######## design 1 ########
Fig. 1: design 1, placement density heat map
(3 px per um) 8 x 8 tiles, from black (low) to pale yellow (high), 0 to 100% covered.
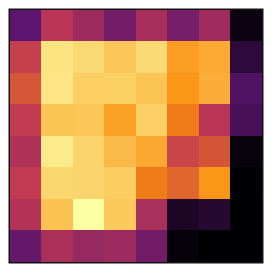

<file path="src/rtl/cell_wr_scheduler_pkg.sv">
// Shared constants and state encoding for the cell write scheduler.
package cell_pkg;

  localparam int AW_DEF       = 3;
  localparam int DW_DEF       = 3;
  localparam int MAX_WR_DEF   = 8;

  localparam int H_RES        = 640;
  localparam int V_RES        = 480;
  localparam int V_ACTIVE_DEF = V_RES;

  typedef enum logic [1:0] {
    ST_IDLE  = 2'd0,
    ST_GRANT = 2'd1,
    ST_WRITE = 2'd2,
    ST_INIT  = 2'd3
  } state_e;

endpackage

</file>
<file path="src/rtl/cell_wr_scheduler_if.sv">
// Request/colour inputs, VGA line position and RAM write-port outputs.
interface cell_wr_if #(
  parameter int AW = 3,
  parameter int DW = 3
);
  logic [(1<<AW)-1:0]    req;
  logic [(1<<AW)*DW-1:0] cell_color;
  logic [8:0]            vga_posY;
  logic [(1<<AW)-1:0]    ack;
  logic [AW-1:0]         mem_px_addr;
  logic [DW-1:0]         mem_px_data;
  logic                  px_wr;
  logic                  busy;
  logic                  frame_sync;

  modport master (
    output req, cell_color, vga_posY,
    input  ack, mem_px_addr, mem_px_data, px_wr, busy, frame_sync
  );

  modport slave (
    input  req, cell_color, vga_posY,
    output ack, mem_px_addr, mem_px_data, px_wr, busy, frame_sync
  );
endinterface

</file>
<file path="src/rtl/cell_wr_scheduler_rr_pick.sv">
// Round-robin priority finder: first set pending bit at or above rr_ptr_i,
// wrapping modulo 2**AW.
module rr_pick #(
  parameter int AW = 3
) (
  input  logic [(1<<AW)-1:0] pending_i,
  input  logic [AW-1:0]      rr_ptr_i,
  output logic               valid_o,
  output logic [AW-1:0]      index_o
);
  localparam int N = 1 << AW;

  logic [AW-1:0] cand;

  // Scan offsets from farthest to nearest so the nearest set bit wins.
  always_comb begin
    valid_o = 1'b0;
    index_o = rr_ptr_i;
    cand    = '0;
    for (int k = N - 1; k >= 0; k--) begin
      cand = rr_ptr_i + AW'(k);
      if (pending_i[cand]) begin
        valid_o = 1'b1;
        index_o = cand;
      end
    end
  end
endmodule

</file>
<file path="src/rtl/cell_wr_scheduler.sv">
// Cell write scheduler: latches per-cell colour updates and writes them to
// the pixel buffer only during vertical blanking, round-robin.
// Optional macro CELL_WR_INIT_EN: after reset, clear all cells to colour 0.
//
// state | meaning
// IDLE  | waiting for blanking entry with work pending
// GRANT | pick next pending cell, register address/data
// WRITE | single-cycle RAM write strobe
// INIT  | post-reset clear of every address (CELL_WR_INIT_EN only)
module cell_wr_scheduler
  import cell_pkg::*;
#(
  parameter int AW       = AW_DEF,
  parameter int DW       = DW_DEF,
  parameter int V_ACTIVE = V_ACTIVE_DEF,
  parameter int MAX_WR   = MAX_WR_DEF
) (
  input logic      clk,
  input logic      rst,
  cell_wr_if.slave bus
);
  localparam int N   = 1 << AW;
  localparam int WCW = $clog2(MAX_WR + 1);

  state_e         state_q, state_d;
  logic [N-1:0]   pending_q, pending_d;
  logic [DW-1:0]  shadow_q [N];
  logic [AW-1:0]  rr_ptr_q, rr_ptr_d;
  logic [WCW-1:0] wr_cnt_q, wr_cnt_d, wr_cnt_inc;
  logic [AW-1:0]  addr_q, addr_d;
  logic [DW-1:0]  data_q, data_d;
  logic [N-1:0]   ack_q;
  logic           vblank, vblank_q, rise, frame_sync_q;
  logic           pick_valid;
  logic [AW-1:0]  pick_idx;
`ifdef CELL_WR_INIT_EN
  logic           init_q, init_d;
`endif

  assign vblank     = (bus.vga_posY >= 9'(V_ACTIVE));
  assign rise       = vblank & ~vblank_q;
  assign wr_cnt_inc = wr_cnt_q + WCW'(1);

  rr_pick #(.AW(AW)) u_pick (
    .pending_i (pending_q),
    .rr_ptr_i  (rr_ptr_q),
    .valid_o   (pick_valid),
    .index_o   (pick_idx)
  );

  // Next-state, capture merge and write sequencing.
  always_comb begin
    state_d   = state_q;
    pending_d = pending_q | bus.req;
    rr_ptr_d  = rr_ptr_q;
    wr_cnt_d  = rise ? '0 : wr_cnt_q;
    addr_d    = addr_q;
    data_d    = data_q;
`ifdef CELL_WR_INIT_EN
    init_d    = init_q;
`endif
    case (state_q)
      ST_IDLE: begin
`ifdef CELL_WR_INIT_EN
        if (init_q) begin
          state_d = ST_INIT;
          addr_d  = '0;
          data_d  = '0;
        end else
`endif
        if (rise && (pending_q != '0)) state_d = ST_GRANT;
      end
      ST_GRANT: begin
        if (pick_valid) begin
          addr_d              = pick_idx;
          data_d              = shadow_q[pick_idx];
          // A request landing in this cycle keeps the cell pending.
          pending_d[pick_idx] = bus.req[pick_idx];
          state_d             = ST_WRITE;
        end else begin
          state_d = ST_IDLE;
        end
      end
      ST_WRITE: begin
        rr_ptr_d = addr_q + AW'(1);
        if (!rise) wr_cnt_d = wr_cnt_inc;
        if ((pending_q != '0) && (wr_cnt_inc < WCW'(MAX_WR)) && vblank)
          state_d = ST_GRANT;
        else
          state_d = ST_IDLE;
      end
`ifdef CELL_WR_INIT_EN
      ST_INIT: begin
        data_d = '0;
        if (addr_q == AW'(N - 1)) begin
          init_d  = 1'b0;
          state_d = ST_IDLE;
        end else begin
          addr_d = addr_q + AW'(1);
        end
      end
`endif
      default: state_d = ST_IDLE;
    endcase
  end

  // Control and output registers.
  always_ff @(posedge clk or negedge rst) begin
    if (!rst) begin
      state_q      <= ST_IDLE;
      pending_q    <= '0;
      rr_ptr_q     <= '0;
      wr_cnt_q     <= '0;
      addr_q       <= '0;
      data_q       <= '0;
      ack_q        <= '0;
      vblank_q     <= 1'b0;
      frame_sync_q <= 1'b0;
`ifdef CELL_WR_INIT_EN
      init_q       <= 1'b1;
`endif
    end else begin
      state_q      <= state_d;
      pending_q    <= pending_d;
      rr_ptr_q     <= rr_ptr_d;
      wr_cnt_q     <= wr_cnt_d;
      addr_q       <= addr_d;
      data_q       <= data_d;
      ack_q        <= bus.req;
      vblank_q     <= vblank;
      frame_sync_q <= rise;
`ifdef CELL_WR_INIT_EN
      init_q       <= init_d;
`endif
    end
  end

  // Colour shadow registers; the latest request's colour wins.
  always_ff @(posedge clk or negedge rst) begin
    if (!rst) begin
      for (int i = 0; i < N; i++) shadow_q[i] <= '0;
    end else begin
      for (int i = 0; i < N; i++)
        if (bus.req[i]) shadow_q[i] <= bus.cell_color[i*DW +: DW];
    end
  end

  assign bus.ack         = ack_q;
  assign bus.mem_px_addr = addr_q;
  assign bus.mem_px_data = data_q;
  assign bus.px_wr       = (state_q == ST_WRITE) || (state_q == ST_INIT);
  assign bus.busy        = (pending_q != '0) || (state_q != ST_IDLE);
  assign bus.frame_sync  = frame_sync_q;
endmodule

</file>
<file path="src/flat_wrapper.sv">
// flat-port wrapper written by rule: the top's interface ports become plain ports
module cell_wr_scheduler_flat import cell_pkg::*;
#(
  parameter int AW       = AW_DEF,
  parameter int DW       = DW_DEF,
  parameter int V_ACTIVE = V_ACTIVE_DEF,
  parameter int MAX_WR   = MAX_WR_DEF
)
  (clk, rst, bus_req, bus_cell_color, bus_vga_posY, bus_ack, bus_mem_px_addr, bus_mem_px_data, bus_px_wr, bus_busy, bus_frame_sync);
  cell_wr_if #(.AW(AW), .DW(DW)) bus_i ();
  input logic clk;
  input logic rst;
  input wire logic [$bits(bus_i.req)-1:0] bus_req;
  input wire logic [$bits(bus_i.cell_color)-1:0] bus_cell_color;
  input wire logic [$bits(bus_i.vga_posY)-1:0] bus_vga_posY;
  output wire logic [$bits(bus_i.ack)-1:0] bus_ack;
  output wire logic [$bits(bus_i.mem_px_addr)-1:0] bus_mem_px_addr;
  output wire logic [$bits(bus_i.mem_px_data)-1:0] bus_mem_px_data;
  output wire logic [$bits(bus_i.px_wr)-1:0] bus_px_wr;
  output wire logic [$bits(bus_i.busy)-1:0] bus_busy;
  output wire logic [$bits(bus_i.frame_sync)-1:0] bus_frame_sync;
  assign bus_i.req = bus_req;
  assign bus_i.cell_color = bus_cell_color;
  assign bus_i.vga_posY = bus_vga_posY;
  assign bus_ack = bus_i.ack;
  assign bus_mem_px_addr = bus_i.mem_px_addr;
  assign bus_mem_px_data = bus_i.mem_px_data;
  assign bus_px_wr = bus_i.px_wr;
  assign bus_busy = bus_i.busy;
  assign bus_frame_sync = bus_i.frame_sync;
  cell_wr_scheduler #(.AW(AW), .DW(DW), .V_ACTIVE(V_ACTIVE), .MAX_WR(MAX_WR)) u_core (.clk(clk), .rst(rst), .bus(bus_i));
endmodule
</file>
<file path="config.mk">
export PLATFORM = sky130hd
export DESIGN_NAME = cell_wr_scheduler_flat
export DESIGN_NICKNAME = d
export VERILOG_FILES = /design/src/rtl/cell_wr_scheduler_pkg.sv /design/src/rtl/cell_wr_scheduler_if.sv /design/src/rtl/cell_wr_scheduler_rr_pick.sv /design/src/rtl/cell_wr_scheduler.sv /design/src/flat_wrapper.sv
export SDC_FILE = /design/constraint.sdc
export NUM_CORES = 1
export LEC_CHECK = 0
export ABC_AREA = 1
export ABC_CLOCK_PERIOD_IN_PS = 7300
export CORE_MARGIN = 4
export CORE_UTILIZATION = 57
export DETAILED_ROUTE_END_ITERATION = 10
export PLACE_DENSITY = 0.9
export SLEW_MARGIN = 5
export SYNTH_ARGS = -nofsm -noshare
export SYNTH_HDL_FRONTEND = slang
export SYNTH_SLANG_ARGS = --single-unit
</file>
<file path="constraint.sdc">
create_clock -name clk -period 7.3 [get_ports clk]
set_input_delay 2.19 -clock clk [delete_from_list [all_inputs] [get_ports clk]]
set_output_delay 2.19 -clock clk [all_outputs]
set_load 0.02 [all_outputs]
</file>
######## design 2 ########
--- config.mk ---
export PLATFORM = sky130hd
export DESIGN_NAME = ascon_csr_driver_flat
export DESIGN_NICKNAME = d
export VERILOG_FILES = /design/src/rtl/ascon_csr_driver_if.sv /design/src/rtl/ascon_csr_driver.sv /design/src/flat_wrapper.sv
export SDC_FILE = /design/constraint.sdc
export NUM_CORES = 2
export LEC_CHECK = 0
export ABC_CLOCK_PERIOD_IN_PS = 2800
export CELL_PAD_IN_SITES_DETAIL_PLACEMENT = 1
export CELL_PAD_IN_SITES_GLOBAL_PLACEMENT = 1
export CORE_AREA = 2 2 376 378
export CTS_BUF_LIST = sky130_fd_sc_hd__clkbuf_4
export DETAILED_ROUTE_END_ITERATION = 7
export DIE_AREA = 0 0 378 380
export HOLD_SLACK_MARGIN = 0.06
export MAX_ROUTING_LAYER = met4
export PLACE_DENSITY_LB_ADDON = 0.3
export SYNTH_ARGS = -nofsm -noshare
export SYNTH_HDL_FRONTEND = slang
export SYNTH_SLANG_ARGS = --single-unit
export TNS_END_PERCENT = 30
--- constraint.sdc ---
create_clock -name clk -period 2.8 [get_ports clk]
set_input_delay 0.56 -clock clk [delete_from_list [all_inputs] [get_ports clk]]
set_output_delay 0.56 -clock clk [all_outputs]
set_load 0.01 [all_outputs]
--- src/rtl/ascon_csr_driver_if.sv ---
// Job, result and Avalon-MM bus signals between the ASCON CSR driver and its environment.
// The master modport is the driver's view; the slave modport is the sequencer-plus-CSR side.
interface ascon_csr_driver_if;
    logic         job_valid;
    logic         job_ready;
    logic [1:0]   job_mode;
    logic [127:0] job_key;
    logic [127:0] job_nonce;
    logic [127:0] job_ad;
    logic [127:0] job_data;

    logic         res_valid;
    logic         res_ready;
    logic [127:0] res_ct;
    logic [127:0] res_tag;
    logic [127:0] res_pt;
    logic         res_error;
    logic         res_timeout;
    logic         busy;

    logic         chipselect;
    logic         write;
    logic         read;
    logic [4:0]   address;
    logic [31:0]  writedata;
    logic [31:0]  readdata;

    modport master (
        input  job_valid, job_mode, job_key, job_nonce, job_ad, job_data,
        input  res_ready, readdata,
        output job_ready, res_valid, res_ct, res_tag, res_pt, res_error, res_timeout, busy,
        output chipselect, write, read, address, writedata
    );

    modport slave (
        output job_valid, job_mode, job_key, job_nonce, job_ad, job_data,
        output res_ready, readdata,
        input  job_ready, res_valid, res_ct, res_tag, res_pt, res_error, res_timeout, busy,
        input  chipselect, write, read, address, writedata
    );
endinterface

--- src/rtl/ascon_csr_driver.sv ---
// Avalon-MM master that runs one ASCON job through the CSR slave: config writes, start, status
// polling, clear, result readback. Define ASCON_DRV_TIMEOUT_EN to enable the poll timeout.
module ascon_csr_driver #(
    parameter int unsigned POLL_GAP  = 4,
    parameter int unsigned MAX_POLLS = 1024
) (
    input logic                clk,
    input logic                rst,
    ascon_csr_driver_if.master bus
);

    localparam int unsigned     GapW       = (POLL_GAP > 1) ? $clog2(POLL_GAP) : 1;
    localparam logic [GapW-1:0] GapLast    = GapW'(POLL_GAP - 1);
    localparam logic [4:0]      AddrCtrl   = 5'h00;
    localparam logic [4:0]      AddrStatus = 5'h0D;

    // The poll counter is 11 bits wide, so the limit has to fit.
    if (MAX_POLLS == 0 || MAX_POLLS > 2047) begin : g_bad_max_polls
        $error("MAX_POLLS must be in 1..2047");
    end

    typedef enum logic [3:0] {
        StIdle,
        StWrCfg,
        StWrStart,
        StPollRd,
        StPollCap,
        StPollGap,
        StWrClr,
        StRdRes,
        StRdLast,
        StResp
    } state_e;

    state_e          state_q, state_d;
    logic [3:0]      cnt_q, cnt_d;
    logic [GapW-1:0] gap_q, gap_d;
    logic [511:0]    cfg_q, cfg_d;
    logic [1:0]      mode_q, mode_d;
    logic [383:0]    res_q, res_d;
    logic            err_q, err_d;
`ifdef ASCON_DRV_TIMEOUT_EN
    logic [10:0]     poll_q, poll_d;
    logic            tout_q, tout_d;
`endif

    logic        cs, wr, rd;
    logic [4:0]  addr;
    logic [31:0] wdata;

    always_comb begin
        state_d = state_q;
        cnt_d   = cnt_q;
        gap_d   = gap_q;
        cfg_d   = cfg_q;
        mode_d  = mode_q;
        res_d   = res_q;
        err_d   = err_q;
`ifdef ASCON_DRV_TIMEOUT_EN
        poll_d  = poll_q;
        tout_d  = tout_q;
`endif
        cs      = 1'b0;
        wr      = 1'b0;
        rd      = 1'b0;
        addr    = '0;
        wdata   = '0;

        unique case (state_q)
            StIdle: begin
                if (bus.job_valid) begin
                    cfg_d   = {bus.job_key, bus.job_nonce, bus.job_ad, bus.job_data};
                    mode_d  = bus.job_mode;
                    res_d   = '0;
                    err_d   = 1'b0;
                    cnt_d   = '0;
`ifdef ASCON_DRV_TIMEOUT_EN
                    poll_d  = '0;
                    tout_d  = 1'b0;
`endif
                    state_d = StWrCfg;
                end
            end

            // Job words leave MSB first; the shifted-out register is not needed afterwards.
            StWrCfg: begin
                cs    = 1'b1;
                wr    = 1'b1;
                addr  = {1'b0, cnt_q} + 5'd1;
                wdata = cfg_q[511 -: 32];
                cfg_d = {cfg_q[479:0], 32'd0};
                if (cnt_q == 4'd15) begin
                    state_d = StWrStart;
                end else begin
                    cnt_d = cnt_q + 4'd1;
                end
            end

            StWrStart: begin
                cs      = 1'b1;
                wr      = 1'b1;
                addr    = AddrCtrl;
                wdata   = {29'd0, mode_q, 1'b1};
                state_d = StPollRd;
            end

            StPollRd: begin
                cs      = 1'b1;
                rd      = 1'b1;
                addr    = AddrStatus;
`ifdef ASCON_DRV_TIMEOUT_EN
                if (poll_q != 11'(MAX_POLLS)) begin
                    poll_d = poll_q + 11'd1;
                end
`endif
                state_d = StPollCap;
            end

            StPollCap: begin
                if (bus.readdata[0]) begin
                    err_d   = bus.readdata[1];
                    state_d = StWrClr;
                end
`ifdef ASCON_DRV_TIMEOUT_EN
                else if (poll_q == 11'(MAX_POLLS)) begin
                    err_d   = 1'b1;
                    tout_d  = 1'b1;
                    state_d = StWrClr;
                end
`endif
                else if (POLL_GAP == 0) begin
                    state_d = StPollRd;
                end else begin
                    gap_d   = '0;
                    state_d = StPollGap;
                end
            end

            StPollGap: begin
                if (gap_q == GapLast) begin
                    state_d = StPollRd;
                end else begin
                    gap_d = gap_q + 1'b1;
                end
            end

            StWrClr: begin
                cs    = 1'b1;
                wr    = 1'b1;
                addr  = AddrCtrl;
                wdata = {29'd0, mode_q, 1'b0};
                cnt_d = '0;
`ifdef ASCON_DRV_TIMEOUT_EN
                state_d = tout_q ? StResp : StRdRes;
`else
                state_d = StRdRes;
`endif
            end

            // Pipelined readback: each cycle issues one read and captures the previous one.
            StRdRes: begin
                cs   = 1'b1;
                rd   = 1'b1;
                addr = {1'b0, cnt_q} + 5'd1;
                if (cnt_q != 4'd0) begin
                    res_d = {res_q[351:0], bus.readdata};
                end
                if (cnt_q == 4'd11) begin
                    state_d = StRdLast;
                end else begin
                    cnt_d = cnt_q + 4'd1;
                end
            end

            StRdLast: begin
                res_d   = {res_q[351:0], bus.readdata};
                state_d = StResp;
            end

            StResp: begin
                if (bus.res_ready) begin
                    state_d = StIdle;
                end
            end

            default: state_d = StIdle;
        endcase
    end

    always_ff @(posedge clk) begin
        if (rst) begin
            state_q <= StIdle;
            cnt_q   <= '0;
            gap_q   <= '0;
            cfg_q   <= '0;
            mode_q  <= '0;
            res_q   <= '0;
            err_q   <= 1'b0;
`ifdef ASCON_DRV_TIMEOUT_EN
            poll_q  <= '0;
            tout_q  <= 1'b0;
`endif
        end else begin
            state_q <= state_d;
            cnt_q   <= cnt_d;
            gap_q   <= gap_d;
            cfg_q   <= cfg_d;
            mode_q  <= mode_d;
            res_q   <= res_d;
            err_q   <= err_d;
`ifdef ASCON_DRV_TIMEOUT_EN
            poll_q  <= poll_d;
            tout_q  <= tout_d;
`endif
        end
    end

    assign bus.job_ready  = (state_q == StIdle);
    assign bus.busy       = (state_q != StIdle);
    assign bus.res_valid  = (state_q == StResp);
    assign bus.res_ct     = res_q[383:256];
    assign bus.res_tag    = res_q[255:128];
    assign bus.res_pt     = res_q[127:0];
    assign bus.res_error  = err_q;
`ifdef ASCON_DRV_TIMEOUT_EN
    assign bus.res_timeout = tout_q;
`else
    assign bus.res_timeout = 1'b0;
`endif

    assign bus.chipselect = cs;
    assign bus.write      = wr;
    assign bus.read       = rd;
    assign bus.address    = addr;
    assign bus.writedata  = wdata;

endmodule

--- src/flat_wrapper.sv ---
// flat-port wrapper written by rule: the top's interface ports become plain ports
module ascon_csr_driver_flat 
#(
    parameter int unsigned POLL_GAP  = 4,
    parameter int unsigned MAX_POLLS = 1024
)
  (clk, rst, bus_job_valid, bus_job_mode, bus_job_key, bus_job_nonce, bus_job_ad, bus_job_data, bus_res_ready, bus_readdata, bus_job_ready, bus_res_valid, bus_res_ct, bus_res_tag, bus_res_pt, bus_res_error, bus_res_timeout, bus_busy, bus_chipselect, bus_write, bus_read, bus_address, bus_writedata);
  ascon_csr_driver_if bus_i ();
  input logic clk;
  input logic rst;
  input wire logic [$bits(bus_i.job_valid)-1:0] bus_job_valid;
  input wire logic [$bits(bus_i.job_mode)-1:0] bus_job_mode;
  input wire logic [$bits(bus_i.job_key)-1:0] bus_job_key;
  input wire logic [$bits(bus_i.job_nonce)-1:0] bus_job_nonce;
  input wire logic [$bits(bus_i.job_ad)-1:0] bus_job_ad;
  input wire logic [$bits(bus_i.job_data)-1:0] bus_job_data;
  input wire logic [$bits(bus_i.res_ready)-1:0] bus_res_ready;
  input wire logic [$bits(bus_i.readdata)-1:0] bus_readdata;
  output wire logic [$bits(bus_i.job_ready)-1:0] bus_job_ready;
  output wire logic [$bits(bus_i.res_valid)-1:0] bus_res_valid;
  output wire logic [$bits(bus_i.res_ct)-1:0] bus_res_ct;
  output wire logic [$bits(bus_i.res_tag)-1:0] bus_res_tag;
  output wire logic [$bits(bus_i.res_pt)-1:0] bus_res_pt;
  output wire logic [$bits(bus_i.res_error)-1:0] bus_res_error;
  output wire logic [$bits(bus_i.res_timeout)-1:0] bus_res_timeout;
  output wire logic [$bits(bus_i.busy)-1:0] bus_busy;
  output wire logic [$bits(bus_i.chipselect)-1:0] bus_chipselect;
  output wire logic [$bits(bus_i.write)-1:0] bus_write;
  output wire logic [$bits(bus_i.read)-1:0] bus_read;
  output wire logic [$bits(bus_i.address)-1:0] bus_address;
  output wire logic [$bits(bus_i.writedata)-1:0] bus_writedata;
  assign bus_i.job_valid = bus_job_valid;
  assign bus_i.job_mode = bus_job_mode;
  assign bus_i.job_key = bus_job_key;
  assign bus_i.job_nonce = bus_job_nonce;
  assign bus_i.job_ad = bus_job_ad;
  assign bus_i.job_data = bus_job_data;
  assign bus_i.res_ready = bus_res_ready;
  assign bus_i.readdata = bus_readdata;
  assign bus_job_ready = bus_i.job_ready;
  assign bus_res_valid = bus_i.res_valid;
  assign bus_res_ct = bus_i.res_ct;
  assign bus_res_tag = bus_i.res_tag;
  assign bus_res_pt = bus_i.res_pt;
  assign bus_res_error = bus_i.res_error;
  assign bus_res_timeout = bus_i.res_timeout;
  assign bus_busy = bus_i.busy;
  assign bus_chipselect = bus_i.chipselect;
  assign bus_write = bus_i.write;
  assign bus_read = bus_i.read;
  assign bus_address = bus_i.address;
  assign bus_writedata = bus_i.writedata;
  ascon_csr_driver #(.POLL_GAP(POLL_GAP), .MAX_POLLS(MAX_POLLS)) u_core (.clk(clk), .rst(rst), .bus(bus_i));
endmodule
######## design 3 ########
==> config.mk <==
export PLATFORM = sky130hd
export DESIGN_NAME = ram_loader
export DESIGN_NICKNAME = d
export VERILOG_FILES = /design/src/rtl/ram_loader_pkg.sv /design/src/rtl/ram_dp_512x8.sv /design/src/rtl/ram_loader.sv
export SDC_FILE = /design/constraint.sdc
export NUM_CORES = 2
export LEC_CHECK = 0
export CAP_MARGIN = 20
export CORE_ASPECT_RATIO = 1.25
export CORE_MARGIN = 2
export CORE_UTILIZATION = 48
export CTS_BUF_LIST = sky130_fd_sc_hd__clkbuf_4 sky130_fd_sc_hd__clkbuf_8 sky130_fd_sc_hd__clkbuf_16
export CTS_CLUSTER_DIAMETER = 150
export DETAILED_ROUTE_END_ITERATION = 7
export PLACE_DENSITY = 0.7
export SLEW_MARGIN = 5
export SYNTH_ARGS = -nofsm -noshare
export SYNTH_HDL_FRONTEND = slang
export SYNTH_HIERARCHICAL = 1
export SYNTH_SLANG_ARGS = --single-unit
==> constraint.sdc <==
create_clock -name CLK -period 2.7 [get_ports CLK]
set_clock_uncertainty 0.15 [all_clocks]
set_input_delay 0.27 -clock CLK [delete_from_list [all_inputs] [get_ports CLK]]
set_output_delay 0.27 -clock CLK [all_outputs]
set_load 0.005 [all_outputs]
==> src/rtl/ram_loader_pkg.sv <==
// Shared types and default geometry for the run-time loadable playback RAM.
package ram_loader_pkg;

  localparam int unsigned DEF_ADDR_W = 9;
  localparam int unsigned DEF_DATA_W = 8;
  localparam int unsigned DEPTH      = 2 ** DEF_ADDR_W;

  typedef enum logic {
    ST_LOAD,
    ST_PLAY
  } state_e;

endpackage

==> src/rtl/ram_dp_512x8.sv <==
// Simple dual-port RAM: one write port, one registered read port with enable.
// No reset on the array or the read register so it maps onto a single SB_RAM40_4K.
module ram_dp_512x8
  import ram_loader_pkg::*;
#(
  parameter int unsigned ADDR_W = DEF_ADDR_W,
  parameter int unsigned DATA_W = DEF_DATA_W
) (
  input  logic              CLK,
  input  logic              wr_en,
  input  logic [ADDR_W-1:0] wr_addr,
  input  logic [DATA_W-1:0] wr_data,
  input  logic              rd_en,
  input  logic [ADDR_W-1:0] rd_addr,
  output logic [DATA_W-1:0] rd_data
);

  logic [DATA_W-1:0] mem [2**ADDR_W];

  // Write port and registered read port; read data holds while rd_en is low.
  always_ff @(posedge CLK) begin
    if (wr_en) begin
      mem[wr_addr] <= wr_data;
    end
    if (rd_en) begin
      rd_data <= mem[rd_addr];
    end
  end

endmodule

==> src/rtl/ram_loader.sv <==
// Loads a byte image over valid/ready into block RAM, then replays it cyclically.
module ram_loader
  import ram_loader_pkg::*;
#(
  parameter int unsigned ADDR_W = DEF_ADDR_W,
  parameter int unsigned DATA_W = DEF_DATA_W
) (
  input  logic              CLK,
  input  logic              RST_N,
  input  logic              in_valid,
  output logic              in_ready,
  input  logic [DATA_W-1:0] in_data,
  input  logic              in_last,
  input  logic              reload,
  output logic              playing,
  output logic [ADDR_W:0]   length,
  output logic [DATA_W-1:0] out_data,
  output logic [ADDR_W-1:0] out_addr,
  output logic              out_valid
);

  localparam logic [ADDR_W-1:0] AddrOne = 1;
  localparam logic [ADDR_W:0]   LenOne  = 1;

  state_e            state_q;
  logic [ADDR_W-1:0] wr_addr_q;
  logic [ADDR_W-1:0] rd_addr_q;
  logic [ADDR_W-1:0] out_addr_q;
  logic [ADDR_W:0]   length_q;
  logic              playing_q;
  logic              out_valid_q;
  logic              data_seen_q;
  logic              wr_en;
  logic              rd_en;
  logic              rd_wrap;
  logic [DATA_W-1:0] rd_data;

  // Handshake and RAM port controls.
  always_comb begin
    in_ready = RST_N & (state_q == ST_LOAD) & ~reload;
    wr_en    = in_valid & in_ready;
    rd_en    = (state_q == ST_PLAY) & ~reload;
    rd_wrap  = ({1'b0, rd_addr_q} == (length_q - LenOne));
  end

  ram_dp_512x8 #(
    .ADDR_W (ADDR_W),
    .DATA_W (DATA_W)
  ) u_ram (
    .CLK     (CLK),
    .wr_en   (wr_en),
    .wr_addr (wr_addr_q),
    .wr_data (in_data),
    .rd_en   (rd_en),
    .rd_addr (rd_addr_q),
    .rd_data (rd_data)
  );

  // Load/play FSM with write and read pointers and registered outputs.
  always_ff @(posedge CLK or negedge RST_N) begin
    if (!RST_N) begin
      state_q     <= ST_LOAD;
      wr_addr_q   <= '0;
      rd_addr_q   <= '0;
      out_addr_q  <= '0;
      length_q    <= '0;
      playing_q   <= 1'b0;
      out_valid_q <= 1'b0;
      data_seen_q <= 1'b0;
    end else begin
      unique case (state_q)
        ST_LOAD: begin
          out_valid_q <= 1'b0;
          if (reload) begin
            wr_addr_q <= '0;
          end else if (wr_en) begin
            wr_addr_q <= wr_addr_q + AddrOne;
            // Last RAM slot also ends the load, so a 513th byte is never accepted.
            if (in_last || (wr_addr_q == '1)) begin
              state_q   <= ST_PLAY;
              playing_q <= 1'b1;
              length_q  <= {1'b0, wr_addr_q} + LenOne;
            end
          end
        end
        ST_PLAY: begin
          if (reload) begin
            state_q     <= ST_LOAD;
            playing_q   <= 1'b0;
            wr_addr_q   <= '0;
            rd_addr_q   <= '0;
            out_valid_q <= 1'b0;
          end else begin
            rd_addr_q   <= rd_wrap ? '0 : rd_addr_q + AddrOne;
            out_addr_q  <= rd_addr_q;
            out_valid_q <= 1'b1;
            data_seen_q <= 1'b1;
          end
        end
        default: state_q <= ST_LOAD;
      endcase
    end
  end

  // The RAM read register has no reset; mask it to zero until a real read has landed.
  always_comb begin
    out_data = data_seen_q ? rd_data : '0;
  end

  assign playing   = playing_q;
  assign length    = length_q;
  assign out_addr  = out_addr_q;
  assign out_valid = out_valid_q;

endmodule

######## design 4 ########
==> src/rtl/pc_fetch_if.sv <==
// Instruction-memory request channel between the fetch stage and memory.
// The fetch side drives request/address; memory answers with ack/data.
interface pc_fetch_if;
    logic        IMemReq;
    logic [31:0] IMemAddr;
    logic        IMemAck;
    logic [31:0] IMemRdata;

    modport master (
        output IMemReq,
        output IMemAddr,
        input  IMemAck,
        input  IMemRdata
    );

    modport slave (
        input  IMemReq,
        input  IMemAddr,
        output IMemAck,
        output IMemRdata
    );
endinterface

==> src/rtl/pc_fetch.sv <==
// Fetch stage: PC sequencing, instruction-memory requests and a single
// output register to decode, with redirect and stale-response dropping.
module pc_fetch #(
    parameter logic [31:0] RESET_PC  = 32'h0000_0000,
    parameter logic [31:0] NOP_INSTR = 32'h0000_0013
) (
    input  logic        Clk,
    input  logic        RstN,
    input  logic        BranchMux,
    input  logic [31:0] BranchTarget,
    input  logic        Stall,
    pc_fetch_if.master  imem,
    output logic [31:0] Instr,
    output logic [31:0] InstrPC,
    output logic        InstrValid,
    output logic [31:0] PC
);

    typedef enum logic [1:0] {BOOT, FETCH, HOLD, DROP} state_e;

    state_e      state_q, state_d;
    logic [31:0] pc_q, pc_d;
    logic [31:0] addr_q, addr_d;
    logic [31:0] instr_q, instr_d;
    logic [31:0] ipc_q, ipc_d;
    logic        valid_q, valid_d;

    logic        consume;
    logic        room;
    logic        req;
    logic [31:0] pc_inc;
    logic [31:0] tgt;

    assign consume = valid_q && !Stall;
    assign room    = !valid_q || !Stall;
    assign pc_inc  = pc_q + 32'd4;
    assign tgt     = BranchTarget & ~32'd3;

    // A full, stalled output register suppresses the request at once.
    assign req = ((state_q == FETCH) && room) || (state_q == DROP);

    assign imem.IMemReq  = req;
    assign imem.IMemAddr = addr_q;
    assign Instr         = instr_q;
    assign InstrPC       = ipc_q;
    assign InstrValid    = valid_q;
    assign PC            = pc_q;

    always_comb begin
        state_d = state_q;
        pc_d    = pc_q;
        addr_d  = addr_q;
        instr_d = instr_q;
        ipc_d   = ipc_q;
        valid_d = valid_q;

        if (consume) begin
            valid_d = 1'b0;
        end

        unique case (state_q)
            BOOT: begin
                state_d = FETCH;
                addr_d  = pc_q;
            end
            FETCH: begin
                if (BranchMux) begin
                    pc_d    = tgt;
                    valid_d = 1'b0;
                    instr_d = NOP_INSTR;
                    // An unanswered request must be drained before refetching.
                    if (req && !imem.IMemAck) begin
                        state_d = DROP;
                    end else begin
                        addr_d = tgt;
                    end
                end else if (!room) begin
                    state_d = HOLD;
                end else if (imem.IMemAck) begin
                    instr_d = imem.IMemRdata;
                    ipc_d   = addr_q;
                    valid_d = 1'b1;
                    pc_d    = pc_inc;
                    addr_d  = pc_inc;
                end
            end
            HOLD: begin
                if (BranchMux) begin
                    pc_d    = tgt;
                    valid_d = 1'b0;
                    instr_d = NOP_INSTR;
                    addr_d  = tgt;
                    state_d = FETCH;
                end else if (consume) begin
                    state_d = FETCH;
                end
            end
            DROP: begin
                if (BranchMux) begin
                    pc_d    = tgt;
                    valid_d = 1'b0;
                    instr_d = NOP_INSTR;
                end else if (imem.IMemAck) begin
                    addr_d  = pc_q;
                    state_d = FETCH;
                end
            end
        endcase
    end

    always_ff @(posedge Clk or negedge RstN) begin
        if (!RstN) begin
            state_q <= BOOT;
            pc_q    <= RESET_PC;
            addr_q  <= RESET_PC;
            instr_q <= NOP_INSTR;
            ipc_q   <= 32'd0;
            valid_q <= 1'b0;
        end else begin
            state_q <= state_d;
            pc_q    <= pc_d;
            addr_q  <= addr_d;
            instr_q <= instr_d;
            ipc_q   <= ipc_d;
            valid_q <= valid_d;
        end
    end

endmodule

==> src/flat_wrapper.sv <==
// flat-port wrapper written by rule: the top's interface ports become plain ports
module pc_fetch_flat 
#(
    parameter logic [31:0] RESET_PC  = 32'h0000_0000,
    parameter logic [31:0] NOP_INSTR = 32'h0000_0013
)
  (Clk, RstN, BranchMux, BranchTarget, Stall, Instr, InstrPC, InstrValid, PC, imem_IMemReq, imem_IMemAddr, imem_IMemAck, imem_IMemRdata);
  pc_fetch_if imem_i ();
  input  logic Clk;
  input  logic RstN;
  input  logic BranchMux;
  input  logic [31:0] BranchTarget;
  input  logic Stall;
  output logic [31:0] Instr;
  output logic [31:0] InstrPC;
  output logic InstrValid;
  output logic [31:0] PC;
  output wire logic [$bits(imem_i.IMemReq)-1:0] imem_IMemReq;
  output wire logic [$bits(imem_i.IMemAddr)-1:0] imem_IMemAddr;
  input wire logic [$bits(imem_i.IMemAck)-1:0] imem_IMemAck;
  input wire logic [$bits(imem_i.IMemRdata)-1:0] imem_IMemRdata;
  assign imem_IMemReq = imem_i.IMemReq;
  assign imem_IMemAddr = imem_i.IMemAddr;
  assign imem_i.IMemAck = imem_IMemAck;
  assign imem_i.IMemRdata = imem_IMemRdata;
  pc_fetch #(.RESET_PC(RESET_PC), .NOP_INSTR(NOP_INSTR)) u_core (.Clk(Clk), .RstN(RstN), .BranchMux(BranchMux), .BranchTarget(BranchTarget), .Stall(Stall), .imem(imem_i), .Instr(Instr), .InstrPC(InstrPC), .InstrValid(InstrValid), .PC(PC));
endmodule
==> config.mk <==
export PLATFORM = sky130hd
export DESIGN_NAME = pc_fetch_flat
export DESIGN_NICKNAME = d
export VERILOG_FILES = /design/src/rtl/pc_fetch_if.sv /design/src/rtl/pc_fetch.sv /design/src/flat_wrapper.sv
export SDC_FILE = /design/constraint.sdc
export NUM_CORES = 1
export LEC_CHECK = 0
export ABC_CLOCK_PERIOD_IN_PS = 7100
export CAP_MARGIN = 15
export CORE_MARGIN = 1
export CORE_UTILIZATION = 30
export CTS_CLUSTER_SIZE = 10
export DETAILED_ROUTE_END_ITERATION = 10
export PLACE_DENSITY_LB_ADDON = 0.2
export SYNTH_ARGS = -nofsm -noshare
export SYNTH_HDL_FRONTEND = slang
export SYNTH_SLANG_ARGS = --single-unit
==> constraint.sdc <==
create_clock -name Clk -period 7.1 [get_ports Clk]
set_input_delay 1.42 -clock Clk [delete_from_list [all_inputs] [get_ports Clk]]
set_output_delay 1.42 -clock Clk [all_outputs]
set_load 0.03 [all_outputs]

==> layout pictures side by side <==
Placement by cell class.
(a)
(4 px per um) Fill, decap, tap and diode cells in grey.
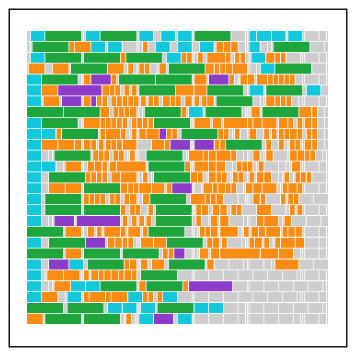
(b)
(2 px per um) Fill, decap, tap and diode cells in grey.
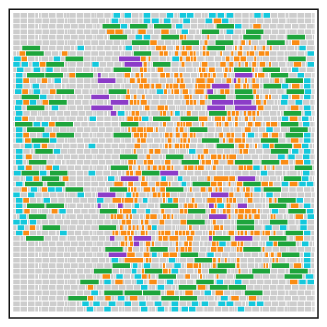
(c)
(1 px per um) Fill, decap, tap and diode cells in grey.
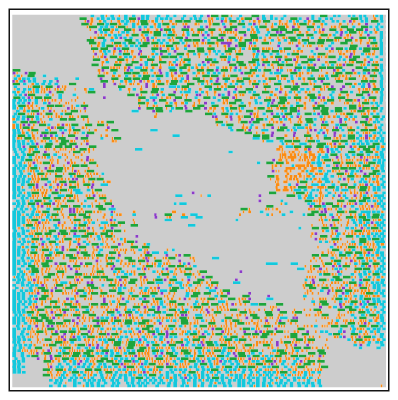
(d)
(1 px per um) Fill, decap, tap and diode cells in grey.
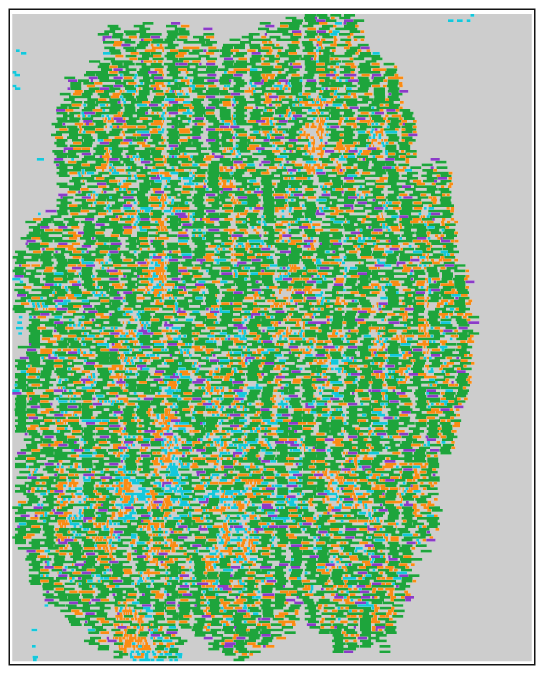
(a) is design 1.
(d) is design 3.
(c) is design 2.
(b) is design 4.
- most cells: (d)
- largest die: (d)

Key to (b):
colour	class	cells
orange	combinational and other logic	521
green	sequential cells	131
purple	clock drivers and dummy loads	32
cyan	remaining buffers and delay cells	210

Fig. 2: design 4, clock nets
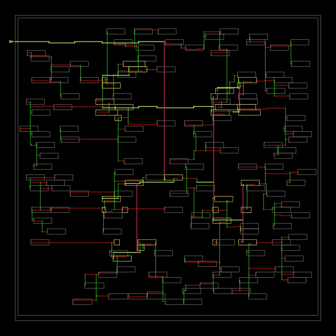
clock skew: 0.0120 ns
Clk Latency, worst-skew pair: 0.43 ns
FF+latch count: 131
clock buffer count from CTS: 17

==> results.sh, design 4 <==
# physical design summary
export IMPL_yosysMostFrequentCell="dfrtp_1"
export IMPL_ys_sh_adder=0.00907
export IMPL_final_area_um2=9730
export IMPL_power_internal_w=0.00284
export IMPL_crit_chain="clkdlybuf4s50_1 > nand2_1 > nand2_1 > nand2b_1 > clkdlybuf4s50_1"
export IMPL_reg2reg_to="u_core.imem.IMemAddr[28]$_DFFE_PN0P_"
export IMPL_common_cells="dfrtp_1 (128), nand2_1 (68), a21oi_1 (50), clkbuf_1 (50)"
export IMPL_antenna_found_initial=1
export IMPL_setup_ws_ns=2.51
export IMPL_setup_viol_count_final=0
export IMPL_edf_count=0
export IMPL_p_leak_nw=3.89
export IMPL_final_layout_size_suffix_gt1_frac=0.113
export IMPL_syn_nets=789
export IMPL_top_cell_area_share=0.464
export IMPL_finalNonFillerCells=1179
export IMPL_pg_comb_w=0.00292
export IMPL_cp_required_ns=5.68
export IMPL_yosys_most_used_dff="dfrtp_1"
export IMPL_initCoreUtil=0.306
export IMPL_outcome="finished, final reports clean"
export IMPL_cap_viol_max_count=0
export IMPL_hold_slack_ns=0.494
export IMPL_routed_wl_um=23200
export IMPL_cts_tree="done"
export IMPL_period_needed_ns=4.59
export IMPL_grt_pass1_wl_um=36700
export IMPL_comb_share=0.344
export IMPL_ys_sh_xor=0.0127
-- design 4: flip-flops by register name (all words and copies together) (netlist names) --
name / flops
u_core.InstrValid: 1
u_core.Instr: 32
u_core.InstrPC: 32
u_core.PC: 32
u_core.imem.IMemAddr: 32
u_core.state_q: 2
-- design 4: per-layer routing --
metal / wire length [um] / up-vias / share of wire
met1: 10600 / 3151 / 0.46
met4: 378 / 0 / 0.016
met3: 1590 / 26 / 0.069
met5: 0 / - / 0
li1: - / 3021 / -
met2: 10600 / 240 / 0.46
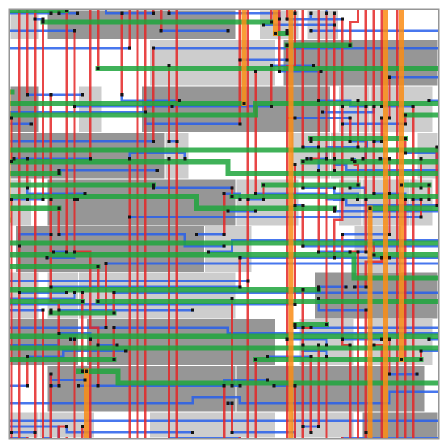
Fig. 3. Zoomed window (design 3).
Region (249, 314) to (274, 339) um. Cells in grey, sequential cells in the stronger grey; small squares are vias.
colour	layer
orange	metal 4
red	metal 2
blue	metal 1
green	metal 3
most frequent	edfxtp_1 (10), mux2i_1 (4), buf_4 (4)
sequential cells in the window	10
cells with their middle in the window	33
netlist names of flops here include	u_ram/mem (10)

==> results.sh, design 3 <==
# physical design summary
export IMPL_slew_viol_final=0
export IMPL_dominant_cells="flip-flops and latches"
export IMPL_cp_end_kind="flip-flop"
export IMPL_buffers_excl_clock=1671
export IMPL_critPathArrivalTime_ns=4.29
export IMPL_p_seq_w=0.0709
export IMPL_hpwl_um=282000
export IMPL_mappedNetlistArea_um2=162000
export IMPL_setup_ws_ns=-0.981
export IMPL_die_x_um=524
export IMPL_pre_cts_ws_ns=-1.84
export IMPL_detail_route_iter0_violations=12000
export IMPL_grt_max_degree=140
export IMPL_numCtsBuffers=381
export IMPL_ys_seq_frac=0.766
export IMPL_setup_viol_count_final=8
export IMPL_dieArea_um2=343000
export IMPL_numSynthFlops=4145
export IMPL_hold_slack_ns=0.0818
export IMPL_rsz0062_at_grt="yes"
export IMPL_antenna_found_initial=13
export IMPL_outcome="complete, but fails checks"
export IMPL_violations="negative setup slack"
export IMPL_ys_sh_xor=0.00124
export IMPL_reg2reg_depth=13
export IMPL_firstDrtPassIters=6
export IMPL_synthArstFlopShare=0.00989
export IMPL_ctsResizeCount=318
export IMPL_power_density_nw_per_um2=791
export IMPL_r2r_start="rd_addr_q[0]$_DFFE_PN0P_"
export IMPL_final_layout_size_suffix_gt1_frac=0.322
design 3: worst reg2reg max path, stage by stage (launching register included):
cell,delay [ns]
dfrtp_4,0.51
buf_8,0.14
buf_12,0.12
buf_16,0.15
buf_8,0.14
mux2i_2,0.17
o221ai_4,0.24
a21oi_4,0.10
nor4_2,0.29
buf_4,0.17
nand4_1,0.49
nor4_4,0.50
buf_4,0.18
o2111a_1,0.19
design 3: routing by layer:
layer,global-route usage,share of wire,up-vias
li1,-,-,37300
met3,0.0432,0.086,1047
met2,0.429,0.51,5007
met4,0.128,0.056,4
met5,0,0.000048,-
met1,0.314,0.35,46400
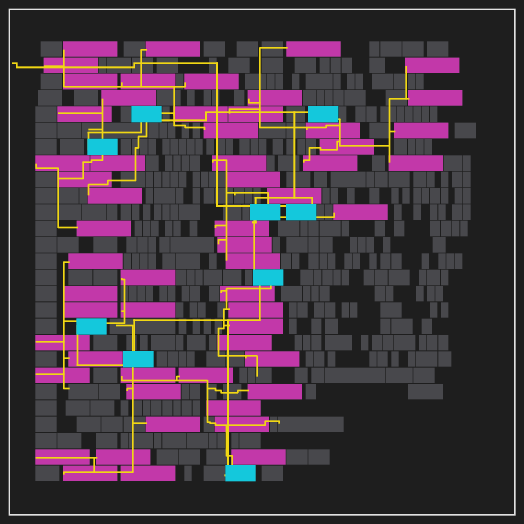
Fig. 4. Clock network drawn from the DEF (design 1).
(6 px per um)
[yellow] clock wires | length: 701 um
[cyan] clock drivers | count: 9
[magenta] flip-flops | count: 57
routed clock nets	10

## Picture notes: Fig. 1
emptiest ninth of the die	south-east
fullest tile	100%
tiles over 75% full	42%
mean over tiles	56%
nearly empty tiles	7.8%

==> results.sh, design 1 <==
# physical design summary
export IMPL_outcome="finished, final reports clean"
export IMPL_buffers_excl_clock=55
export IMPL_met1Wirelength_um=3090
export IMPL_drc_errors=0
export IMPL_use_met2=0.407
export IMPL_seq_cell_share=0.350
export IMPL_grt_use_total=0.238
export IMPL_power_largest_group="combinational logic"
export IMPL_fin_nets=496
export IMPL_warnings=32
export IMPL_topRoutingLayerUsed="met4"
export IMPL_synthCells=394
export IMPL_cts_root_buffer="clkbuf_8"
export IMPL_bufAreaShareNonClock=0.133
export IMPL_io_buffer_count=54
export IMPL_synth_area_leader_cell="dfrtp_1"
export IMPL_p_sw_w=0.000929
export IMPL_period_used=0.762
export IMPL_min_from="u_core.vblank_q$_DFF_PN0_"
export IMPL_wl_per_cell_um=14.7
export IMPL_clkPwrFrac=0.189
export IMPL_n_sequential_cell=57
export IMPL_common_cells="nand2_1 (131), dfrtp_1 (57), nand3_1 (40)"
export IMPL_yosys_stat_area_um2=3290
export IMPL_largest_register="u_core.shadow_q"
export IMPL_post_cts_buffers=0
export IMPL_crit_type="reg2out"
export IMPL_pg_comb_w=0.00111
export IMPL_rsz0062_at_grt="no"
export IMPL_use_met1=0.281
export IMPL_fin_worst_skew_ns=0.00837
export IMPL_critPathArrivalTime_ns=3.37
export IMPL_topCellsByArea="dfrtp_1 (43%), nand2_1 (15%), mux2_2 (7.2%)"
export IMPL_ys_cells=394
export IMPL_p_leak_nw=1.96
export IMPL_register_area_um2=1430
export IMPL_p_seq_w=0.000426
export IMPL_vias=2914
export IMPL_slowest_stage="dfrtp_1"
export IMPL_nMultiInputCombCells=291
export IMPL_cap_viol_max_count=0
export IMPL_rows=27
export IMPL_setup_viol_count_final=0
export IMPL_swShare=0.489
export IMPL_cp_top_family="simple AND/OR/NAND/NOR gates"
export IMPL_reg2reg_depth=22
export IMPL_slew_viol_final=0
-- design 1: cells in the final DEF (no fill, tap or decap), types with 2 or more instances in the layout --
master	count
a21oi_1	7
a21oi_2	8
a31oi_1	2
bufinv_16	3
clkbuf_8	10
clkdlybuf4s50_1	53
dfrtp_1	57
ha_1	4
inv_1	25
inv_2	9
mux2_2	21
nand2_1	131
nand2_2	13
nand2_4	3
nand3_1	40
nand3_2	12
nand4_1	2
nor2_1	20
nor3_1	4
o21ai_0	10
o21ai_1	4
xnor2_1	2
Fig. 5: design 2, clock network drawn from the DEF
(1.5 px per um)
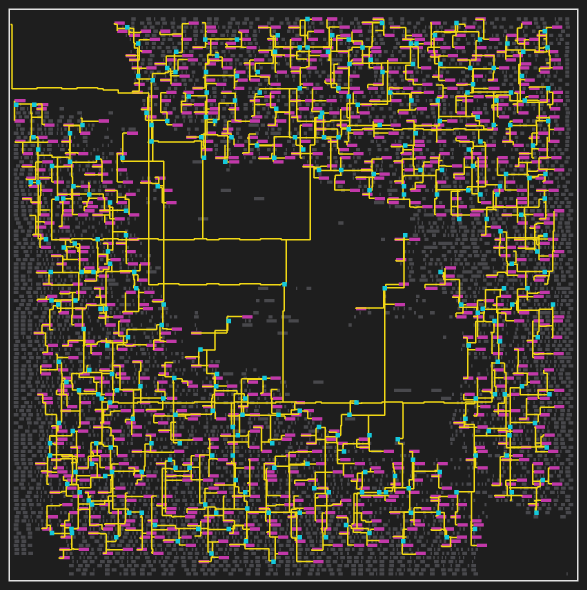
[magenta] flip-flops | count: 909
[cyan] clock drivers | count: 285
[yellow] clock wires | length: 15600 um
routed clock nets	286
flops lie	all over the die
Clk Latency, worst-skew pair: 1.19 ns
Clock power frac: 0.266
clock skew: 0.119 ns
clock group total power: 0.0127 W

==> results.sh, design 2 <==
# physical design summary
export IMPL_post_cts_buffers=22
export IMPL_setup_ws_ns=-0.247
export IMPL_dieHeight_um=380
export IMPL_violations="negative setup slack"
export IMPL_io_buffer_count=977
export IMPL_top_cell_area_share=0.520
export IMPL_crit_start="u_core.state_q[3]$_SDFFE_PP0P_"
export IMPL_slew_headroom=0.326
export IMPL_outcome="complete, but fails checks"
export IMPL_power_largest_group="sequential cells"
export IMPL_lay_top_cells="nand2_1 (1027), dfxtp_1 (876), clkdlybuf4s50_1 (560)"
export IMPL_clk_share=0.0585
export IMPL_slowest_delay_ns=0.34
export IMPL_p_sw_w=0.0183
export IMPL_nClkBuffers=408
export IMPL_final_util=0.399
export IMPL_yosysWarnings=0
export IMPL_cp_top_family="buffers and inverters"
export IMPL_buffers_excl_clock=1655
export IMPL_cts_sink_count=909
export IMPL_setup_viol_count_final=41
export IMPL_cp_common_cell="buf_6"
[design 2: sequential cells by signal, summed over array words and instances, names as in the netlist]
signal,cells
u_core.bus.res_error,1
u_core.cfg_q,512
u_core.cnt_q,4
u_core.gap_q,2
u_core.mode_q,2
u_core.res_q,384
u_core.state_q,4
[design 2: per-layer routing]
layer	part of all wire	up-vias	routed length [um]	global-route usage
met4	0.048	0	8410	0.124
li1	-	18200	-	-
met2	0.47	1286	83100	0.382
met5	0	-	0	-
met3	0.054	407	9560	0.0531
met1	0.43	19000	76000	0.294

######## design 5 ########
Fig. 6: design 5, clock network drawn from the DEF
(8 px per um)
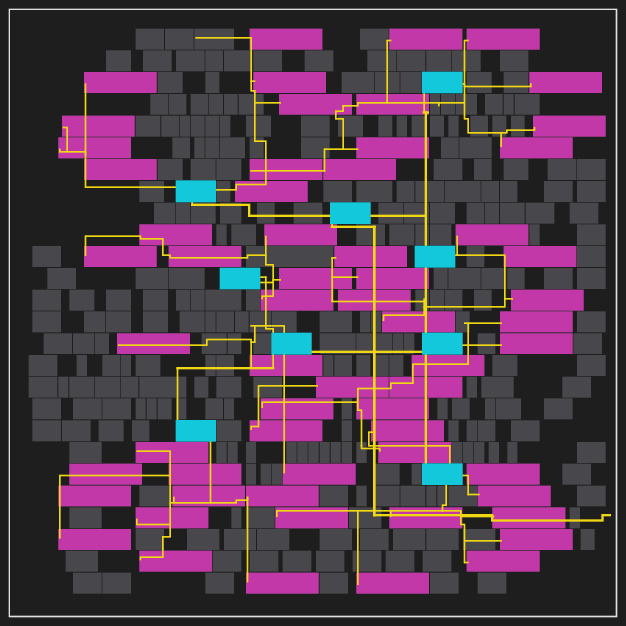

===== config.mk =====
export PLATFORM = sky130hd
export DESIGN_NAME = branch_cond_unit
export DESIGN_NICKNAME = d
export VERILOG_FILES = /design/src/rtl/branch_cond_unit_pkg.sv /design/src/rtl/branch_cond_unit_cond_eval.sv /design/src/rtl/branch_cond_unit.sv
export SDC_FILE = /design/constraint.sdc
export NUM_CORES = 1
export LEC_CHECK = 0
export ABC_AREA = 0
export CORE_UTILIZATION = 54
export DETAILED_ROUTE_END_ITERATION = 8
export PLACE_DENSITY = 0.9
export RECOVER_POWER = 100
export SLEW_MARGIN = 5
export SYNTH_ARGS = -nofsm -noshare
export SYNTH_HDL_FRONTEND = slang
export SYNTH_HIERARCHICAL = 1
export SYNTH_SLANG_ARGS = --single-unit

===== constraint.sdc =====
create_clock -name clk -period 5.87 [get_ports clk]
set_clock_uncertainty 0.05 [all_clocks]
set_input_delay 1.4675 -clock clk [delete_from_list [all_inputs] [get_ports clk]]
set_output_delay 1.4675 -clock clk [all_outputs]
set_load 0.01 [all_outputs]

===== src/rtl/branch_cond_unit_pkg.sv =====
// rtl/branch_cond_unit_pkg.sv - shared condition codes, flag indices and FSM states
package branch_cond_unit_pkg;

   // Condition code encodings carried on br_cc
   typedef enum logic [3:0] {
      CC_AL = 4'd0,
      CC_EQ = 4'd1,
      CC_NE = 4'd2,
      CC_CS = 4'd3,
      CC_CC = 4'd4,
      CC_MI = 4'd5,
      CC_PL = 4'd6,
      CC_VS = 4'd7,
      CC_VC = 4'd8,
      CC_HI = 4'd9,
      CC_LS = 4'd10,
      CC_GE = 4'd11,
      CC_LT = 4'd12,
      CC_GT = 4'd13,
      CC_LE = 4'd14,
      CC_NV = 4'd15
   } cc_e;

   // Bit positions inside the 4-bit flags word
   localparam int FLAG_N = 3;
   localparam int FLAG_Z = 2;
   localparam int FLAG_C = 1;
   localparam int FLAG_V = 0;

   // Branch unit control states
   typedef enum logic [1:0] {
      ST_IDLE  = 2'd0,
      ST_WAIT  = 2'd1,
      ST_FLUSH = 2'd2
   } state_e;

endpackage


===== src/rtl/branch_cond_unit_cond_eval.sv =====
// rtl/branch_cond_unit_cond_eval.sv - combinational condition-code evaluator
module cond_eval
   import branch_cond_unit_pkg::*;
(
   input  logic [3:0] cc,
   input  logic [3:0] flags,
   output logic       taken
);

   logic n, z, c, v;

   assign n = flags[FLAG_N];
   assign z = flags[FLAG_Z];
   assign c = flags[FLAG_C];
   assign v = flags[FLAG_V];

   // Decode the condition code against the current flags
   always_comb begin
      taken = 1'b0;
      case (cc_e'(cc))
         CC_AL: taken = 1'b1;
         CC_EQ: taken = z;
         CC_NE: taken = ~z;
         CC_CS: taken = c;
         CC_CC: taken = ~c;
         CC_MI: taken = n;
         CC_PL: taken = ~n;
         CC_VS: taken = v;
         CC_VC: taken = ~v;
         CC_HI: taken = c & ~z;
         CC_LS: taken = ~c | z;
         CC_GE: taken = (n == v);
         CC_LT: taken = (n != v);
         CC_GT: taken = ~z & (n == v);
         CC_LE: taken = z | (n != v);
         CC_NV: taken = 1'b0;
      endcase
   end

endmodule


===== src/rtl/branch_cond_unit.sv =====
// rtl/branch_cond_unit.sv - branch resolution FSM with redirect, flush and statistics
module branch_cond_unit
   import branch_cond_unit_pkg::*;
#(
   parameter int AW           = 8,
   parameter int FLUSH_CYCLES = 2,
   parameter int CNTW         = 16
) (
   input  logic            clk,
   input  logic            rst,
   input  logic            br_valid,
   output logic            br_ready,
   input  logic [3:0]      br_cc,
   input  logic [AW-1:0]   br_target,
   input  logic [3:0]      flags_in,
   input  logic            flag_pending,
   input  logic            kill,
   output logic            redirect_valid,
   output logic [AW-1:0]   redirect_pc,
   output logic            flush,
   output logic            br_done,
   output logic            br_taken,
   output logic [CNTW-1:0] taken_cnt,
   output logic [CNTW-1:0] stall_cnt
);

   // Flush counter is preloaded with the number of remaining cycles after the first
   localparam logic [3:0] FLUSH_LAST = 4'(FLUSH_CYCLES - 1);

   state_e          state, state_nxt;
   logic [3:0]      cc_q, cc_nxt;
   logic [AW-1:0]   tgt_q, tgt_nxt;
   logic [3:0]      fcnt_q, fcnt_nxt;
   logic            rv_nxt, flush_nxt, done_nxt, taken_nxt;
   logic [AW-1:0]   rpc_nxt;
   logic [CNTW-1:0] tcnt_nxt, scnt_nxt;
   logic            cond_taken;

   cond_eval u_cond_eval (
      .cc    (cc_q),
      .flags (flags_in),
      .taken (cond_taken)
   );

   assign br_ready = (state == ST_IDLE);

   // Next-state and next-output decision for the branch FSM
   always_comb begin
      state_nxt = state;
      cc_nxt    = cc_q;
      tgt_nxt   = tgt_q;
      fcnt_nxt  = fcnt_q;
      rv_nxt    = 1'b0;
      rpc_nxt   = redirect_pc;
      done_nxt  = 1'b0;
      taken_nxt = 1'b0;
      tcnt_nxt  = taken_cnt;
      scnt_nxt  = stall_cnt;
      case (state)
         ST_IDLE: begin
            if (br_valid) begin
               cc_nxt    = br_cc;
               tgt_nxt   = br_target;
               state_nxt = ST_WAIT;
            end
         end
         ST_WAIT: begin
            if (kill) begin
               state_nxt = ST_IDLE;
            end else if (flag_pending) begin
               if (!(&stall_cnt)) begin
                  scnt_nxt = stall_cnt + CNTW'(1);
               end
            end else begin
               done_nxt  = 1'b1;
               taken_nxt = cond_taken;
               if (cond_taken) begin
                  state_nxt = ST_FLUSH;
                  rv_nxt    = 1'b1;
                  rpc_nxt   = tgt_q;
                  fcnt_nxt  = FLUSH_LAST;
                  if (!(&taken_cnt)) begin
                     tcnt_nxt = taken_cnt + CNTW'(1);
                  end
               end else begin
                  state_nxt = ST_IDLE;
               end
            end
         end
         ST_FLUSH: begin
            if (fcnt_q == 4'd0) begin
               state_nxt = ST_IDLE;
            end else begin
               fcnt_nxt = fcnt_q - 4'd1;
            end
         end
         default: begin
            state_nxt = ST_IDLE;
         end
      endcase
      flush_nxt = (state_nxt == ST_FLUSH);
   end

   // FSM state register
   always_ff @(posedge clk or negedge rst) begin
      if (!rst) begin
         state <= ST_IDLE;
      end else begin
         state <= state_nxt;
      end
   end

   // Latched request, strobes and statistics counters
   always_ff @(posedge clk or negedge rst) begin
      if (!rst) begin
         cc_q           <= 4'd0;
         tgt_q          <= '0;
         fcnt_q         <= 4'd0;
         redirect_valid <= 1'b0;
         redirect_pc    <= '0;
         flush          <= 1'b0;
         br_done        <= 1'b0;
         br_taken       <= 1'b0;
         taken_cnt      <= '0;
         stall_cnt      <= '0;
      end else begin
         cc_q           <= cc_nxt;
         tgt_q          <= tgt_nxt;
         fcnt_q         <= fcnt_nxt;
         redirect_valid <= rv_nxt;
         redirect_pc    <= rpc_nxt;
         flush          <= flush_nxt;
         br_done        <= done_nxt;
         br_taken       <= taken_nxt;
         taken_cnt      <= tcnt_nxt;
         stall_cnt      <= scnt_nxt;
      end
   end

endmodule


######## design 6 ########
[config.mk]
export PLATFORM = sky130hd
export DESIGN_NAME = card_hand_display_flat
export DESIGN_NICKNAME = d
export VERILOG_FILES = /design/src/rtl/card_hand_display_if.sv /design/src/rtl/card_hand_display.sv /design/src/flat_wrapper.sv
export SDC_FILE = /design/constraint.sdc
export NUM_CORES = 1
export LEC_CHECK = 0
export ABC_AREA = 1
export CAP_MARGIN = 25
export CORE_UTILIZATION = 40
export CTS_BUF_LIST = sky130_fd_sc_hd__clkbuf_8
export DETAILED_ROUTE_END_ITERATION = 8
export PLACE_DENSITY_LB_ADDON = 0.25
export SYNTH_ARGS = -nofsm -noshare
export SYNTH_HDL_FRONTEND = slang
export SYNTH_HIERARCHICAL = 1
export SYNTH_SLANG_ARGS = --single-unit
[constraint.sdc]
create_clock -name slow_clock -period 5.64 [get_ports slow_clock]
set_clock_uncertainty 0.2 [all_clocks]
set_input_delay 0.846 -clock slow_clock [delete_from_list [all_inputs] [get_ports slow_clock]]
set_output_delay 0.846 -clock slow_clock [all_outputs]
set_load 0.02 [all_outputs]
[src/rtl/card_hand_display_if.sv]
// card_hand_display_if: load/clear/card request side and display/score
// result side of the card hand display. master drives cards in, slave is
// the display block.
interface card_hand_display_if #(
    parameter int NUM_SLOTS = 3
);
    localparam int CW = $clog2(NUM_SLOTS + 1);

    logic                   load;
    logic [3:0]             card;
    logic                   clear;
    logic [7*NUM_SLOTS-1:0] HEX;
    logic [CW-1:0]          count;
    logic [3:0]             score;
    logic                   full;
    logic                   err;

    modport master (
        output load, card, clear,
        input  HEX, count, score, full, err
    );

    modport slave (
        input  load, card, clear,
        output HEX, count, score, full, err
    );
endinterface

[src/rtl/card_hand_display.sv]
// card_hand_display: holds up to NUM_SLOTS cards loaded one per strobe,
// drives one active-low 7-segment digit per slot, and reports the card count,
// full flag, reject pulse and baccarat score (sum of values mod 10).
// Optional macro CARD_BLINK_NEW_EN: blinks the newest card's digit with a
// half-period of BLINK_HALF cycles; when undefined every card shows steadily.

// Per-slot glyph and baccarat value lookup.
module card_hand_display_digit (
    input  logic [3:0] i_code,
    input  logic       i_blank,
    output logic [6:0] o_seg,
    output logic [3:0] o_val
);
    // Decode slot code to segments and point value; 0/14/15 show blank
    always_comb begin
        o_seg = 7'b1111111;
        o_val = 4'd0;
        case (i_code)
            4'd1:    begin o_seg = 7'b0001000; o_val = 4'd1; end
            4'd2:    begin o_seg = 7'b0100100; o_val = 4'd2; end
            4'd3:    begin o_seg = 7'b0110000; o_val = 4'd3; end
            4'd4:    begin o_seg = 7'b0011001; o_val = 4'd4; end
            4'd5:    begin o_seg = 7'b0010010; o_val = 4'd5; end
            4'd6:    begin o_seg = 7'b0000010; o_val = 4'd6; end
            4'd7:    begin o_seg = 7'b1111000; o_val = 4'd7; end
            4'd8:    begin o_seg = 7'b0000000; o_val = 4'd8; end
            4'd9:    begin o_seg = 7'b0010000; o_val = 4'd9; end
            4'd10:   o_seg = 7'b1000000;
            4'd11:   o_seg = 7'b1100001;
            4'd12:   o_seg = 7'b0011000;
            4'd13:   o_seg = 7'b0001001;
            default: o_seg = 7'b1111111;
        endcase
        if (i_blank) o_seg = 7'b1111111;
    end
endmodule

module card_hand_display #(
    parameter int NUM_SLOTS  = 3,
    parameter int BLINK_HALF = 2
) (
    input  logic                 slow_clock,
    input  logic                 reset,
    card_hand_display_if.slave   bus
);
    localparam int CW = $clog2(NUM_SLOTS + 1);
    localparam int SW = $clog2(9 * NUM_SLOTS + 1);

    logic [NUM_SLOTS-1:0][3:0] r_slot;
    logic [CW-1:0]             r_count;
    logic                      r_err;

    logic                      w_valid_code;
    logic                      w_full;
    logic                      w_accept;
    logic                      w_reject;
    logic [NUM_SLOTS-1:0]      w_blank;
    logic [NUM_SLOTS-1:0][6:0] w_seg;
    logic [NUM_SLOTS-1:0][3:0] w_val;
    logic [SW-1:0]             w_sum;

    assign w_valid_code = (bus.card >= 4'd1) && (bus.card <= 4'd13);
    assign w_full       = (r_count == CW'(NUM_SLOTS));
    // clear swallows a simultaneous load without flagging it
    assign w_accept     = bus.load && !bus.clear && w_valid_code && !w_full;
    assign w_reject     = bus.load && !bus.clear && (!w_valid_code || w_full);

    // Hand storage: append to slot[count], clear empties, reject pulses err
    always_ff @(posedge slow_clock) begin
        if (reset) begin
            r_slot  <= '0;
            r_count <= '0;
            r_err   <= 1'b0;
        end else if (bus.clear) begin
            r_slot  <= '0;
            r_count <= '0;
            r_err   <= 1'b0;
        end else begin
            r_err <= w_reject;
            if (w_accept) begin
                for (int i = 0; i < NUM_SLOTS; i++)
                    if (r_count == CW'(i)) r_slot[i] <= bus.card;
                r_count <= r_count + CW'(1);
            end
        end
    end

`ifdef CARD_BLINK_NEW_EN
    localparam int BW = (BLINK_HALF > 1) ? $clog2(BLINK_HALF) : 1;

    logic [BW-1:0] r_blink_cnt;
    logic          r_phase;     // 1 = newest digit visible

    // Blink timer; restarts visible on every accepted load or clear so the
    // fresh card is never hidden in its first displayed cycle
    always_ff @(posedge slow_clock) begin
        if (reset || (!reset && (bus.clear || w_accept))) begin
            r_blink_cnt <= '0;
            r_phase     <= 1'b1;
        end else if (r_blink_cnt == BW'(BLINK_HALF - 1)) begin
            r_blink_cnt <= '0;
            r_phase     <= ~r_phase;
        end else begin
            r_blink_cnt <= r_blink_cnt + BW'(1);
        end
    end

    // Only slot[count-1] blinks; count==0 matches no slot
    always_comb begin
        w_blank = '0;
        for (int i = 0; i < NUM_SLOTS; i++)
            w_blank[i] = !r_phase && (r_count == CW'(i + 1));
    end
`else
    assign w_blank = '0;
`endif

    for (genvar g = 0; g < NUM_SLOTS; g++) begin : g_slot
        card_hand_display_digit u_digit (
            .i_code  (r_slot[g]),
            .i_blank (w_blank[g]),
            .o_seg   (w_seg[g]),
            .o_val   (w_val[g])
        );
    end

    // Hand total; SW bits hold an all-nines hand
    always_comb begin
        w_sum = '0;
        for (int i = 0; i < NUM_SLOTS; i++)
            w_sum = w_sum + SW'(w_val[i]);
    end

    assign bus.HEX   = w_seg;
    assign bus.count = r_count;
    assign bus.score = 4'(w_sum % SW'(10));
    assign bus.full  = w_full;
    assign bus.err   = r_err;
endmodule

[src/flat_wrapper.sv]
// flat-port wrapper written by rule: the top's interface ports become plain ports
module card_hand_display_flat 
#(
    parameter int NUM_SLOTS  = 3,
    parameter int BLINK_HALF = 2
)
  (slow_clock, reset, bus_load, bus_card, bus_clear, bus_HEX, bus_count, bus_score, bus_full, bus_err);
  card_hand_display_if #(.NUM_SLOTS(NUM_SLOTS)) bus_i ();
  input  logic slow_clock;
  input  logic reset;
  input wire logic [$bits(bus_i.load)-1:0] bus_load;
  input wire logic [$bits(bus_i.card)-1:0] bus_card;
  input wire logic [$bits(bus_i.clear)-1:0] bus_clear;
  output wire logic [$bits(bus_i.HEX)-1:0] bus_HEX;
  output wire logic [$bits(bus_i.count)-1:0] bus_count;
  output wire logic [$bits(bus_i.score)-1:0] bus_score;
  output wire logic [$bits(bus_i.full)-1:0] bus_full;
  output wire logic [$bits(bus_i.err)-1:0] bus_err;
  assign bus_i.load = bus_load;
  assign bus_i.card = bus_card;
  assign bus_i.clear = bus_clear;
  assign bus_HEX = bus_i.HEX;
  assign bus_count = bus_i.count;
  assign bus_score = bus_i.score;
  assign bus_full = bus_i.full;
  assign bus_err = bus_i.err;
  card_hand_display #(.NUM_SLOTS(NUM_SLOTS), .BLINK_HALF(BLINK_HALF)) u_core (.slow_clock(slow_clock), .reset(reset), .bus(bus_i));
endmodule
######## design 7 ########
==> src/rtl/signed_bcd_pkg.sv <==
// Shared definitions for the signed binary-to-BCD converter.
//   state_t        : controller FSM states
//   WIDTH / NDIG   : operand width and number of BCD output digits
//   SHIFT_STEPS    : double-dabble iterations (one per operand bit)
//   BCD_ADJ_*      : digit correction threshold and addend
package signed_bcd_pkg;

    typedef enum logic [1:0] {
        IDLE  = 2'd0,
        ABS   = 2'd1,
        SHIFT = 2'd2,
        DONE  = 2'd3
    } state_t;

    localparam int WIDTH          = 8;
    localparam int NDIG           = 3;
    localparam int SHIFT_STEPS    = 8;
    localparam int BCD_ADJ_THRESH = 5;
    localparam int BCD_ADJ_ADD    = 3;

endpackage

==> src/rtl/bcd_digit_adj.sv <==
// Double-dabble digit correction: one BCD digit in, corrected digit out.
//   d : current 4-bit BCD digit
//   q : d + 3 when d >= 5, otherwise d unchanged
// Purely combinational.
module bcd_digit_adj
    import signed_bcd_pkg::*;
(
    input  logic [3:0] d,
    output logic [3:0] q
);

    always_comb begin
        q = d;
        if (d >= 4'(BCD_ADJ_THRESH)) begin
            q = d + 4'(BCD_ADJ_ADD);
        end
    end

endmodule

==> src/rtl/signed_bcd_ctrl.sv <==
// Signed 8-bit to sign + 3-digit BCD converter with valid/ready handshakes.
// A request is captured in IDLE, its magnitude taken in ABS, converted by
// eight double-dabble steps in SHIFT, and presented in DONE until consumed.
// Fixed latency: out_valid rises 9 clock edges after the accepting edge.
//   clk       : clock, rising edge
//   rst_n     : asynchronous active-low reset
//   in_valid  : din carries a request
//   in_ready  : high only in IDLE
//   din       : two's-complement operand
//   out_valid : high only in DONE
//   out_ready : consumer takes the result (ignored outside DONE)
//   neg       : sign of the last converted operand
//   bcd_h/t/o : hundreds / tens / ones digits of |din|, held until next result
// Only WIDTH=8 and NDIG=3 are supported.
module signed_bcd_ctrl
    import signed_bcd_pkg::*;
#(
    parameter int WIDTH = signed_bcd_pkg::WIDTH,
    parameter int NDIG  = signed_bcd_pkg::NDIG
) (
    input  logic             clk,
    input  logic             rst_n,
    input  logic             in_valid,
    output logic             in_ready,
    input  logic [WIDTH-1:0] din,
    output logic             out_valid,
    input  logic             out_ready,
    output logic             neg,
    output logic [3:0]       bcd_h,
    output logic [3:0]       bcd_t,
    output logic [3:0]       bcd_o
);

    localparam int BCDW = 4 * NDIG;

    state_t            state_reg;
    logic [2:0]        count_reg;
    logic [WIDTH-1:0]  op_reg;
    logic [WIDTH-1:0]  mag_reg;
    logic [BCDW-1:0]   bcd_reg;
    logic              neg_r_reg;

    logic              in_ready_reg;
    logic              out_valid_reg;
    logic              neg_reg;
    logic [3:0]        bcd_h_reg;
    logic [3:0]        bcd_t_reg;
    logic [3:0]        bcd_o_reg;

    logic [BCDW-1:0]       bcd_adj;
    logic [BCDW+WIDTH-1:0] shift_next;

    // Per-digit correction ahead of each shift.
    generate
        for (genvar gi = 0; gi < NDIG; gi++) begin : g_adj
            bcd_digit_adj u_adj (
                .d (bcd_reg[4*gi +: 4]),
                .q (bcd_adj[4*gi +: 4])
            );
        end
    endgenerate

    // One double-dabble step: corrected digits and magnitude shift left as one
    // word; the top digit bit can never be set for an 8-bit magnitude.
    assign shift_next = {bcd_adj[BCDW-2:0], mag_reg, 1'b0};

    always_ff @(posedge clk or negedge rst_n) begin
        if (!rst_n) begin
            state_reg     <= IDLE;
            count_reg     <= '0;
            op_reg        <= '0;
            mag_reg       <= '0;
            bcd_reg       <= '0;
            neg_r_reg     <= 1'b0;
            in_ready_reg  <= 1'b1;
            out_valid_reg <= 1'b0;
            neg_reg       <= 1'b0;
            bcd_h_reg     <= '0;
            bcd_t_reg     <= '0;
            bcd_o_reg     <= '0;
        end else begin
            case (state_reg)
                IDLE: begin
                    if (in_valid && in_ready_reg) begin
                        op_reg       <= din;
                        in_ready_reg <= 1'b0;
                        state_reg    <= ABS;
                    end
                end
                ABS: begin
                    // -128 negates to itself; read as unsigned it is 128.
                    neg_r_reg <= op_reg[WIDTH-1];
                    mag_reg   <= op_reg[WIDTH-1] ? (~op_reg) + 8'd1 : op_reg;
                    bcd_reg   <= '0;
                    count_reg <= '0;
                    state_reg <= SHIFT;
                end
                SHIFT: begin
                    {bcd_reg, mag_reg} <= shift_next;
                    count_reg          <= count_reg + 3'd1;
                    if (count_reg == 3'(SHIFT_STEPS - 1)) begin
                        // Result loads on the same edge as the last step.
                        neg_reg       <= neg_r_reg;
                        bcd_h_reg     <= shift_next[WIDTH+8 +: 4];
                        bcd_t_reg     <= shift_next[WIDTH+4 +: 4];
                        bcd_o_reg     <= shift_next[WIDTH   +: 4];
                        out_valid_reg <= 1'b1;
                        state_reg     <= DONE;
                    end
                end
                DONE: begin
                    if (out_ready) begin
                        out_valid_reg <= 1'b0;
                        in_ready_reg  <= 1'b1;
                        state_reg     <= IDLE;
                    end
                end
                default: begin
                    state_reg     <= IDLE;
                    in_ready_reg  <= 1'b1;
                    out_valid_reg <= 1'b0;
                end
            endcase
        end
    end

    assign in_ready  = in_ready_reg;
    assign out_valid = out_valid_reg;
    assign neg       = neg_reg;
    assign bcd_h     = bcd_h_reg;
    assign bcd_t     = bcd_t_reg;
    assign bcd_o     = bcd_o_reg;

endmodule

==> config.mk <==
export PLATFORM = sky130hd
export DESIGN_NAME = signed_bcd_ctrl
export DESIGN_NICKNAME = d
export VERILOG_FILES = /design/src/rtl/signed_bcd_pkg.sv /design/src/rtl/bcd_digit_adj.sv /design/src/rtl/signed_bcd_ctrl.sv
export SDC_FILE = /design/constraint.sdc
export NUM_CORES = 1
export LEC_CHECK = 0
export CELL_PAD_IN_SITES_DETAIL_PLACEMENT = 0
export CELL_PAD_IN_SITES_GLOBAL_PLACEMENT = 1
export CORE_MARGIN = 4
export CORE_UTILIZATION = 30
export DETAILED_ROUTE_END_ITERATION = 6
export PLACE_DENSITY = 0.58
export SETUP_SLACK_MARGIN = 0.2
export SYNTH_ARGS = -nofsm -noshare
export SYNTH_HDL_FRONTEND = slang
export SYNTH_SLANG_ARGS = --single-unit
==> constraint.sdc <==
create_clock -name clk -period 1.65 [get_ports clk]
set_clock_uncertainty 0.2 [all_clocks]
set_input_delay 0.33 -clock clk [delete_from_list [all_inputs] [get_ports clk]]
set_output_delay 0.33 -clock clk [all_outputs]
set_load 0.05 [all_outputs]
Fig. 7: design 6, clock nets
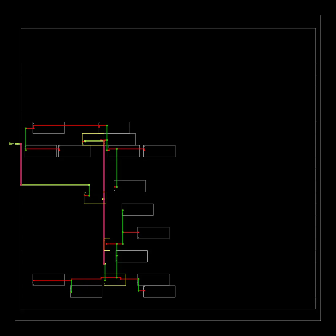
clock buffer count from CTS: 3
CTS Sinks: 15

==> results.sh, design 6 <==
# physical design summary
export IMPL_diodes=0
export IMPL_clkPwrFrac=0.316
export IMPL_ctsHoldBuffers=0
export IMPL_period_used=0.896
export IMPL_p_sw_w=0.0000788
export IMPL_total_power_w=0.000264
export IMPL_bufAreaShareNonClock=0.154
export IMPL_tightestPinTransition_ns=0.833
export IMPL_io_buffer_count=36
export IMPL_seq_cell_share=0.128
export IMPL_slowest_stage="clkdlybuf4s50_1"
export IMPL_n_sequential_cell=15
export IMPL_common_cells="nand2_1 (101), inv_1 (55), nor2_1 (43)"
export IMPL_comb_share=0.571
export IMPL_outcome="finished, final reports clean"
export IMPL_p_clk_w=0.0000833
==> design 6: metal layers <==
layer / part of all wire / wire (um) / vias up / GRT usage
li1: - / - / 1053 / -
met1: 0.51 / 1900 / 848 / 0.227
met2: 0.45 / 1700 / 37 / 0.275
met3: 0.030 / 112 / 5 / 0.0142
met4: 0.010 / 38 / 0 / 0.0400
met5: 0 / 0 / - / 0
==> design 6: registers in the layout, indices dropped and copies added, names as in the netlist <==
| register | flops |
|---|---|
| u_core/bus.count | 2 |
| u_core/bus.err | 1 |
| u_core/r_slot | 12 |
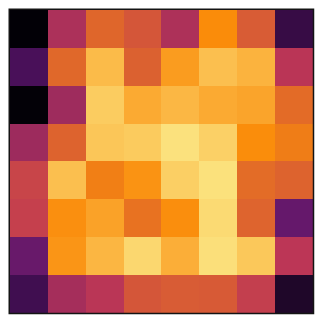
Fig. 8. Placement density heat map (design 5).
(4 px per um) 8 x 8 tiles, from black (low) to pale yellow (high), 0 to 100% covered.
tiles over 75% full	45%
emptiest ninth of the die	north-west
fullest tile	94%
densest ninth of the die	centre

Notes on Fig. 6 above:
[cyan] clock drivers | count: 9
[magenta] flip-flops | count: 61
[yellow] clock wires | length: 741 um
flops lie	all over the die
routed clock nets	10

==> results.sh, design 5 <==
# physical design summary
export IMPL_outcome="complete, but fails checks"
export IMPL_yosysWarnings=6
export IMPL_cts_tree="done"
export IMPL_setup_viol_count_final=0
export IMPL_startpoint_type="primary input"
export IMPL_reg2reg_to="taken_cnt[5]$_DFFE_PN0P_"
export IMPL_hold_slack_ns=0.431
export IMPL_pg_comb_w=0.000397
export IMPL_p_seq_w=0.000636
export IMPL_grt_pass1_vias=2195
export IMPL_violations="max-capacitance violations, max-slew violations"
export IMPL_cap_viol_max_count=1
export IMPL_yosysMostFrequentCell="dfrtp_1"
export IMPL_holdPathEnd="redirect_pc[7]$_DFFE_PN0P_"
export IMPL_routed_wl_um=6180
export IMPL_core_area_um2=5170
export IMPL_slew_viol_final=62
export IMPL_diodes=0
export IMPL_vias=2274
export IMPL_yosys_stat_area_um2=2930
export IMPL_rows=26
export IMPL_ff2ff_setup_slack_ns=2.92
export IMPL_ys_cells=263
export IMPL_power_internal_w=0.000947
export IMPL_tightestPinTransition_ns=3.17
export IMPL_fin_nets=356
export IMPL_post_cts_buffers=0
export IMPL_comb_area_um2=1280
export IMPL_min_from="tgt_q[7]$_DFFE_PN0P_"
export IMPL_seq_cell_share=0.405
export IMPL_io_buffer_count=65
export IMPL_top_usage_layer="met2"
export IMPL_ctsResizeCount=0
export IMPL_aoi_share=0.0380
export IMPL_overflow=0
export IMPL_cp_end_kind="flip-flop"
export IMPL_fin_tns_setup_ns=0
export IMPL_synthArstFlopShare=1.00
export IMPL_use_met1=0.304
export IMPL_crit_start="flags_in[3]"
[design 5: worst min-delay path, stage by stage (launching register included)]
cell and delay, ns:
dfrtp_1 0.35, nand2_1 0.05, nand2_1 0.05
[design 5: flip-flops by register name, indices dropped and copies added, names as in the netlist]
name         cells
redirect_pc      8
fcnt_q           4
tgt_q            8
stall_cnt       16
state            2
flush            1
br_done          1
cc_q             4
taken_cnt       16
br_taken         1
[design 5: per-layer routing]
metal  part of all wire  wire [um]
met3              0.042        257
met4              0.030        185
met2               0.50       3080
met1               0.43       2650
met5                  0          0
Fig. 9: design 7, placement density heat map
(3 px per um) 10 x 10 tiles, from black (low) to pale yellow (high), 0 to 100% covered.
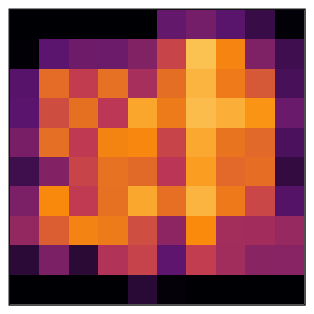
mean over tiles	43%
tiles over 75% full	10%
densest ninth of the die	centre
nearly empty tiles	16%
fullest tile	87%
Util after Layout: 0.541
Core Area: 7810 um^2
Core Util at FP: 0.312

==> results.sh, design 7 <==
# physical design summary
export IMPL_outcome="complete, but fails checks"
export IMPL_violations="negative setup slack"
export IMPL_placed_cells=379
export IMPL_dieArea_um2=9610
export IMPL_final_layout_size_suffix_gt1_frac=0.565
export IMPL_vdd_ir_drop_max_mv=0.299
export IMPL_fin_tns_setup_ns=-0.00747
export IMPL_hpwl_um=3580
export IMPL_clkTransAtPathRegs_ns=0.10
export IMPL_hold_slack_ns=0.321
export IMPL_n_sequential_cell=49
export IMPL_ys_sh_xor=0.0216
export IMPL_power_density_nw_per_um2=476
export IMPL_drc_errors=0
export IMPL_reg2reg_to="state_reg[0]$_DFFE_PN0P_"
export IMPL_use_met3=0.0271
export IMPL_rsz0062_at_grt="yes"
export IMPL_met1Wirelength_um=2580
export IMPL_worstPathMaxFanout=4
export IMPL_synth_logic_top_family="AND-OR/OR-AND gates"
export IMPL_htreeDepth=2
export IMPL_synthCells=239
export IMPL_synth_simple_area_share=0.119
export IMPL_total_power_w=0.00201
export IMPL_rows=32
export IMPL_final_area_um2=4220
export IMPL_io_buffer_count=26
export IMPL_wl_per_cell_um=13.8
export IMPL_grt_pass1_wl_um=9830
export IMPL_largest_reg_flops=12
export IMPL_numSynthFlops=49
export IMPL_hp_class="reg2reg"
export IMPL_clock_path_buffers=2
export IMPL_dominant_cells="logic gates"
export IMPL_nClkBuffers=5
export IMPL_cts_sink_count=49
export IMPL_period_needed_ns=1.66
export IMPL_slew_viol_final=0
export IMPL_n_fill_cell=701
export IMPL_syn_nets=265
export IMPL_comb_share=0.396
export IMPL_max_freq_ghz=0.603
export IMPL_top_cell_area_share=0.494
export IMPL_r2r_start="count_reg[0]$_DFFE_PN0P_"
export IMPL_ctsResizeCount=102
export IMPL_grt_pass1_vias=2055
export IMPL_setup_viol_count_final=1
export IMPL_reg2reg_depth=7
export IMPL_setup_ws_ns=-0.00747
export IMPL_endpoint="state_reg[0]$_DFFE_PN0P_"
export IMPL_cap_viol_max_count=0
export IMPL_crit_type="reg2reg"
export IMPL_bufAreaShareNonClock=0.238
export IMPL_route_met3_wl_um=240
[design 7: report_power, final]
| group | total (W) | switching, W | leakage, nW | internal [W] |
|---|---|---|---|---|
| logic | 0.0000623 | 0.0000306 | 1.05 | 0.0000317 |
| registers | 0.00120 | 0 | 0.682 | 0.00120 |
| clock network | 0.000750 | 0.000448 | 0.0445 | 0.000302 |
[design 7: worst max-delay path, stage by stage (launching register included)]
cell and delay, ns:
dfrtp_1 0.37, ha_2 0.19, ha_4 0.16, inv_4 0.03
a222oi_1 0.33, buf_4 0.19, o21ai_1 0.06, o21ai_1 0.07

==> gallery <==
Placement by cell class.
Plate I
(4 px per um) Fill, decap, tap and diode cells in grey.
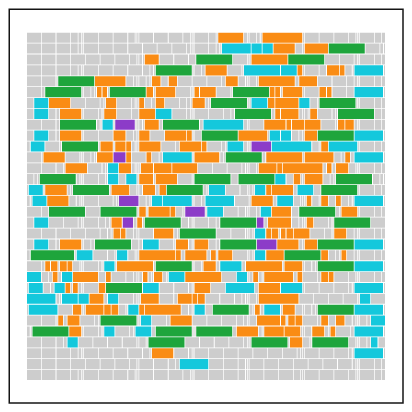
Plate II
(4 px per um) Fill, decap, tap and diode cells in grey.
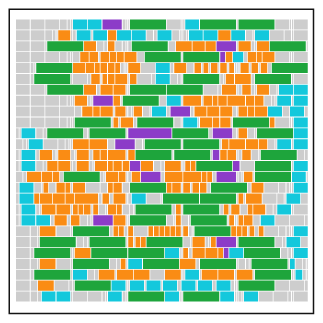
Plate III
(6 px per um) Fill, decap, tap and diode cells in grey.
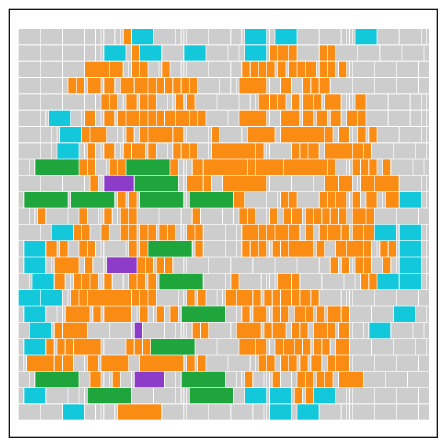
Of these, fewest sequential cells: Plate III
Plate II is design 5.
Plate III is design 6.
Plate I is design 7.

Key to Plate II:
colour	class	cells
cyan	remaining buffers and delay cells	67
green	sequential cells	61
orange	combinational and other logic	192
purple	clock drivers and dummy loads	16


######## design 8 ########
==> config.mk <==
export PLATFORM = sky130hd
export DESIGN_NAME = wb_sram_banked_ctrl
export DESIGN_NICKNAME = d
export VERILOG_FILES = /design/src/rtl/wb_sram_banked_ctrl.sv
export SDC_FILE = /design/constraint.sdc
export NUM_CORES = 1
export LEC_CHECK = 0
export ABC_AREA = 1
export CORE_MARGIN = 4
export CORE_UTILIZATION = 27
export DETAILED_ROUTE_END_ITERATION = 10
export PLACE_DENSITY = 0.79
export REMOVE_ABC_BUFFERS = 1
export SLEW_MARGIN = 15
export SYNTH_ARGS = -nofsm -noshare
export SYNTH_HDL_FRONTEND = slang
export SYNTH_SLANG_ARGS = --single-unit
==> constraint.sdc <==
create_clock -name clk_i -period 1.4 [get_ports clk_i]
set_input_delay 0.28 -clock clk_i [delete_from_list [all_inputs] [get_ports clk_i]]
set_output_delay 0.28 -clock clk_i [all_outputs]
set_load 0.05 [all_outputs]
==> src/rtl/wb_sram_banked_ctrl.sv <==
// Wishbone B4 slave over NUM_BANKS single-port SRAM macros with zero-wait bursts.
// Optional idle power-down of the macros is enabled with `define SRAM_SLEEP_EN.
module wb_sram_banked_ctrl #(
  parameter int BANK_AW     = 13,
  parameter int NUM_BANKS   = 2,
  parameter int IDLE_CYCLES = 64
) (
  input  logic                                    clk_i,
  input  logic                                    rst_i,
  input  logic                                    cyc_i,
  input  logic                                    stb_i,
  input  logic                                    we_i,
  input  logic [BANK_AW+$clog2(NUM_BANKS)+1:2]    adr_i,
  input  logic [3:0]                              sel_i,
  input  logic [31:0]                             dat_i,
  input  logic [2:0]                              cti_i,
  input  logic [1:0]                              bte_i,
  output logic [31:0]                             dat_o,
  output logic                                    ack_o,
  output logic [BANK_AW-1:0]                      mem_adr_o,
  output logic [31:0]                             mem_d_o,
  output logic [31:0]                             mem_wem_o,
  output logic [NUM_BANKS-1:0]                    mem_we_o,
  output logic [NUM_BANKS-1:0]                    mem_oe_o,
  output logic [NUM_BANKS-1:0]                    mem_me_o,
  input  logic [32*NUM_BANKS-1:0]                 mem_q_i,
  output logic [3:0]                              mem_rm_o
);
  localparam int BW  = $clog2(NUM_BANKS);
  localparam int AW  = BANK_AW + BW;
  localparam int BWI = (BW == 0) ? 1 : BW;

  if (NUM_BANKS < 1 || NUM_BANKS > 8 || (1 << BW) != NUM_BANKS) begin : g_chk_banks
    $error("NUM_BANKS must be a power of two in 1..8");
  end
  if (IDLE_CYCLES < 2) begin : g_chk_idle
    $error("IDLE_CYCLES must be at least 2");
  end

  typedef enum logic [1:0] {
    S_IDLE  = 2'd0,
    S_ACT   = 2'd1
`ifdef SRAM_SLEEP_EN
    , S_SLEEP = 2'd2,
    S_WAKE  = 2'd3
`endif
  } state_t;

  state_t           r_state, w_state_n;
  logic [AW-1:0]    r_cur;
  logic [BWI-1:0]   r_bsel;
  logic             r_we;
  logic [AW-1:0]    w_adr, w_mask, w_next;
  logic             w_req, w_burst, w_ack;

  function automatic logic [BWI-1:0] bank_of(input logic [AW-1:0] a);
    logic [AW-1:0] s;
    s = a >> BANK_AW;
    return s[BWI-1:0];
  endfunction

  function automatic logic [NUM_BANKS-1:0] dec(input logic [BWI-1:0] b);
    return NUM_BANKS'(1) << b;
  endfunction

  assign w_adr   = adr_i;
  assign w_req   = cyc_i & stb_i;
  assign w_burst = (cti_i == 3'b010);

  // Only the masked low bits advance; wrap bursts keep the upper bits fixed.
  always_comb begin
    case (bte_i)
      2'b01:   w_mask = AW'(3);
      2'b10:   w_mask = AW'(7);
      2'b11:   w_mask = AW'(15);
      default: w_mask = '1;
    endcase
  end
  assign w_next = (r_cur & ~w_mask) | ((r_cur + AW'(1)) & w_mask);

`ifdef SRAM_SLEEP_EN
  localparam int IW = (IDLE_CYCLES > 2) ? $clog2(IDLE_CYCLES) : 1;
  localparam logic [IW-1:0] IDLE_LAST = IW'(IDLE_CYCLES - 1);
  logic [IW-1:0] r_idle;

  always_ff @(posedge clk_i or posedge rst_i) begin
    if (rst_i)
      r_idle <= '0;
    else if (r_state == S_IDLE && !w_req && r_idle != IDLE_LAST)
      r_idle <= r_idle + IW'(1);
    else
      r_idle <= '0;
  end

  assign mem_me_o = (r_state == S_SLEEP) ? '0 : '1;
`else
  assign mem_me_o = {NUM_BANKS{~rst_i}};
`endif

  always_ff @(posedge clk_i or posedge rst_i) begin
    if (rst_i) r_state <= S_IDLE;
    else       r_state <= w_state_n;
  end

  always_comb begin
    w_state_n = r_state;
    w_ack     = 1'b0;
    case (r_state)
      S_IDLE: begin
        if (w_req) w_state_n = S_ACT;
`ifdef SRAM_SLEEP_EN
        else if (r_idle == IDLE_LAST) w_state_n = S_SLEEP;
`endif
      end
      S_ACT: begin
        w_ack = w_req;
        if (!(w_req && w_burst)) w_state_n = S_IDLE;
      end
`ifdef SRAM_SLEEP_EN
      S_SLEEP: if (w_req) w_state_n = S_WAKE;
      S_WAKE:  w_state_n = S_IDLE;
`endif
      default: w_state_n = S_IDLE;
    endcase
  end

  always_ff @(posedge clk_i or posedge rst_i) begin
    if (rst_i) begin
      r_cur  <= '0;
      r_bsel <= '0;
      r_we   <= 1'b0;
    end else if (r_state == S_IDLE && w_req) begin
      r_cur  <= w_adr;
      r_bsel <= bank_of(w_adr);
      r_we   <= we_i;
    end else if (w_ack && w_burst) begin
      r_cur  <= w_next;
      r_bsel <= bank_of(w_next);
    end
  end

  // Reads prefetch the following beat; writes address the beat being acked.
  always_comb begin
    mem_adr_o = r_cur[BANK_AW-1:0];
    mem_we_o  = '0;
    mem_oe_o  = '0;
    case (r_state)
      S_IDLE: begin
        mem_adr_o = w_adr[BANK_AW-1:0];
        if (w_req && !rst_i) mem_oe_o = dec(bank_of(w_adr));
      end
      S_ACT: begin
        if (r_we) begin
          if (w_ack) mem_we_o = dec(r_bsel);
        end else begin
          mem_adr_o = w_next[BANK_AW-1:0];
          mem_oe_o  = dec(bank_of(w_next));
        end
      end
      default: ;
    endcase
  end

  assign ack_o     = w_ack;
  assign dat_o     = mem_q_i[32*r_bsel +: 32];
  assign mem_d_o   = dat_i;
  assign mem_wem_o = {{8{sel_i[3]}}, {8{sel_i[2]}}, {8{sel_i[1]}}, {8{sel_i[0]}}};
  assign mem_rm_o  = 4'b1000;
endmodule

######## design 9 ########
## src/rtl/instr_sequencer.sv

```systemverilog
// Multi-cycle instruction sequencer: FETCH/DECODE/EXEC/MEM/WB control with a data-memory timeout.
// Optional busy-cycle counter enabled by defining CYCLE_COUNT_EN; otherwise CYCLE_COUNT reads 0.
module instr_sequencer #(
    parameter int MEM_WAIT_MAX = 15
) (
    input  logic        CLK,
    input  logic        RESET,
    input  logic        START,
    input  logic        MEM_READ,
    input  logic        MEM_WRITE,
    input  logic        REG_WRITE,
    input  logic        BRANCH,
    input  logic        HALT,
    input  logic        DMEM_ACK,
    output logic        IR_EN,
    output logic        PC_EN,
    output logic        REG_WE,
    output logic        DMEM_REQ,
    output logic        DMEM_WE,
    output logic        DONE,
    output logic        FAULT,
    output logic [2:0]  STATE,
    output logic [15:0] CYCLE_COUNT
);

    typedef enum logic [2:0] {
        S_IDLE   = 3'd0,
        S_FETCH  = 3'd1,
        S_DECODE = 3'd2,
        S_EXEC   = 3'd3,
        S_MEM    = 3'd4,
        S_WB     = 3'd5,
        S_HALTED = 3'd6,
        S_FAULT  = 3'd7
    } state_t;

    // Last no-ack MEM cycle allowed; reaching it without ack is a timeout.
    localparam logic [7:0] WAIT_LAST = 8'(MEM_WAIT_MAX - 1);

    state_t     state;
    state_t     state_next;
    logic       lat_rd;
    logic       lat_wr;
    logic       lat_rw;
    logic       lat_halt;
    logic [7:0] wait_cnt;

    // BRANCH is observational only, and the halt decision is taken from the live line in DECODE.
    logic unused_ok;
    assign unused_ok = ^{BRANCH, lat_halt};

    assign STATE = state;

    always_ff @(posedge CLK or posedge RESET) begin
        if (RESET) begin
            state <= S_IDLE;
        end else begin
            state <= state_next;
        end
    end

    always_ff @(posedge CLK or posedge RESET) begin
        if (RESET) begin
            lat_rd   <= 1'b0;
            lat_wr   <= 1'b0;
            lat_rw   <= 1'b0;
            lat_halt <= 1'b0;
        end else if (state == S_DECODE) begin
            lat_rd   <= MEM_READ;
            lat_wr   <= MEM_WRITE;
            lat_rw   <= REG_WRITE;
            lat_halt <= HALT;
        end
    end

    // Counts consecutive no-ack MEM cycles; zero whenever MEM is entered.
    always_ff @(posedge CLK or posedge RESET) begin
        if (RESET) begin
            wait_cnt <= 8'd0;
        end else if (state != S_MEM) begin
            wait_cnt <= 8'd0;
        end else if (!DMEM_ACK) begin
            wait_cnt <= wait_cnt + 8'd1;
        end
    end

    always_comb begin
        state_next = state;
        IR_EN      = 1'b0;
        PC_EN      = 1'b0;
        REG_WE     = 1'b0;
        DMEM_REQ   = 1'b0;
        DMEM_WE    = 1'b0;
        DONE       = 1'b0;
        FAULT      = 1'b0;
        case (state)
            S_IDLE: begin
                if (START) state_next = S_FETCH;
            end
            S_FETCH: begin
                IR_EN      = 1'b1;
                state_next = S_DECODE;
            end
            S_DECODE: begin
                state_next = HALT ? S_HALTED : S_EXEC;
            end
            S_EXEC: begin
                if (lat_rd || lat_wr) begin
                    state_next = S_MEM;
                end else if (lat_rw) begin
                    state_next = S_WB;
                end else begin
                    PC_EN      = 1'b1;
                    state_next = S_FETCH;
                end
            end
            S_MEM: begin
                // Read wins when both read and write are latched.
                DMEM_REQ = 1'b1;
                DMEM_WE  = lat_wr && !lat_rd;
                if (DMEM_ACK) begin
                    if (lat_rd) begin
                        state_next = S_WB;
                    end else begin
                        PC_EN      = 1'b1;
                        state_next = S_FETCH;
                    end
                end else if (wait_cnt == WAIT_LAST) begin
                    state_next = S_FAULT;
                end
            end
            S_WB: begin
                REG_WE     = 1'b1;
                PC_EN      = 1'b1;
                state_next = S_FETCH;
            end
            S_HALTED: begin
                DONE = 1'b1;
                if (START) state_next = S_FETCH;
            end
            S_FAULT: begin
                DONE  = 1'b1;
                FAULT = 1'b1;
            end
            default: state_next = S_IDLE;
        endcase
    end

`ifdef CYCLE_COUNT_EN
    logic [15:0] cycle_cnt;

    always_ff @(posedge CLK or posedge RESET) begin
        if (RESET) begin
            cycle_cnt <= 16'd0;
        end else if ((state == S_IDLE || state == S_HALTED) && START) begin
            cycle_cnt <= 16'd0;
        end else if ((state inside {S_FETCH, S_DECODE, S_EXEC, S_MEM, S_WB})
                     && (cycle_cnt != 16'hFFFF)) begin
            cycle_cnt <= cycle_cnt + 16'd1;
        end
    end

    assign CYCLE_COUNT = cycle_cnt;
`else
    assign CYCLE_COUNT = 16'd0;
`endif

endmodule

```

## config.mk

```make
export PLATFORM = sky130hd
export DESIGN_NAME = instr_sequencer
export DESIGN_NICKNAME = d
export VERILOG_FILES = /design/src/rtl/instr_sequencer.sv
export SDC_FILE = /design/constraint.sdc
export NUM_CORES = 1
export LEC_CHECK = 0
export CORE_MARGIN = 2
export CORE_UTILIZATION = 48
export CTS_CLUSTER_DIAMETER = 120
export CTS_CLUSTER_SIZE = 20
export DETAILED_ROUTE_END_ITERATION = 8
export PLACE_DENSITY = 0.84
export SYNTH_ARGS = -nofsm -noshare
export SYNTH_HDL_FRONTEND = slang
export SYNTH_SLANG_ARGS = --single-unit
```

## constraint.sdc

```tcl
create_clock -name CLK -period 4 [get_ports CLK]
set_input_delay 1.2 -clock CLK [delete_from_list [all_inputs] [get_ports CLK]]
set_output_delay 1.2 -clock CLK [all_outputs]
set_load 0.02 [all_outputs]
```

######## design 10 ########
$ cat config.mk
export PLATFORM = sky130hd
export DESIGN_NAME = ifetch_flat
export DESIGN_NICKNAME = d
export VERILOG_FILES = /design/src/rtl/ifetch_pkg.sv /design/src/rtl/ifetch_if.sv /design/src/rtl/ifetch_ifid_reg.sv /design/src/rtl/ifetch.sv /design/src/flat_wrapper.sv
export SDC_FILE = /design/constraint.sdc
export NUM_CORES = 1
export LEC_CHECK = 0
export ABC_AREA = 0
export CAP_MARGIN = 20
export CORE_MARGIN = 2
export CORE_UTILIZATION = 51
export DETAILED_ROUTE_END_ITERATION = 7
export GPL_ROUTABILITY_DRIVEN = 0
export PLACE_DENSITY = 0.95
export RECOVER_POWER = 25
export SLEW_MARGIN = 20
export SYNTH_ARGS = -nofsm -noshare
export SYNTH_HDL_FRONTEND = slang
export SYNTH_SLANG_ARGS = --single-unit
$ cat constraint.sdc
create_clock -name clk -period 8.75 [get_ports clk]
set_input_delay 2.1875 -clock clk [delete_from_list [all_inputs] [get_ports clk]]
set_output_delay 2.1875 -clock clk [all_outputs]
set_load 0.05 [all_outputs]
$ cat src/rtl/ifetch_pkg.sv
// Shared types, constants and the PC legality check for the fetch stage.
package ifetch_pkg;

    typedef enum logic {
        RUN,
        FAULT
    } fetch_state_t;

    localparam int unsigned PC_STEP = 4;

    // Wide enough for any supported instruction width; users slice it down.
    localparam logic [63:0] BUBBLE_INSTR = '0;

    // A PC is legal when word aligned and inside the 4*2**r byte imem window.
    // Callers zero-extend their PC to 64 bits.
    function automatic logic pc_legal(input logic [63:0] pc, input int unsigned r);
        return (pc[1:0] == 2'b00) && ((pc >> (r + 2)) == 64'd0);
    endfunction

endpackage

$ cat src/rtl/ifetch_if.sv
// Instruction-memory read port: word address out, combinational data back.
interface ifetch_if #(
    parameter int unsigned n = 32,
    parameter int unsigned r = 6
) ();

    logic [r-1:0] imem_addr;
    logic [n-1:0] imem_readdata;

    modport master (
        output imem_addr,
        input  imem_readdata
    );

    modport slave (
        input  imem_addr,
        output imem_readdata
    );

endinterface

$ cat src/rtl/ifetch_ifid_reg.sv
// IF/ID pipeline register: clear wins over enable, otherwise hold.
module ifid_reg
    import ifetch_pkg::*;
#(
    parameter int unsigned n = 32
) (
    input  logic         clk,
    input  logic         reset,
    input  logic         en_i,
    input  logic         clr_i,
    input  logic [n-1:0] instr_i,
    input  logic [n-1:0] pc_i,
    input  logic [n-1:0] pcplus4_i,
    output logic [n-1:0] instr_o,
    output logic [n-1:0] pc_o,
    output logic [n-1:0] pcplus4_o,
    output logic         valid_o
);

    logic [n-1:0] instr_q, instr_d;
    logic [n-1:0] pc_q, pc_d;
    logic [n-1:0] pcplus4_q, pcplus4_d;
    logic         valid_q, valid_d;

    // Next-state: bubble on clear, capture on enable, else hold.
    always_comb begin
        instr_d   = instr_q;
        pc_d      = pc_q;
        pcplus4_d = pcplus4_q;
        valid_d   = valid_q;
        if (clr_i) begin
            instr_d   = BUBBLE_INSTR[n-1:0];
            pc_d      = '0;
            pcplus4_d = '0;
            valid_d   = 1'b0;
        end else if (en_i) begin
            instr_d   = instr_i;
            pc_d      = pc_i;
            pcplus4_d = pcplus4_i;
            valid_d   = 1'b1;
        end
    end

    // State register with synchronous reset to an empty slot.
    always_ff @(posedge clk) begin
        if (reset) begin
            instr_q   <= '0;
            pc_q      <= '0;
            pcplus4_q <= '0;
            valid_q   <= 1'b0;
        end else begin
            instr_q   <= instr_d;
            pc_q      <= pc_d;
            pcplus4_q <= pcplus4_d;
            valid_q   <= valid_d;
        end
    end

    assign instr_o   = instr_q;
    assign pc_o      = pc_q;
    assign pcplus4_o = pcplus4_q;
    assign valid_o   = valid_q;

endmodule

$ cat src/rtl/ifetch.sv
// Instruction-fetch stage: owns the PC, drives imem, fills IF/ID, traps bad PCs.
module ifetch
    import ifetch_pkg::*;
#(
    parameter int unsigned   n        = 32,
    parameter int unsigned   r        = 6,
    parameter logic [n-1:0]  RESET_PC = '0
) (
    input  logic         clk,
    input  logic         reset,
    ifetch_if.master     imem,
    input  logic         redirect,
    input  logic [n-1:0] redirect_pc,
    input  logic         stall,
    input  logic         flush,
    output logic [n-1:0] instr_d,
    output logic [n-1:0] pc_d,
    output logic [n-1:0] pcplus4_d,
    output logic         valid_d,
    output logic         fault,
    output logic [n-1:0] fault_pc
);

    fetch_state_t state_q, state_d;
    logic [n-1:0] pc_f_q, pc_f_d;
    logic [n-1:0] fault_pc_q, fault_pc_d;
    logic [n-1:0] pc_plus4;
    logic         pc_f_ok, pc_plus4_ok, redirect_ok;
    logic         ifid_en, ifid_clr;

    assign pc_plus4    = pc_f_q + n'(PC_STEP);
    assign pc_f_ok     = pc_legal(64'(pc_f_q), r);
    assign pc_plus4_ok = pc_legal(64'(pc_plus4), r);
    assign redirect_ok = pc_legal(64'(redirect_pc), r);

    assign imem.imem_addr = pc_f_q[r+1:2];

    // Next-state: PC update, IF/ID control and fault entry by priority.
    always_comb begin
        state_d    = state_q;
        pc_f_d     = pc_f_q;
        fault_pc_d = fault_pc_q;
        ifid_en    = 1'b0;
        ifid_clr   = 1'b0;
        unique case (state_q)
            RUN: begin
                if (!pc_f_ok) begin
                    // Only reachable with an illegal RESET_PC.
                    state_d    = FAULT;
                    fault_pc_d = pc_f_q;
                    ifid_clr   = 1'b1;
                end else if (redirect) begin
                    ifid_clr = 1'b1;
                    if (redirect_ok) begin
                        pc_f_d = redirect_pc;
                    end else begin
                        state_d    = FAULT;
                        fault_pc_d = redirect_pc;
                    end
                end else if (stall) begin
                    ifid_clr = flush;
                end else begin
                    ifid_en  = 1'b1;
                    ifid_clr = flush;
                    if (pc_plus4_ok) begin
                        pc_f_d = pc_plus4;
                    end else begin
                        // Deliver the last word; keep PC pointing inside imem.
                        state_d    = FAULT;
                        fault_pc_d = pc_plus4;
                    end
                end
            end
            FAULT: begin
                ifid_clr = 1'b1;
            end
            default: begin
                state_d  = FAULT;
                ifid_clr = 1'b1;
            end
        endcase
    end

    // State register; reset overrides everything, including FAULT.
    always_ff @(posedge clk) begin
        if (reset) begin
            state_q    <= RUN;
            pc_f_q     <= RESET_PC;
            fault_pc_q <= '0;
        end else begin
            state_q    <= state_d;
            pc_f_q     <= pc_f_d;
            fault_pc_q <= fault_pc_d;
        end
    end

    ifid_reg #(
        .n (n)
    ) u_ifid_reg (
        .clk       (clk),
        .reset     (reset),
        .en_i      (ifid_en),
        .clr_i     (ifid_clr),
        .instr_i   (imem.imem_readdata),
        .pc_i      (pc_f_q),
        .pcplus4_i (pc_plus4),
        .instr_o   (instr_d),
        .pc_o      (pc_d),
        .pcplus4_o (pcplus4_d),
        .valid_o   (valid_d)
    );

    assign fault    = (state_q == FAULT);
    assign fault_pc = fault_pc_q;

    // A valid IF/ID slot always carries an in-range PC.
    assert property (@(posedge clk) disable iff (reset) valid_d |-> pc_legal(64'(pc_d), r));

    // Whatever got latched as the fault PC really was out of range.
    assert property (@(posedge clk) disable iff (reset) fault |-> !pc_legal(64'(fault_pc), r));

endmodule

$ cat src/flat_wrapper.sv
// flat-port wrapper written by rule: the top's interface ports become plain ports
module ifetch_flat import ifetch_pkg::*;
#(
    parameter int unsigned   n        = 32,
    parameter int unsigned   r        = 6,
    parameter logic [n-1:0]  RESET_PC = '0
)
  (clk, reset, redirect, redirect_pc, stall, flush, instr_d, pc_d, pcplus4_d, valid_d, fault, fault_pc, imem_imem_addr, imem_imem_readdata);
  ifetch_if #(.n(n), .r(r)) imem_i ();
  input  logic clk;
  input  logic reset;
  input  logic redirect;
  input  logic [n-1:0] redirect_pc;
  input  logic stall;
  input  logic flush;
  output logic [n-1:0] instr_d;
  output logic [n-1:0] pc_d;
  output logic [n-1:0] pcplus4_d;
  output logic valid_d;
  output logic fault;
  output logic [n-1:0] fault_pc;
  output wire logic [$bits(imem_i.imem_addr)-1:0] imem_imem_addr;
  input wire logic [$bits(imem_i.imem_readdata)-1:0] imem_imem_readdata;
  assign imem_imem_addr = imem_i.imem_addr;
  assign imem_i.imem_readdata = imem_imem_readdata;
  ifetch #(.n(n), .r(r), .RESET_PC(RESET_PC)) u_core (.clk(clk), .reset(reset), .imem(imem_i), .redirect(redirect), .redirect_pc(redirect_pc), .stall(stall), .flush(flush), .instr_d(instr_d), .pc_d(pc_d), .pcplus4_d(pcplus4_d), .valid_d(valid_d), .fault(fault), .fault_pc(fault_pc));
endmodule
######## design 11 ########
**src/rtl/des_pkg.sv**
```systemverilog
// Shared types for the DES core scheduler: block type, tag record, tag-width helper.
// Latency: none (types and constants only).
// Backpressure: not applicable.
package des_pkg;

    localparam int DES_W    = 64;
    // Tag id field is sized for the largest supported requester count (16).
    localparam int TAG_ID_W = 4;

    typedef logic [DES_W-1:0] des_blk_t;

    typedef struct packed {
        logic                valid;
        logic [TAG_ID_W-1:0] id;
    } des_tag_t;

    function automatic int tag_w(input int n);
        return (n < 2) ? 1 : $clog2(n);
    endfunction

endpackage

```
**src/rtl/des_sched_arb.sv**
```systemverilog
// Round-robin arbiter: first requester at or after ptr wins, wrapping mod N.
// Latency: combinational, gnt/idx/any follow req and ptr in the same cycle.
// Backpressure: none; a losing requester simply holds req until granted.
module des_sched_arb #(
    parameter int N   = 4,
    parameter int IDW = 2
) (
    input  logic [N-1:0]   req,
    input  logic [IDW-1:0] ptr,
    output logic [N-1:0]   gnt,
    output logic [IDW-1:0] idx,
    output logic           any
);

    logic [N-1:0] req_hi;

    // Requests at or above the pointer take priority; the rest cover the wrap.
    always_comb begin
        req_hi = '0;
        for (int i = 0; i < N; i++) begin
            req_hi[i] = req[i] && (i >= int'(ptr));
        end
    end

    always_comb begin
        gnt = '0;
        idx = '0;
        any = 1'b0;
        for (int i = 0; i < N; i++) begin
            if (!any && req_hi[i]) begin
                any    = 1'b1;
                idx    = IDW'(i);
                gnt[i] = 1'b1;
            end
        end
        for (int i = 0; i < N; i++) begin
            if (!any && req[i]) begin
                any    = 1'b1;
                idx    = IDW'(i);
                gnt[i] = 1'b1;
            end
        end
    end

endmodule

```
**src/rtl/des_sched.sv**
```systemverilog
// Round-robin sharing of one pipelined DES core among N requesters; err checker under DES_SCHED_CHECK_EN.
// Latency: LAT+2 cycles from grant to rsp_valid, fixed, one block per cycle aggregate.
// Backpressure: none toward the core; requesters hold req until gnt, results are never stalled.
module des_sched
    import des_pkg::*;
#(
    parameter int N   = 4,
    parameter int LAT = 16
) (
    input  logic               clk,
    input  logic               rst,
    input  logic [N-1:0]       req,
    input  logic [DES_W*N-1:0] req_key,
    input  logic [DES_W*N-1:0] req_data,
    output logic [N-1:0]       gnt,
    output logic [N-1:0]       rsp_valid,
    output logic [DES_W-1:0]   rsp_data,
    output logic               core_invalid,
    output logic [DES_W-1:0]   core_id,
    output logic [DES_W-1:0]   core_key,
    input  logic               core_outvalid,
    input  logic [DES_W-1:0]   core_od,
    output logic               err
);

    localparam int IDW = tag_w(N);
    localparam int QW  = $clog2(LAT + 2);
    localparam logic [QW-1:0] QUIET_LD = QW'(LAT + 1);

    logic [IDW-1:0] ptr;
    logic [IDW-1:0] idx;
    logic           any;
    des_blk_t       sel_key;
    des_blk_t       sel_data;
    des_tag_t       tag_line [LAT+1];
    des_tag_t       tag_out;
    logic [QW-1:0]  quiet_cnt;
    logic           quiet;
    logic           hit;

    des_sched_arb #(
        .N   (N),
        .IDW (IDW)
    ) u_arb (
        .req (req),
        .ptr (ptr),
        .gnt (gnt),
        .idx (idx),
        .any (any)
    );

    always_comb begin
        sel_key  = '0;
        sel_data = '0;
        for (int i = 0; i < N; i++) begin
            if (gnt[i]) begin
                sel_key  = req_key[i*DES_W +: DES_W];
                sel_data = req_data[i*DES_W +: DES_W];
            end
        end
    end

    always_ff @(posedge clk) begin
        if (rst) begin
            ptr          <= '0;
            core_invalid <= 1'b0;
            core_key     <= '0;
            core_id      <= '0;
        end else begin
            core_invalid <= any;
            if (any) begin
                core_key <= sel_key;
                core_id  <= sel_data;
                ptr      <= (idx == IDW'(N - 1)) ? '0 : idx + 1'b1;
            end
        end
    end

    // Stage k holds the tag of the block the core accepted k cycles ago,
    // so stage LAT lines up with core_outvalid for that block.
    always_ff @(posedge clk) begin
        if (rst) begin
            for (int s = 0; s <= LAT; s++) begin
                tag_line[s] <= '0;
            end
        end else begin
            tag_line[0] <= '{valid: any, id: TAG_ID_W'(idx)};
            for (int s = 1; s <= LAT; s++) begin
                tag_line[s] <= tag_line[s-1];
            end
        end
    end

    assign tag_out = tag_line[LAT];

    // The core itself is never reset, so its pipeline may still emit results
    // from before rst; ignore everything until those have drained.
    always_ff @(posedge clk) begin
        if (rst) begin
            quiet_cnt <= QUIET_LD;
        end else if (quiet) begin
            quiet_cnt <= quiet_cnt - 1'b1;
        end
    end

    assign quiet = (quiet_cnt != '0);
    assign hit   = !quiet && tag_out.valid && core_outvalid;

    always_ff @(posedge clk) begin
        if (rst) begin
            rsp_valid <= '0;
            rsp_data  <= '0;
        end else begin
            rsp_valid <= hit ? (N'(1) << tag_out.id) : '0;
            if (hit) begin
                rsp_data <= core_od;
            end
        end
    end

`ifdef DES_SCHED_CHECK_EN
    always_ff @(posedge clk) begin
        if (rst) begin
            err <= 1'b0;
        end else if (!quiet && (core_outvalid != tag_out.valid)) begin
            err <= 1'b1;
        end
    end
`else
    assign err = 1'b0;
`endif

endmodule

```
**config.mk**
```make
export PLATFORM = sky130hd
export DESIGN_NAME = des_sched
export DESIGN_NICKNAME = d
export VERILOG_FILES = /design/src/rtl/des_pkg.sv /design/src/rtl/des_sched_arb.sv /design/src/rtl/des_sched.sv
export SDC_FILE = /design/constraint.sdc
export NUM_CORES = 1
export LEC_CHECK = 0
export CORE_AREA = 2 2 306 308
export DETAILED_ROUTE_END_ITERATION = 7
export DIE_AREA = 0 0 308 310
export GPL_TIMING_DRIVEN = 0
export PLACE_DENSITY_LB_ADDON = 0.08
export SETUP_SLACK_MARGIN = 0.2
export SYNTH_ARGS = -nofsm -noshare
export SYNTH_HDL_FRONTEND = slang
export SYNTH_SLANG_ARGS = --single-unit
export TNS_END_PERCENT = 30
```
**constraint.sdc**
```tcl
create_clock -name clk -period 2.97 [get_ports clk]
set_clock_uncertainty 0.1 [all_clocks]
set_input_delay 0.891 -clock clk [delete_from_list [all_inputs] [get_ports clk]]
set_output_delay 0.891 -clock clk [all_outputs]
set_load 0.01 [all_outputs]
```

==> gallery <==
Placement by cell class.
picture 1
(1 px per um) Fill, decap, tap and diode cells in grey.
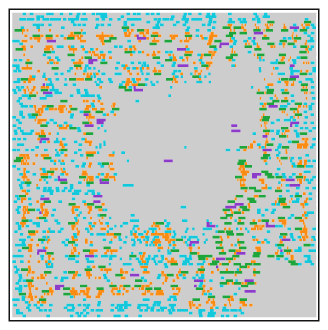
picture 2
(4 px per um) Fill, decap, tap and diode cells in grey.
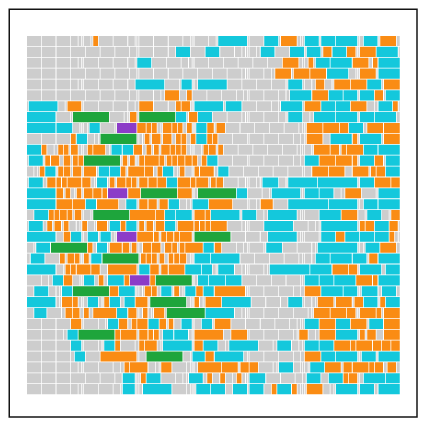
picture 3
(8 px per um) Fill, decap, tap and diode cells in grey.
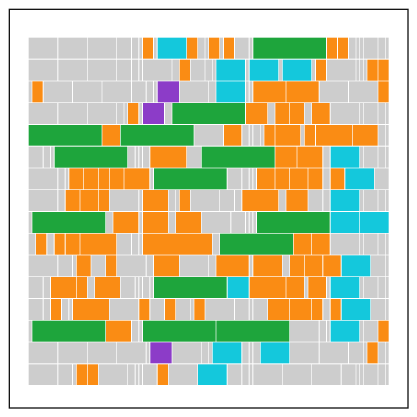
picture 4
(3 px per um) Fill, decap, tap and diode cells in grey.
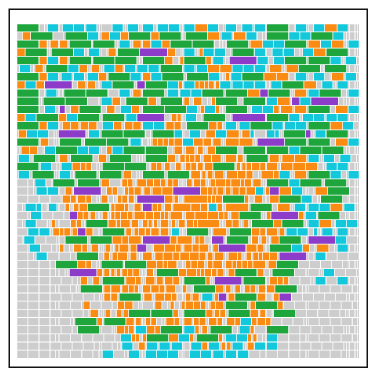
| picture | from |
|---|---|
| picture 4 | design 10 |
| picture 3 | design 9 |
| picture 1 | design 11 |
| picture 2 | design 8 |
The one with the most cells is picture 1.
The one with the most sequential cells is picture 1.

Fig. 10: design 8, zoomed window
Region (38, 38) to (63, 63) um. Cells in grey, sequential cells in the stronger grey; small squares are vias.
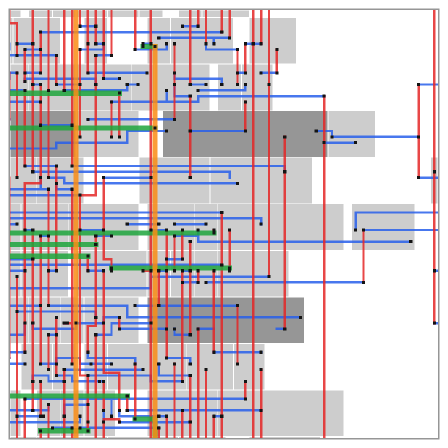
colour	layer
red	metal 2
orange	metal 4
green	metal 3
blue	metal 1
cells with their middle in the window	46
netlist names of flops here include	r_cur (2)
sequential cells in the window	2
most frequent	nand2_1 (9), buf_4 (8), inv_1 (4)

==> results.sh, design 8 <==
# physical design summary
export IMPL_outcome="complete, but fails checks"
export IMPL_violations="negative setup slack"
export IMPL_grt_max_degree=17
export IMPL_yosysWarnings=0
export IMPL_area_growth_pct=122
export IMPL_yosys_stat_area_um2=2360
export IMPL_slowest_delay_ns=0.40
export IMPL_ctsHoldBuffers=0
export IMPL_synth_logic_top_family="simple AND/OR/NAND/NOR gates"
export IMPL_met1Wirelength_um=4400
export IMPL_diodes=0
export IMPL_clk_share=0.0105
export IMPL_top_cell_area_share=0.297
export IMPL_ioPinCount=244
export IMPL_endpoint="mem_adr_o[9]"
export IMPL_warnings=28
export IMPL_detail_route_iter0_violations=175
export IMPL_grt_pass1_vias=3162
export IMPL_setup_viol_count_final=65
export IMPL_routed_wl_um=13100
export IMPL_reg2reg_to="r_cur[2]$_DFFE_PP0P_"
export IMPL_die_x_um=102
export IMPL_fin_nets=677
export IMPL_topRoutingLayerUsed="met5"
export IMPL_ys_sh_xor=0.0185
export IMPL_common_cells="nand2_1 (187), buf_4 (70), inv_1 (26)"
export IMPL_htreeDepth=1
export IMPL_overflow=0
export IMPL_topCellsByArea="nand2_1 (30%), buf_4 (22%), dfrtp_1 (17%)"
export IMPL_grt_use_total=0.213
export IMPL_numCtsBuffers=3
export IMPL_rsz0062_at_grt="yes"
export IMPL_hpwl_um=8140
export IMPL_comb_area_um2=1960
export IMPL_hp_class="in2async"
export IMPL_swShare=0.481
export IMPL_cts_tree="done"
export IMPL_setup_ws_ns=-0.668
export IMPL_numSynthFlops=16
==> design 8: layer usage <==
layer,up-vias,global-route usage
met5,-,0.0529
met4,2,0.0634
met3,34,0.0923
met2,228,0.377
met1,1486,0.225
li1,1466,-
==> design 8: power by group through the flow <==
stage                     Sequential [W]  Combinational [W]  Clock (W)
final                           0.000614            0.00374   0.000436
after detailed placement        0.000612            0.00252          0
after global routing            0.000620            0.00391   0.000460
after floorplan                 0.000660            0.00130          0
after CTS                       0.000605            0.00324   0.000439
after global placement          0.000606            0.00249          0
Fig. 11: design 11, clock nets
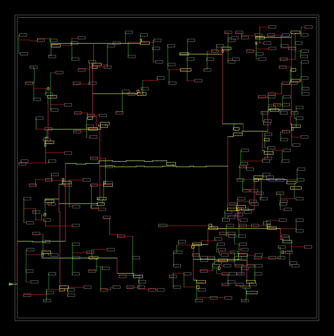
clock buffer count from CTS: 38
Clk Latency, worst-skew pair: 0.56 ns
FF+latch count: 254
CTS Sinks: 254

==> results.sh, design 11 <==
# physical design summary
export IMPL_topRoutingLayerUsed="met5"
export IMPL_vias=17200
export IMPL_power_internal_w=0.00815
export IMPL_setup_ws_ns=-0.00239
export IMPL_bufAreaShareNonClock=0.385
export IMPL_detail_route_iter0_violations=1287
export IMPL_outcome="complete, but fails checks"
export IMPL_startpoint_type="primary input"
export IMPL_lay_top_count="clkdlybuf4s50_1"
export IMPL_violations="negative setup slack"
export IMPL_hold_slack_ns=0.333
export IMPL_clkTransAtPathRegs_ns=0.06
export IMPL_reg2reg_to="core_key[10]$_SDFFE_PP0P_"
export IMPL_cap_viol_max_count=0
export IMPL_routed_wl_um=98500
export IMPL_setup_viol_count_final=1
export IMPL_top_usage_layer="met2"
[design 11: worst max-delay path, delay by kind of cell]
| family | cells | cell delay (ns) |
|---|---|---|
| AOI/OAI and AO/OA | 1 | 0.08 |
| buffers and inverters | 5 | 0.54 |
| and+or+nand+nor | 2 | 0.47 |
[design 11: kinds of logic after synthesis]
kind of cell             Yosys count
AND/OR/NAND/NOR                  465
buffers and inverters            208
AND-OR/OR-AND                    596
other                              1
flip-flops                       254
adder cells (fa/ha/maj)            1
XOR/XNOR                           3
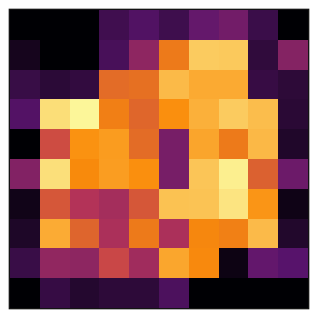
Fig. 12. Placement density heat map (design 9).
(6 px per um) 10 x 10 tiles, from black (low) to pale yellow (high), 0 to 100% covered.
tiles over 75% full	27%
emptiest ninth of the die	north-west
nearly empty tiles	12%
fullest tile	98%
mean over tiles	44%

==> results.sh, design 9 <==
# physical design summary
export IMPL_cp_depth=5
export IMPL_use_met3=0.0212
export IMPL_ys_seq_frac=0.350
export IMPL_io_buffer_count=17
export IMPL_cts_tree="done"
export IMPL_combPwrFrac=0.519
export IMPL_yosys_stat_area_um2=1000
export IMPL_pg_comb_w=0.000335
export IMPL_reg2reg_to="STATE[0]$_DFFE_PP0P_"
export IMPL_outcome="finished, final reports clean"
export IMPL_synthCells=105
export IMPL_topRoutingLayerUsed="met4"
export IMPL_cp_top_family="buffers and inverters"
export IMPL_ioPinCount=35
export IMPL_vias=728
export IMPL_syn_avg_cell_area_um2=9.53
export IMPL_p_seq_frac=0.361
export IMPL_core_area_um2=1960
export IMPL_use_met2=0.258
export IMPL_taps=27
export IMPL_largest_reg_flops=8
export IMPL_final_layout_size_suffix_gt1_frac=0.108
export IMPL_clkPwrFrac=0.121
export IMPL_die_x_um=49.7
export IMPL_synth_area_leader_cell="dfrtp_1"
export IMPL_fin_nets=133
export IMPL_vdd_ir_drop_max_mv=0.247
export IMPL_dieArea_um2=2470
export IMPL_power_internal_w=0.000378
export IMPL_ant_nets=0
export IMPL_clock_path_buffers=2
export IMPL_route_met3_wl_um=75
export IMPL_met1Wirelength_um=742
export IMPL_placed_area_um2=1110
export IMPL_slew_headroom=0.639
export IMPL_p_seq_w=0.000233
export IMPL_grt_max_degree=15
export IMPL_wl_per_cell_um=11.9
export IMPL_routed_wl_um=1750
export IMPL_seq_cell_share=0.310
export IMPL_ctsHoldBuffers=0
design 9: cells in the final DEF (no fill, tap or decap), types with 3 or more instances in the layout:
cell,instances
nor3_1,4
nand4b_1,3
inv_1,4
nand2b_1,6
dfrtp_1,14
conb_1,16
clkdlybuf4s50_1,17
nand2_1,4
xor2_1,3
nor2_1,9
a21oi_1,6
clkbuf_4,3
mux2_2,3
design 9: cells by family after synthesis:
family                   synth area share
AND-OR/OR-AND                       0.115
other                             0.00375
adder cells (fa/ha/maj)            0.0250
flip-flops                          0.350
buffers and inverters               0.177
AND/OR/NAND/NOR                     0.251
multiplexers                       0.0337
XOR/XNOR                           0.0438
Fig. 13: design 10, placement density heat map
(2 px per um) 12 x 12 tiles, from black (low) to pale yellow (high), 0 to 100% covered.
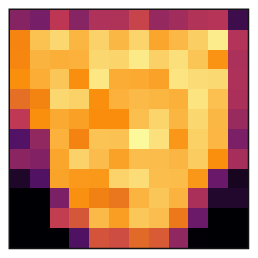
fullest tile	99%
tiles over 75% full	58%
emptiest ninth of the die	south-west
mean over tiles	64%
densest ninth of the die	centre
Core Util at FP: 0.529
Util after Layout: 0.728
Core Area: 12700 um^2

==> results.sh, design 10 <==
# physical design summary
export IMPL_reg2reg_depth=9
export IMPL_yosys_most_used_dff="dfxtp_1"
export IMPL_ys_seq_frac=0.476
export IMPL_cap_viol_max_count=1
export IMPL_dieHeight_um=119
export IMPL_synthArstFlopShare=0
export IMPL_synth_logic_top_family="AND-OR/OR-AND gates"
export IMPL_use_met2=0.490
export IMPL_cts_tree="done"
export IMPL_ioPinCount=205
export IMPL_comb_share=0.342
export IMPL_slew_viol_final=46
export IMPL_violations="max-capacitance violations, max-slew violations"
export IMPL_dominant_cells="flip-flops and latches"
export IMPL_register_area_um2=3200
export IMPL_grt_pass1_vias=6171
export IMPL_n_sequential_cell=160
export IMPL_outcome="complete, but fails checks"
[design 10: power groups by stage]
| stage | Combinational (W) | Sequential [W] | Clock, W |
|---|---|---|---|
| 2_1_floorplan | 0.0000820 | 0.000839 | 0 |
| 3_3_place_gp | 0.000228 | 0.000779 | 0 |
| 3_5_place_dp | 0.000231 | 0.000780 | 0 |
| 4_1_cts | 0.000233 | 0.000765 | 0.000712 |
| 5_1_grt | 0.000243 | 0.000767 | 0.000744 |
| 6_report | 0.000232 | 0.000765 | 0.000709 |


==> gallery <==
Clock nets.
panel A
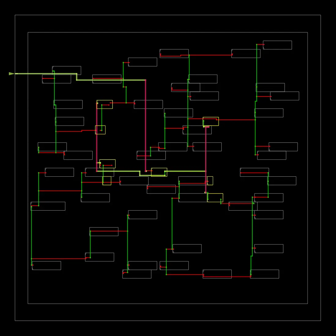
panel B
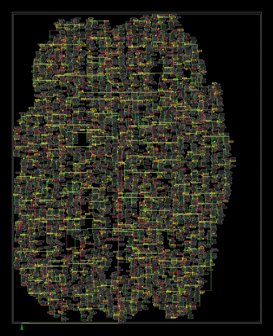
panel C
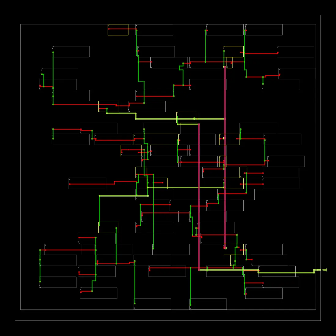
panel D
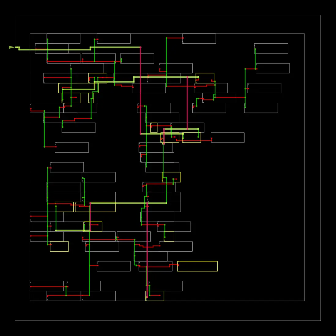
panel E
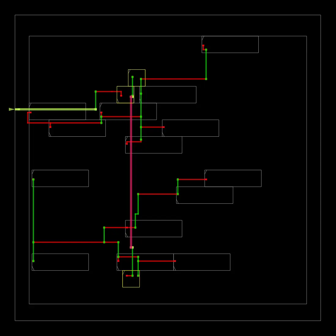
panel F
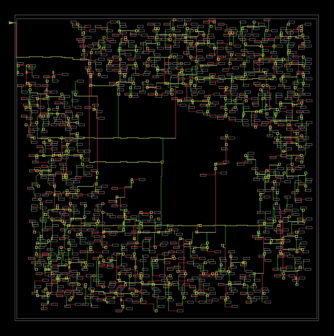
Panel B comes from design 3.
Panel A comes from design 7.
Panel E comes from design 9.
Panel D comes from design 1.
Panel C comes from design 5.
Panel F comes from design 2.
Of these, most sequential cells: panel B
Of these, fewest sequential cells: panel E


==> gallery <==
Placement density heat map.
image #1
38 x 38 tiles, from black (low) to pale yellow (high), 0 to 100% covered.
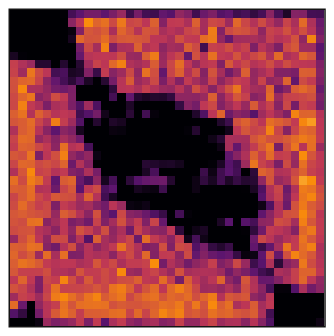
image #2
26 x 33 tiles, from black (low) to pale yellow (high), 0 to 100% covered.
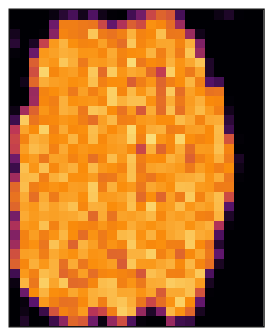
image #3
(3 px per um) 10 x 10 tiles, from black (low) to pale yellow (high), 0 to 100% covered.
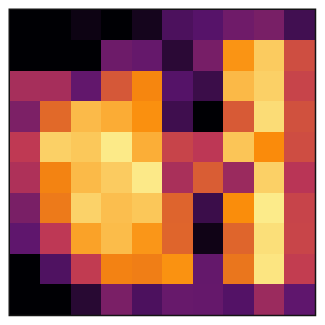
image #4
(4 px per um) 7 x 7 tiles, from black (low) to pale yellow (high), 0 to 100% covered.
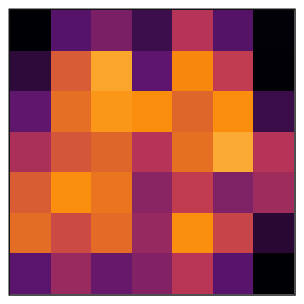
image #5
(2 px per um) 15 x 15 tiles, from black (low) to pale yellow (high), 0 to 100% covered.
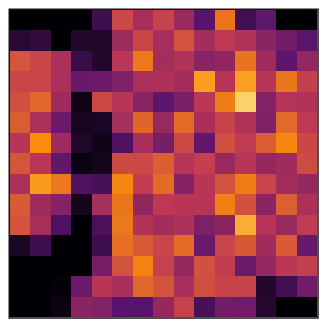
image #6
(1 px per um) 31 x 31 tiles, from black (low) to pale yellow (high), 0 to 100% covered.
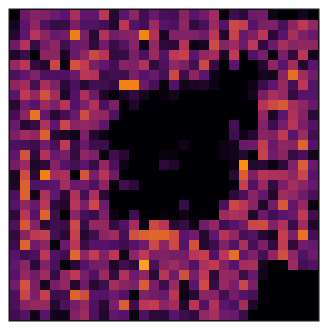
- image #4 = design 6
- image #3 = design 8
- image #1 = design 2
- image #6 = design 11
- image #5 = design 4
- image #2 = design 3

Power figures rest on the tool's default switching activity, not on a simulated workload.
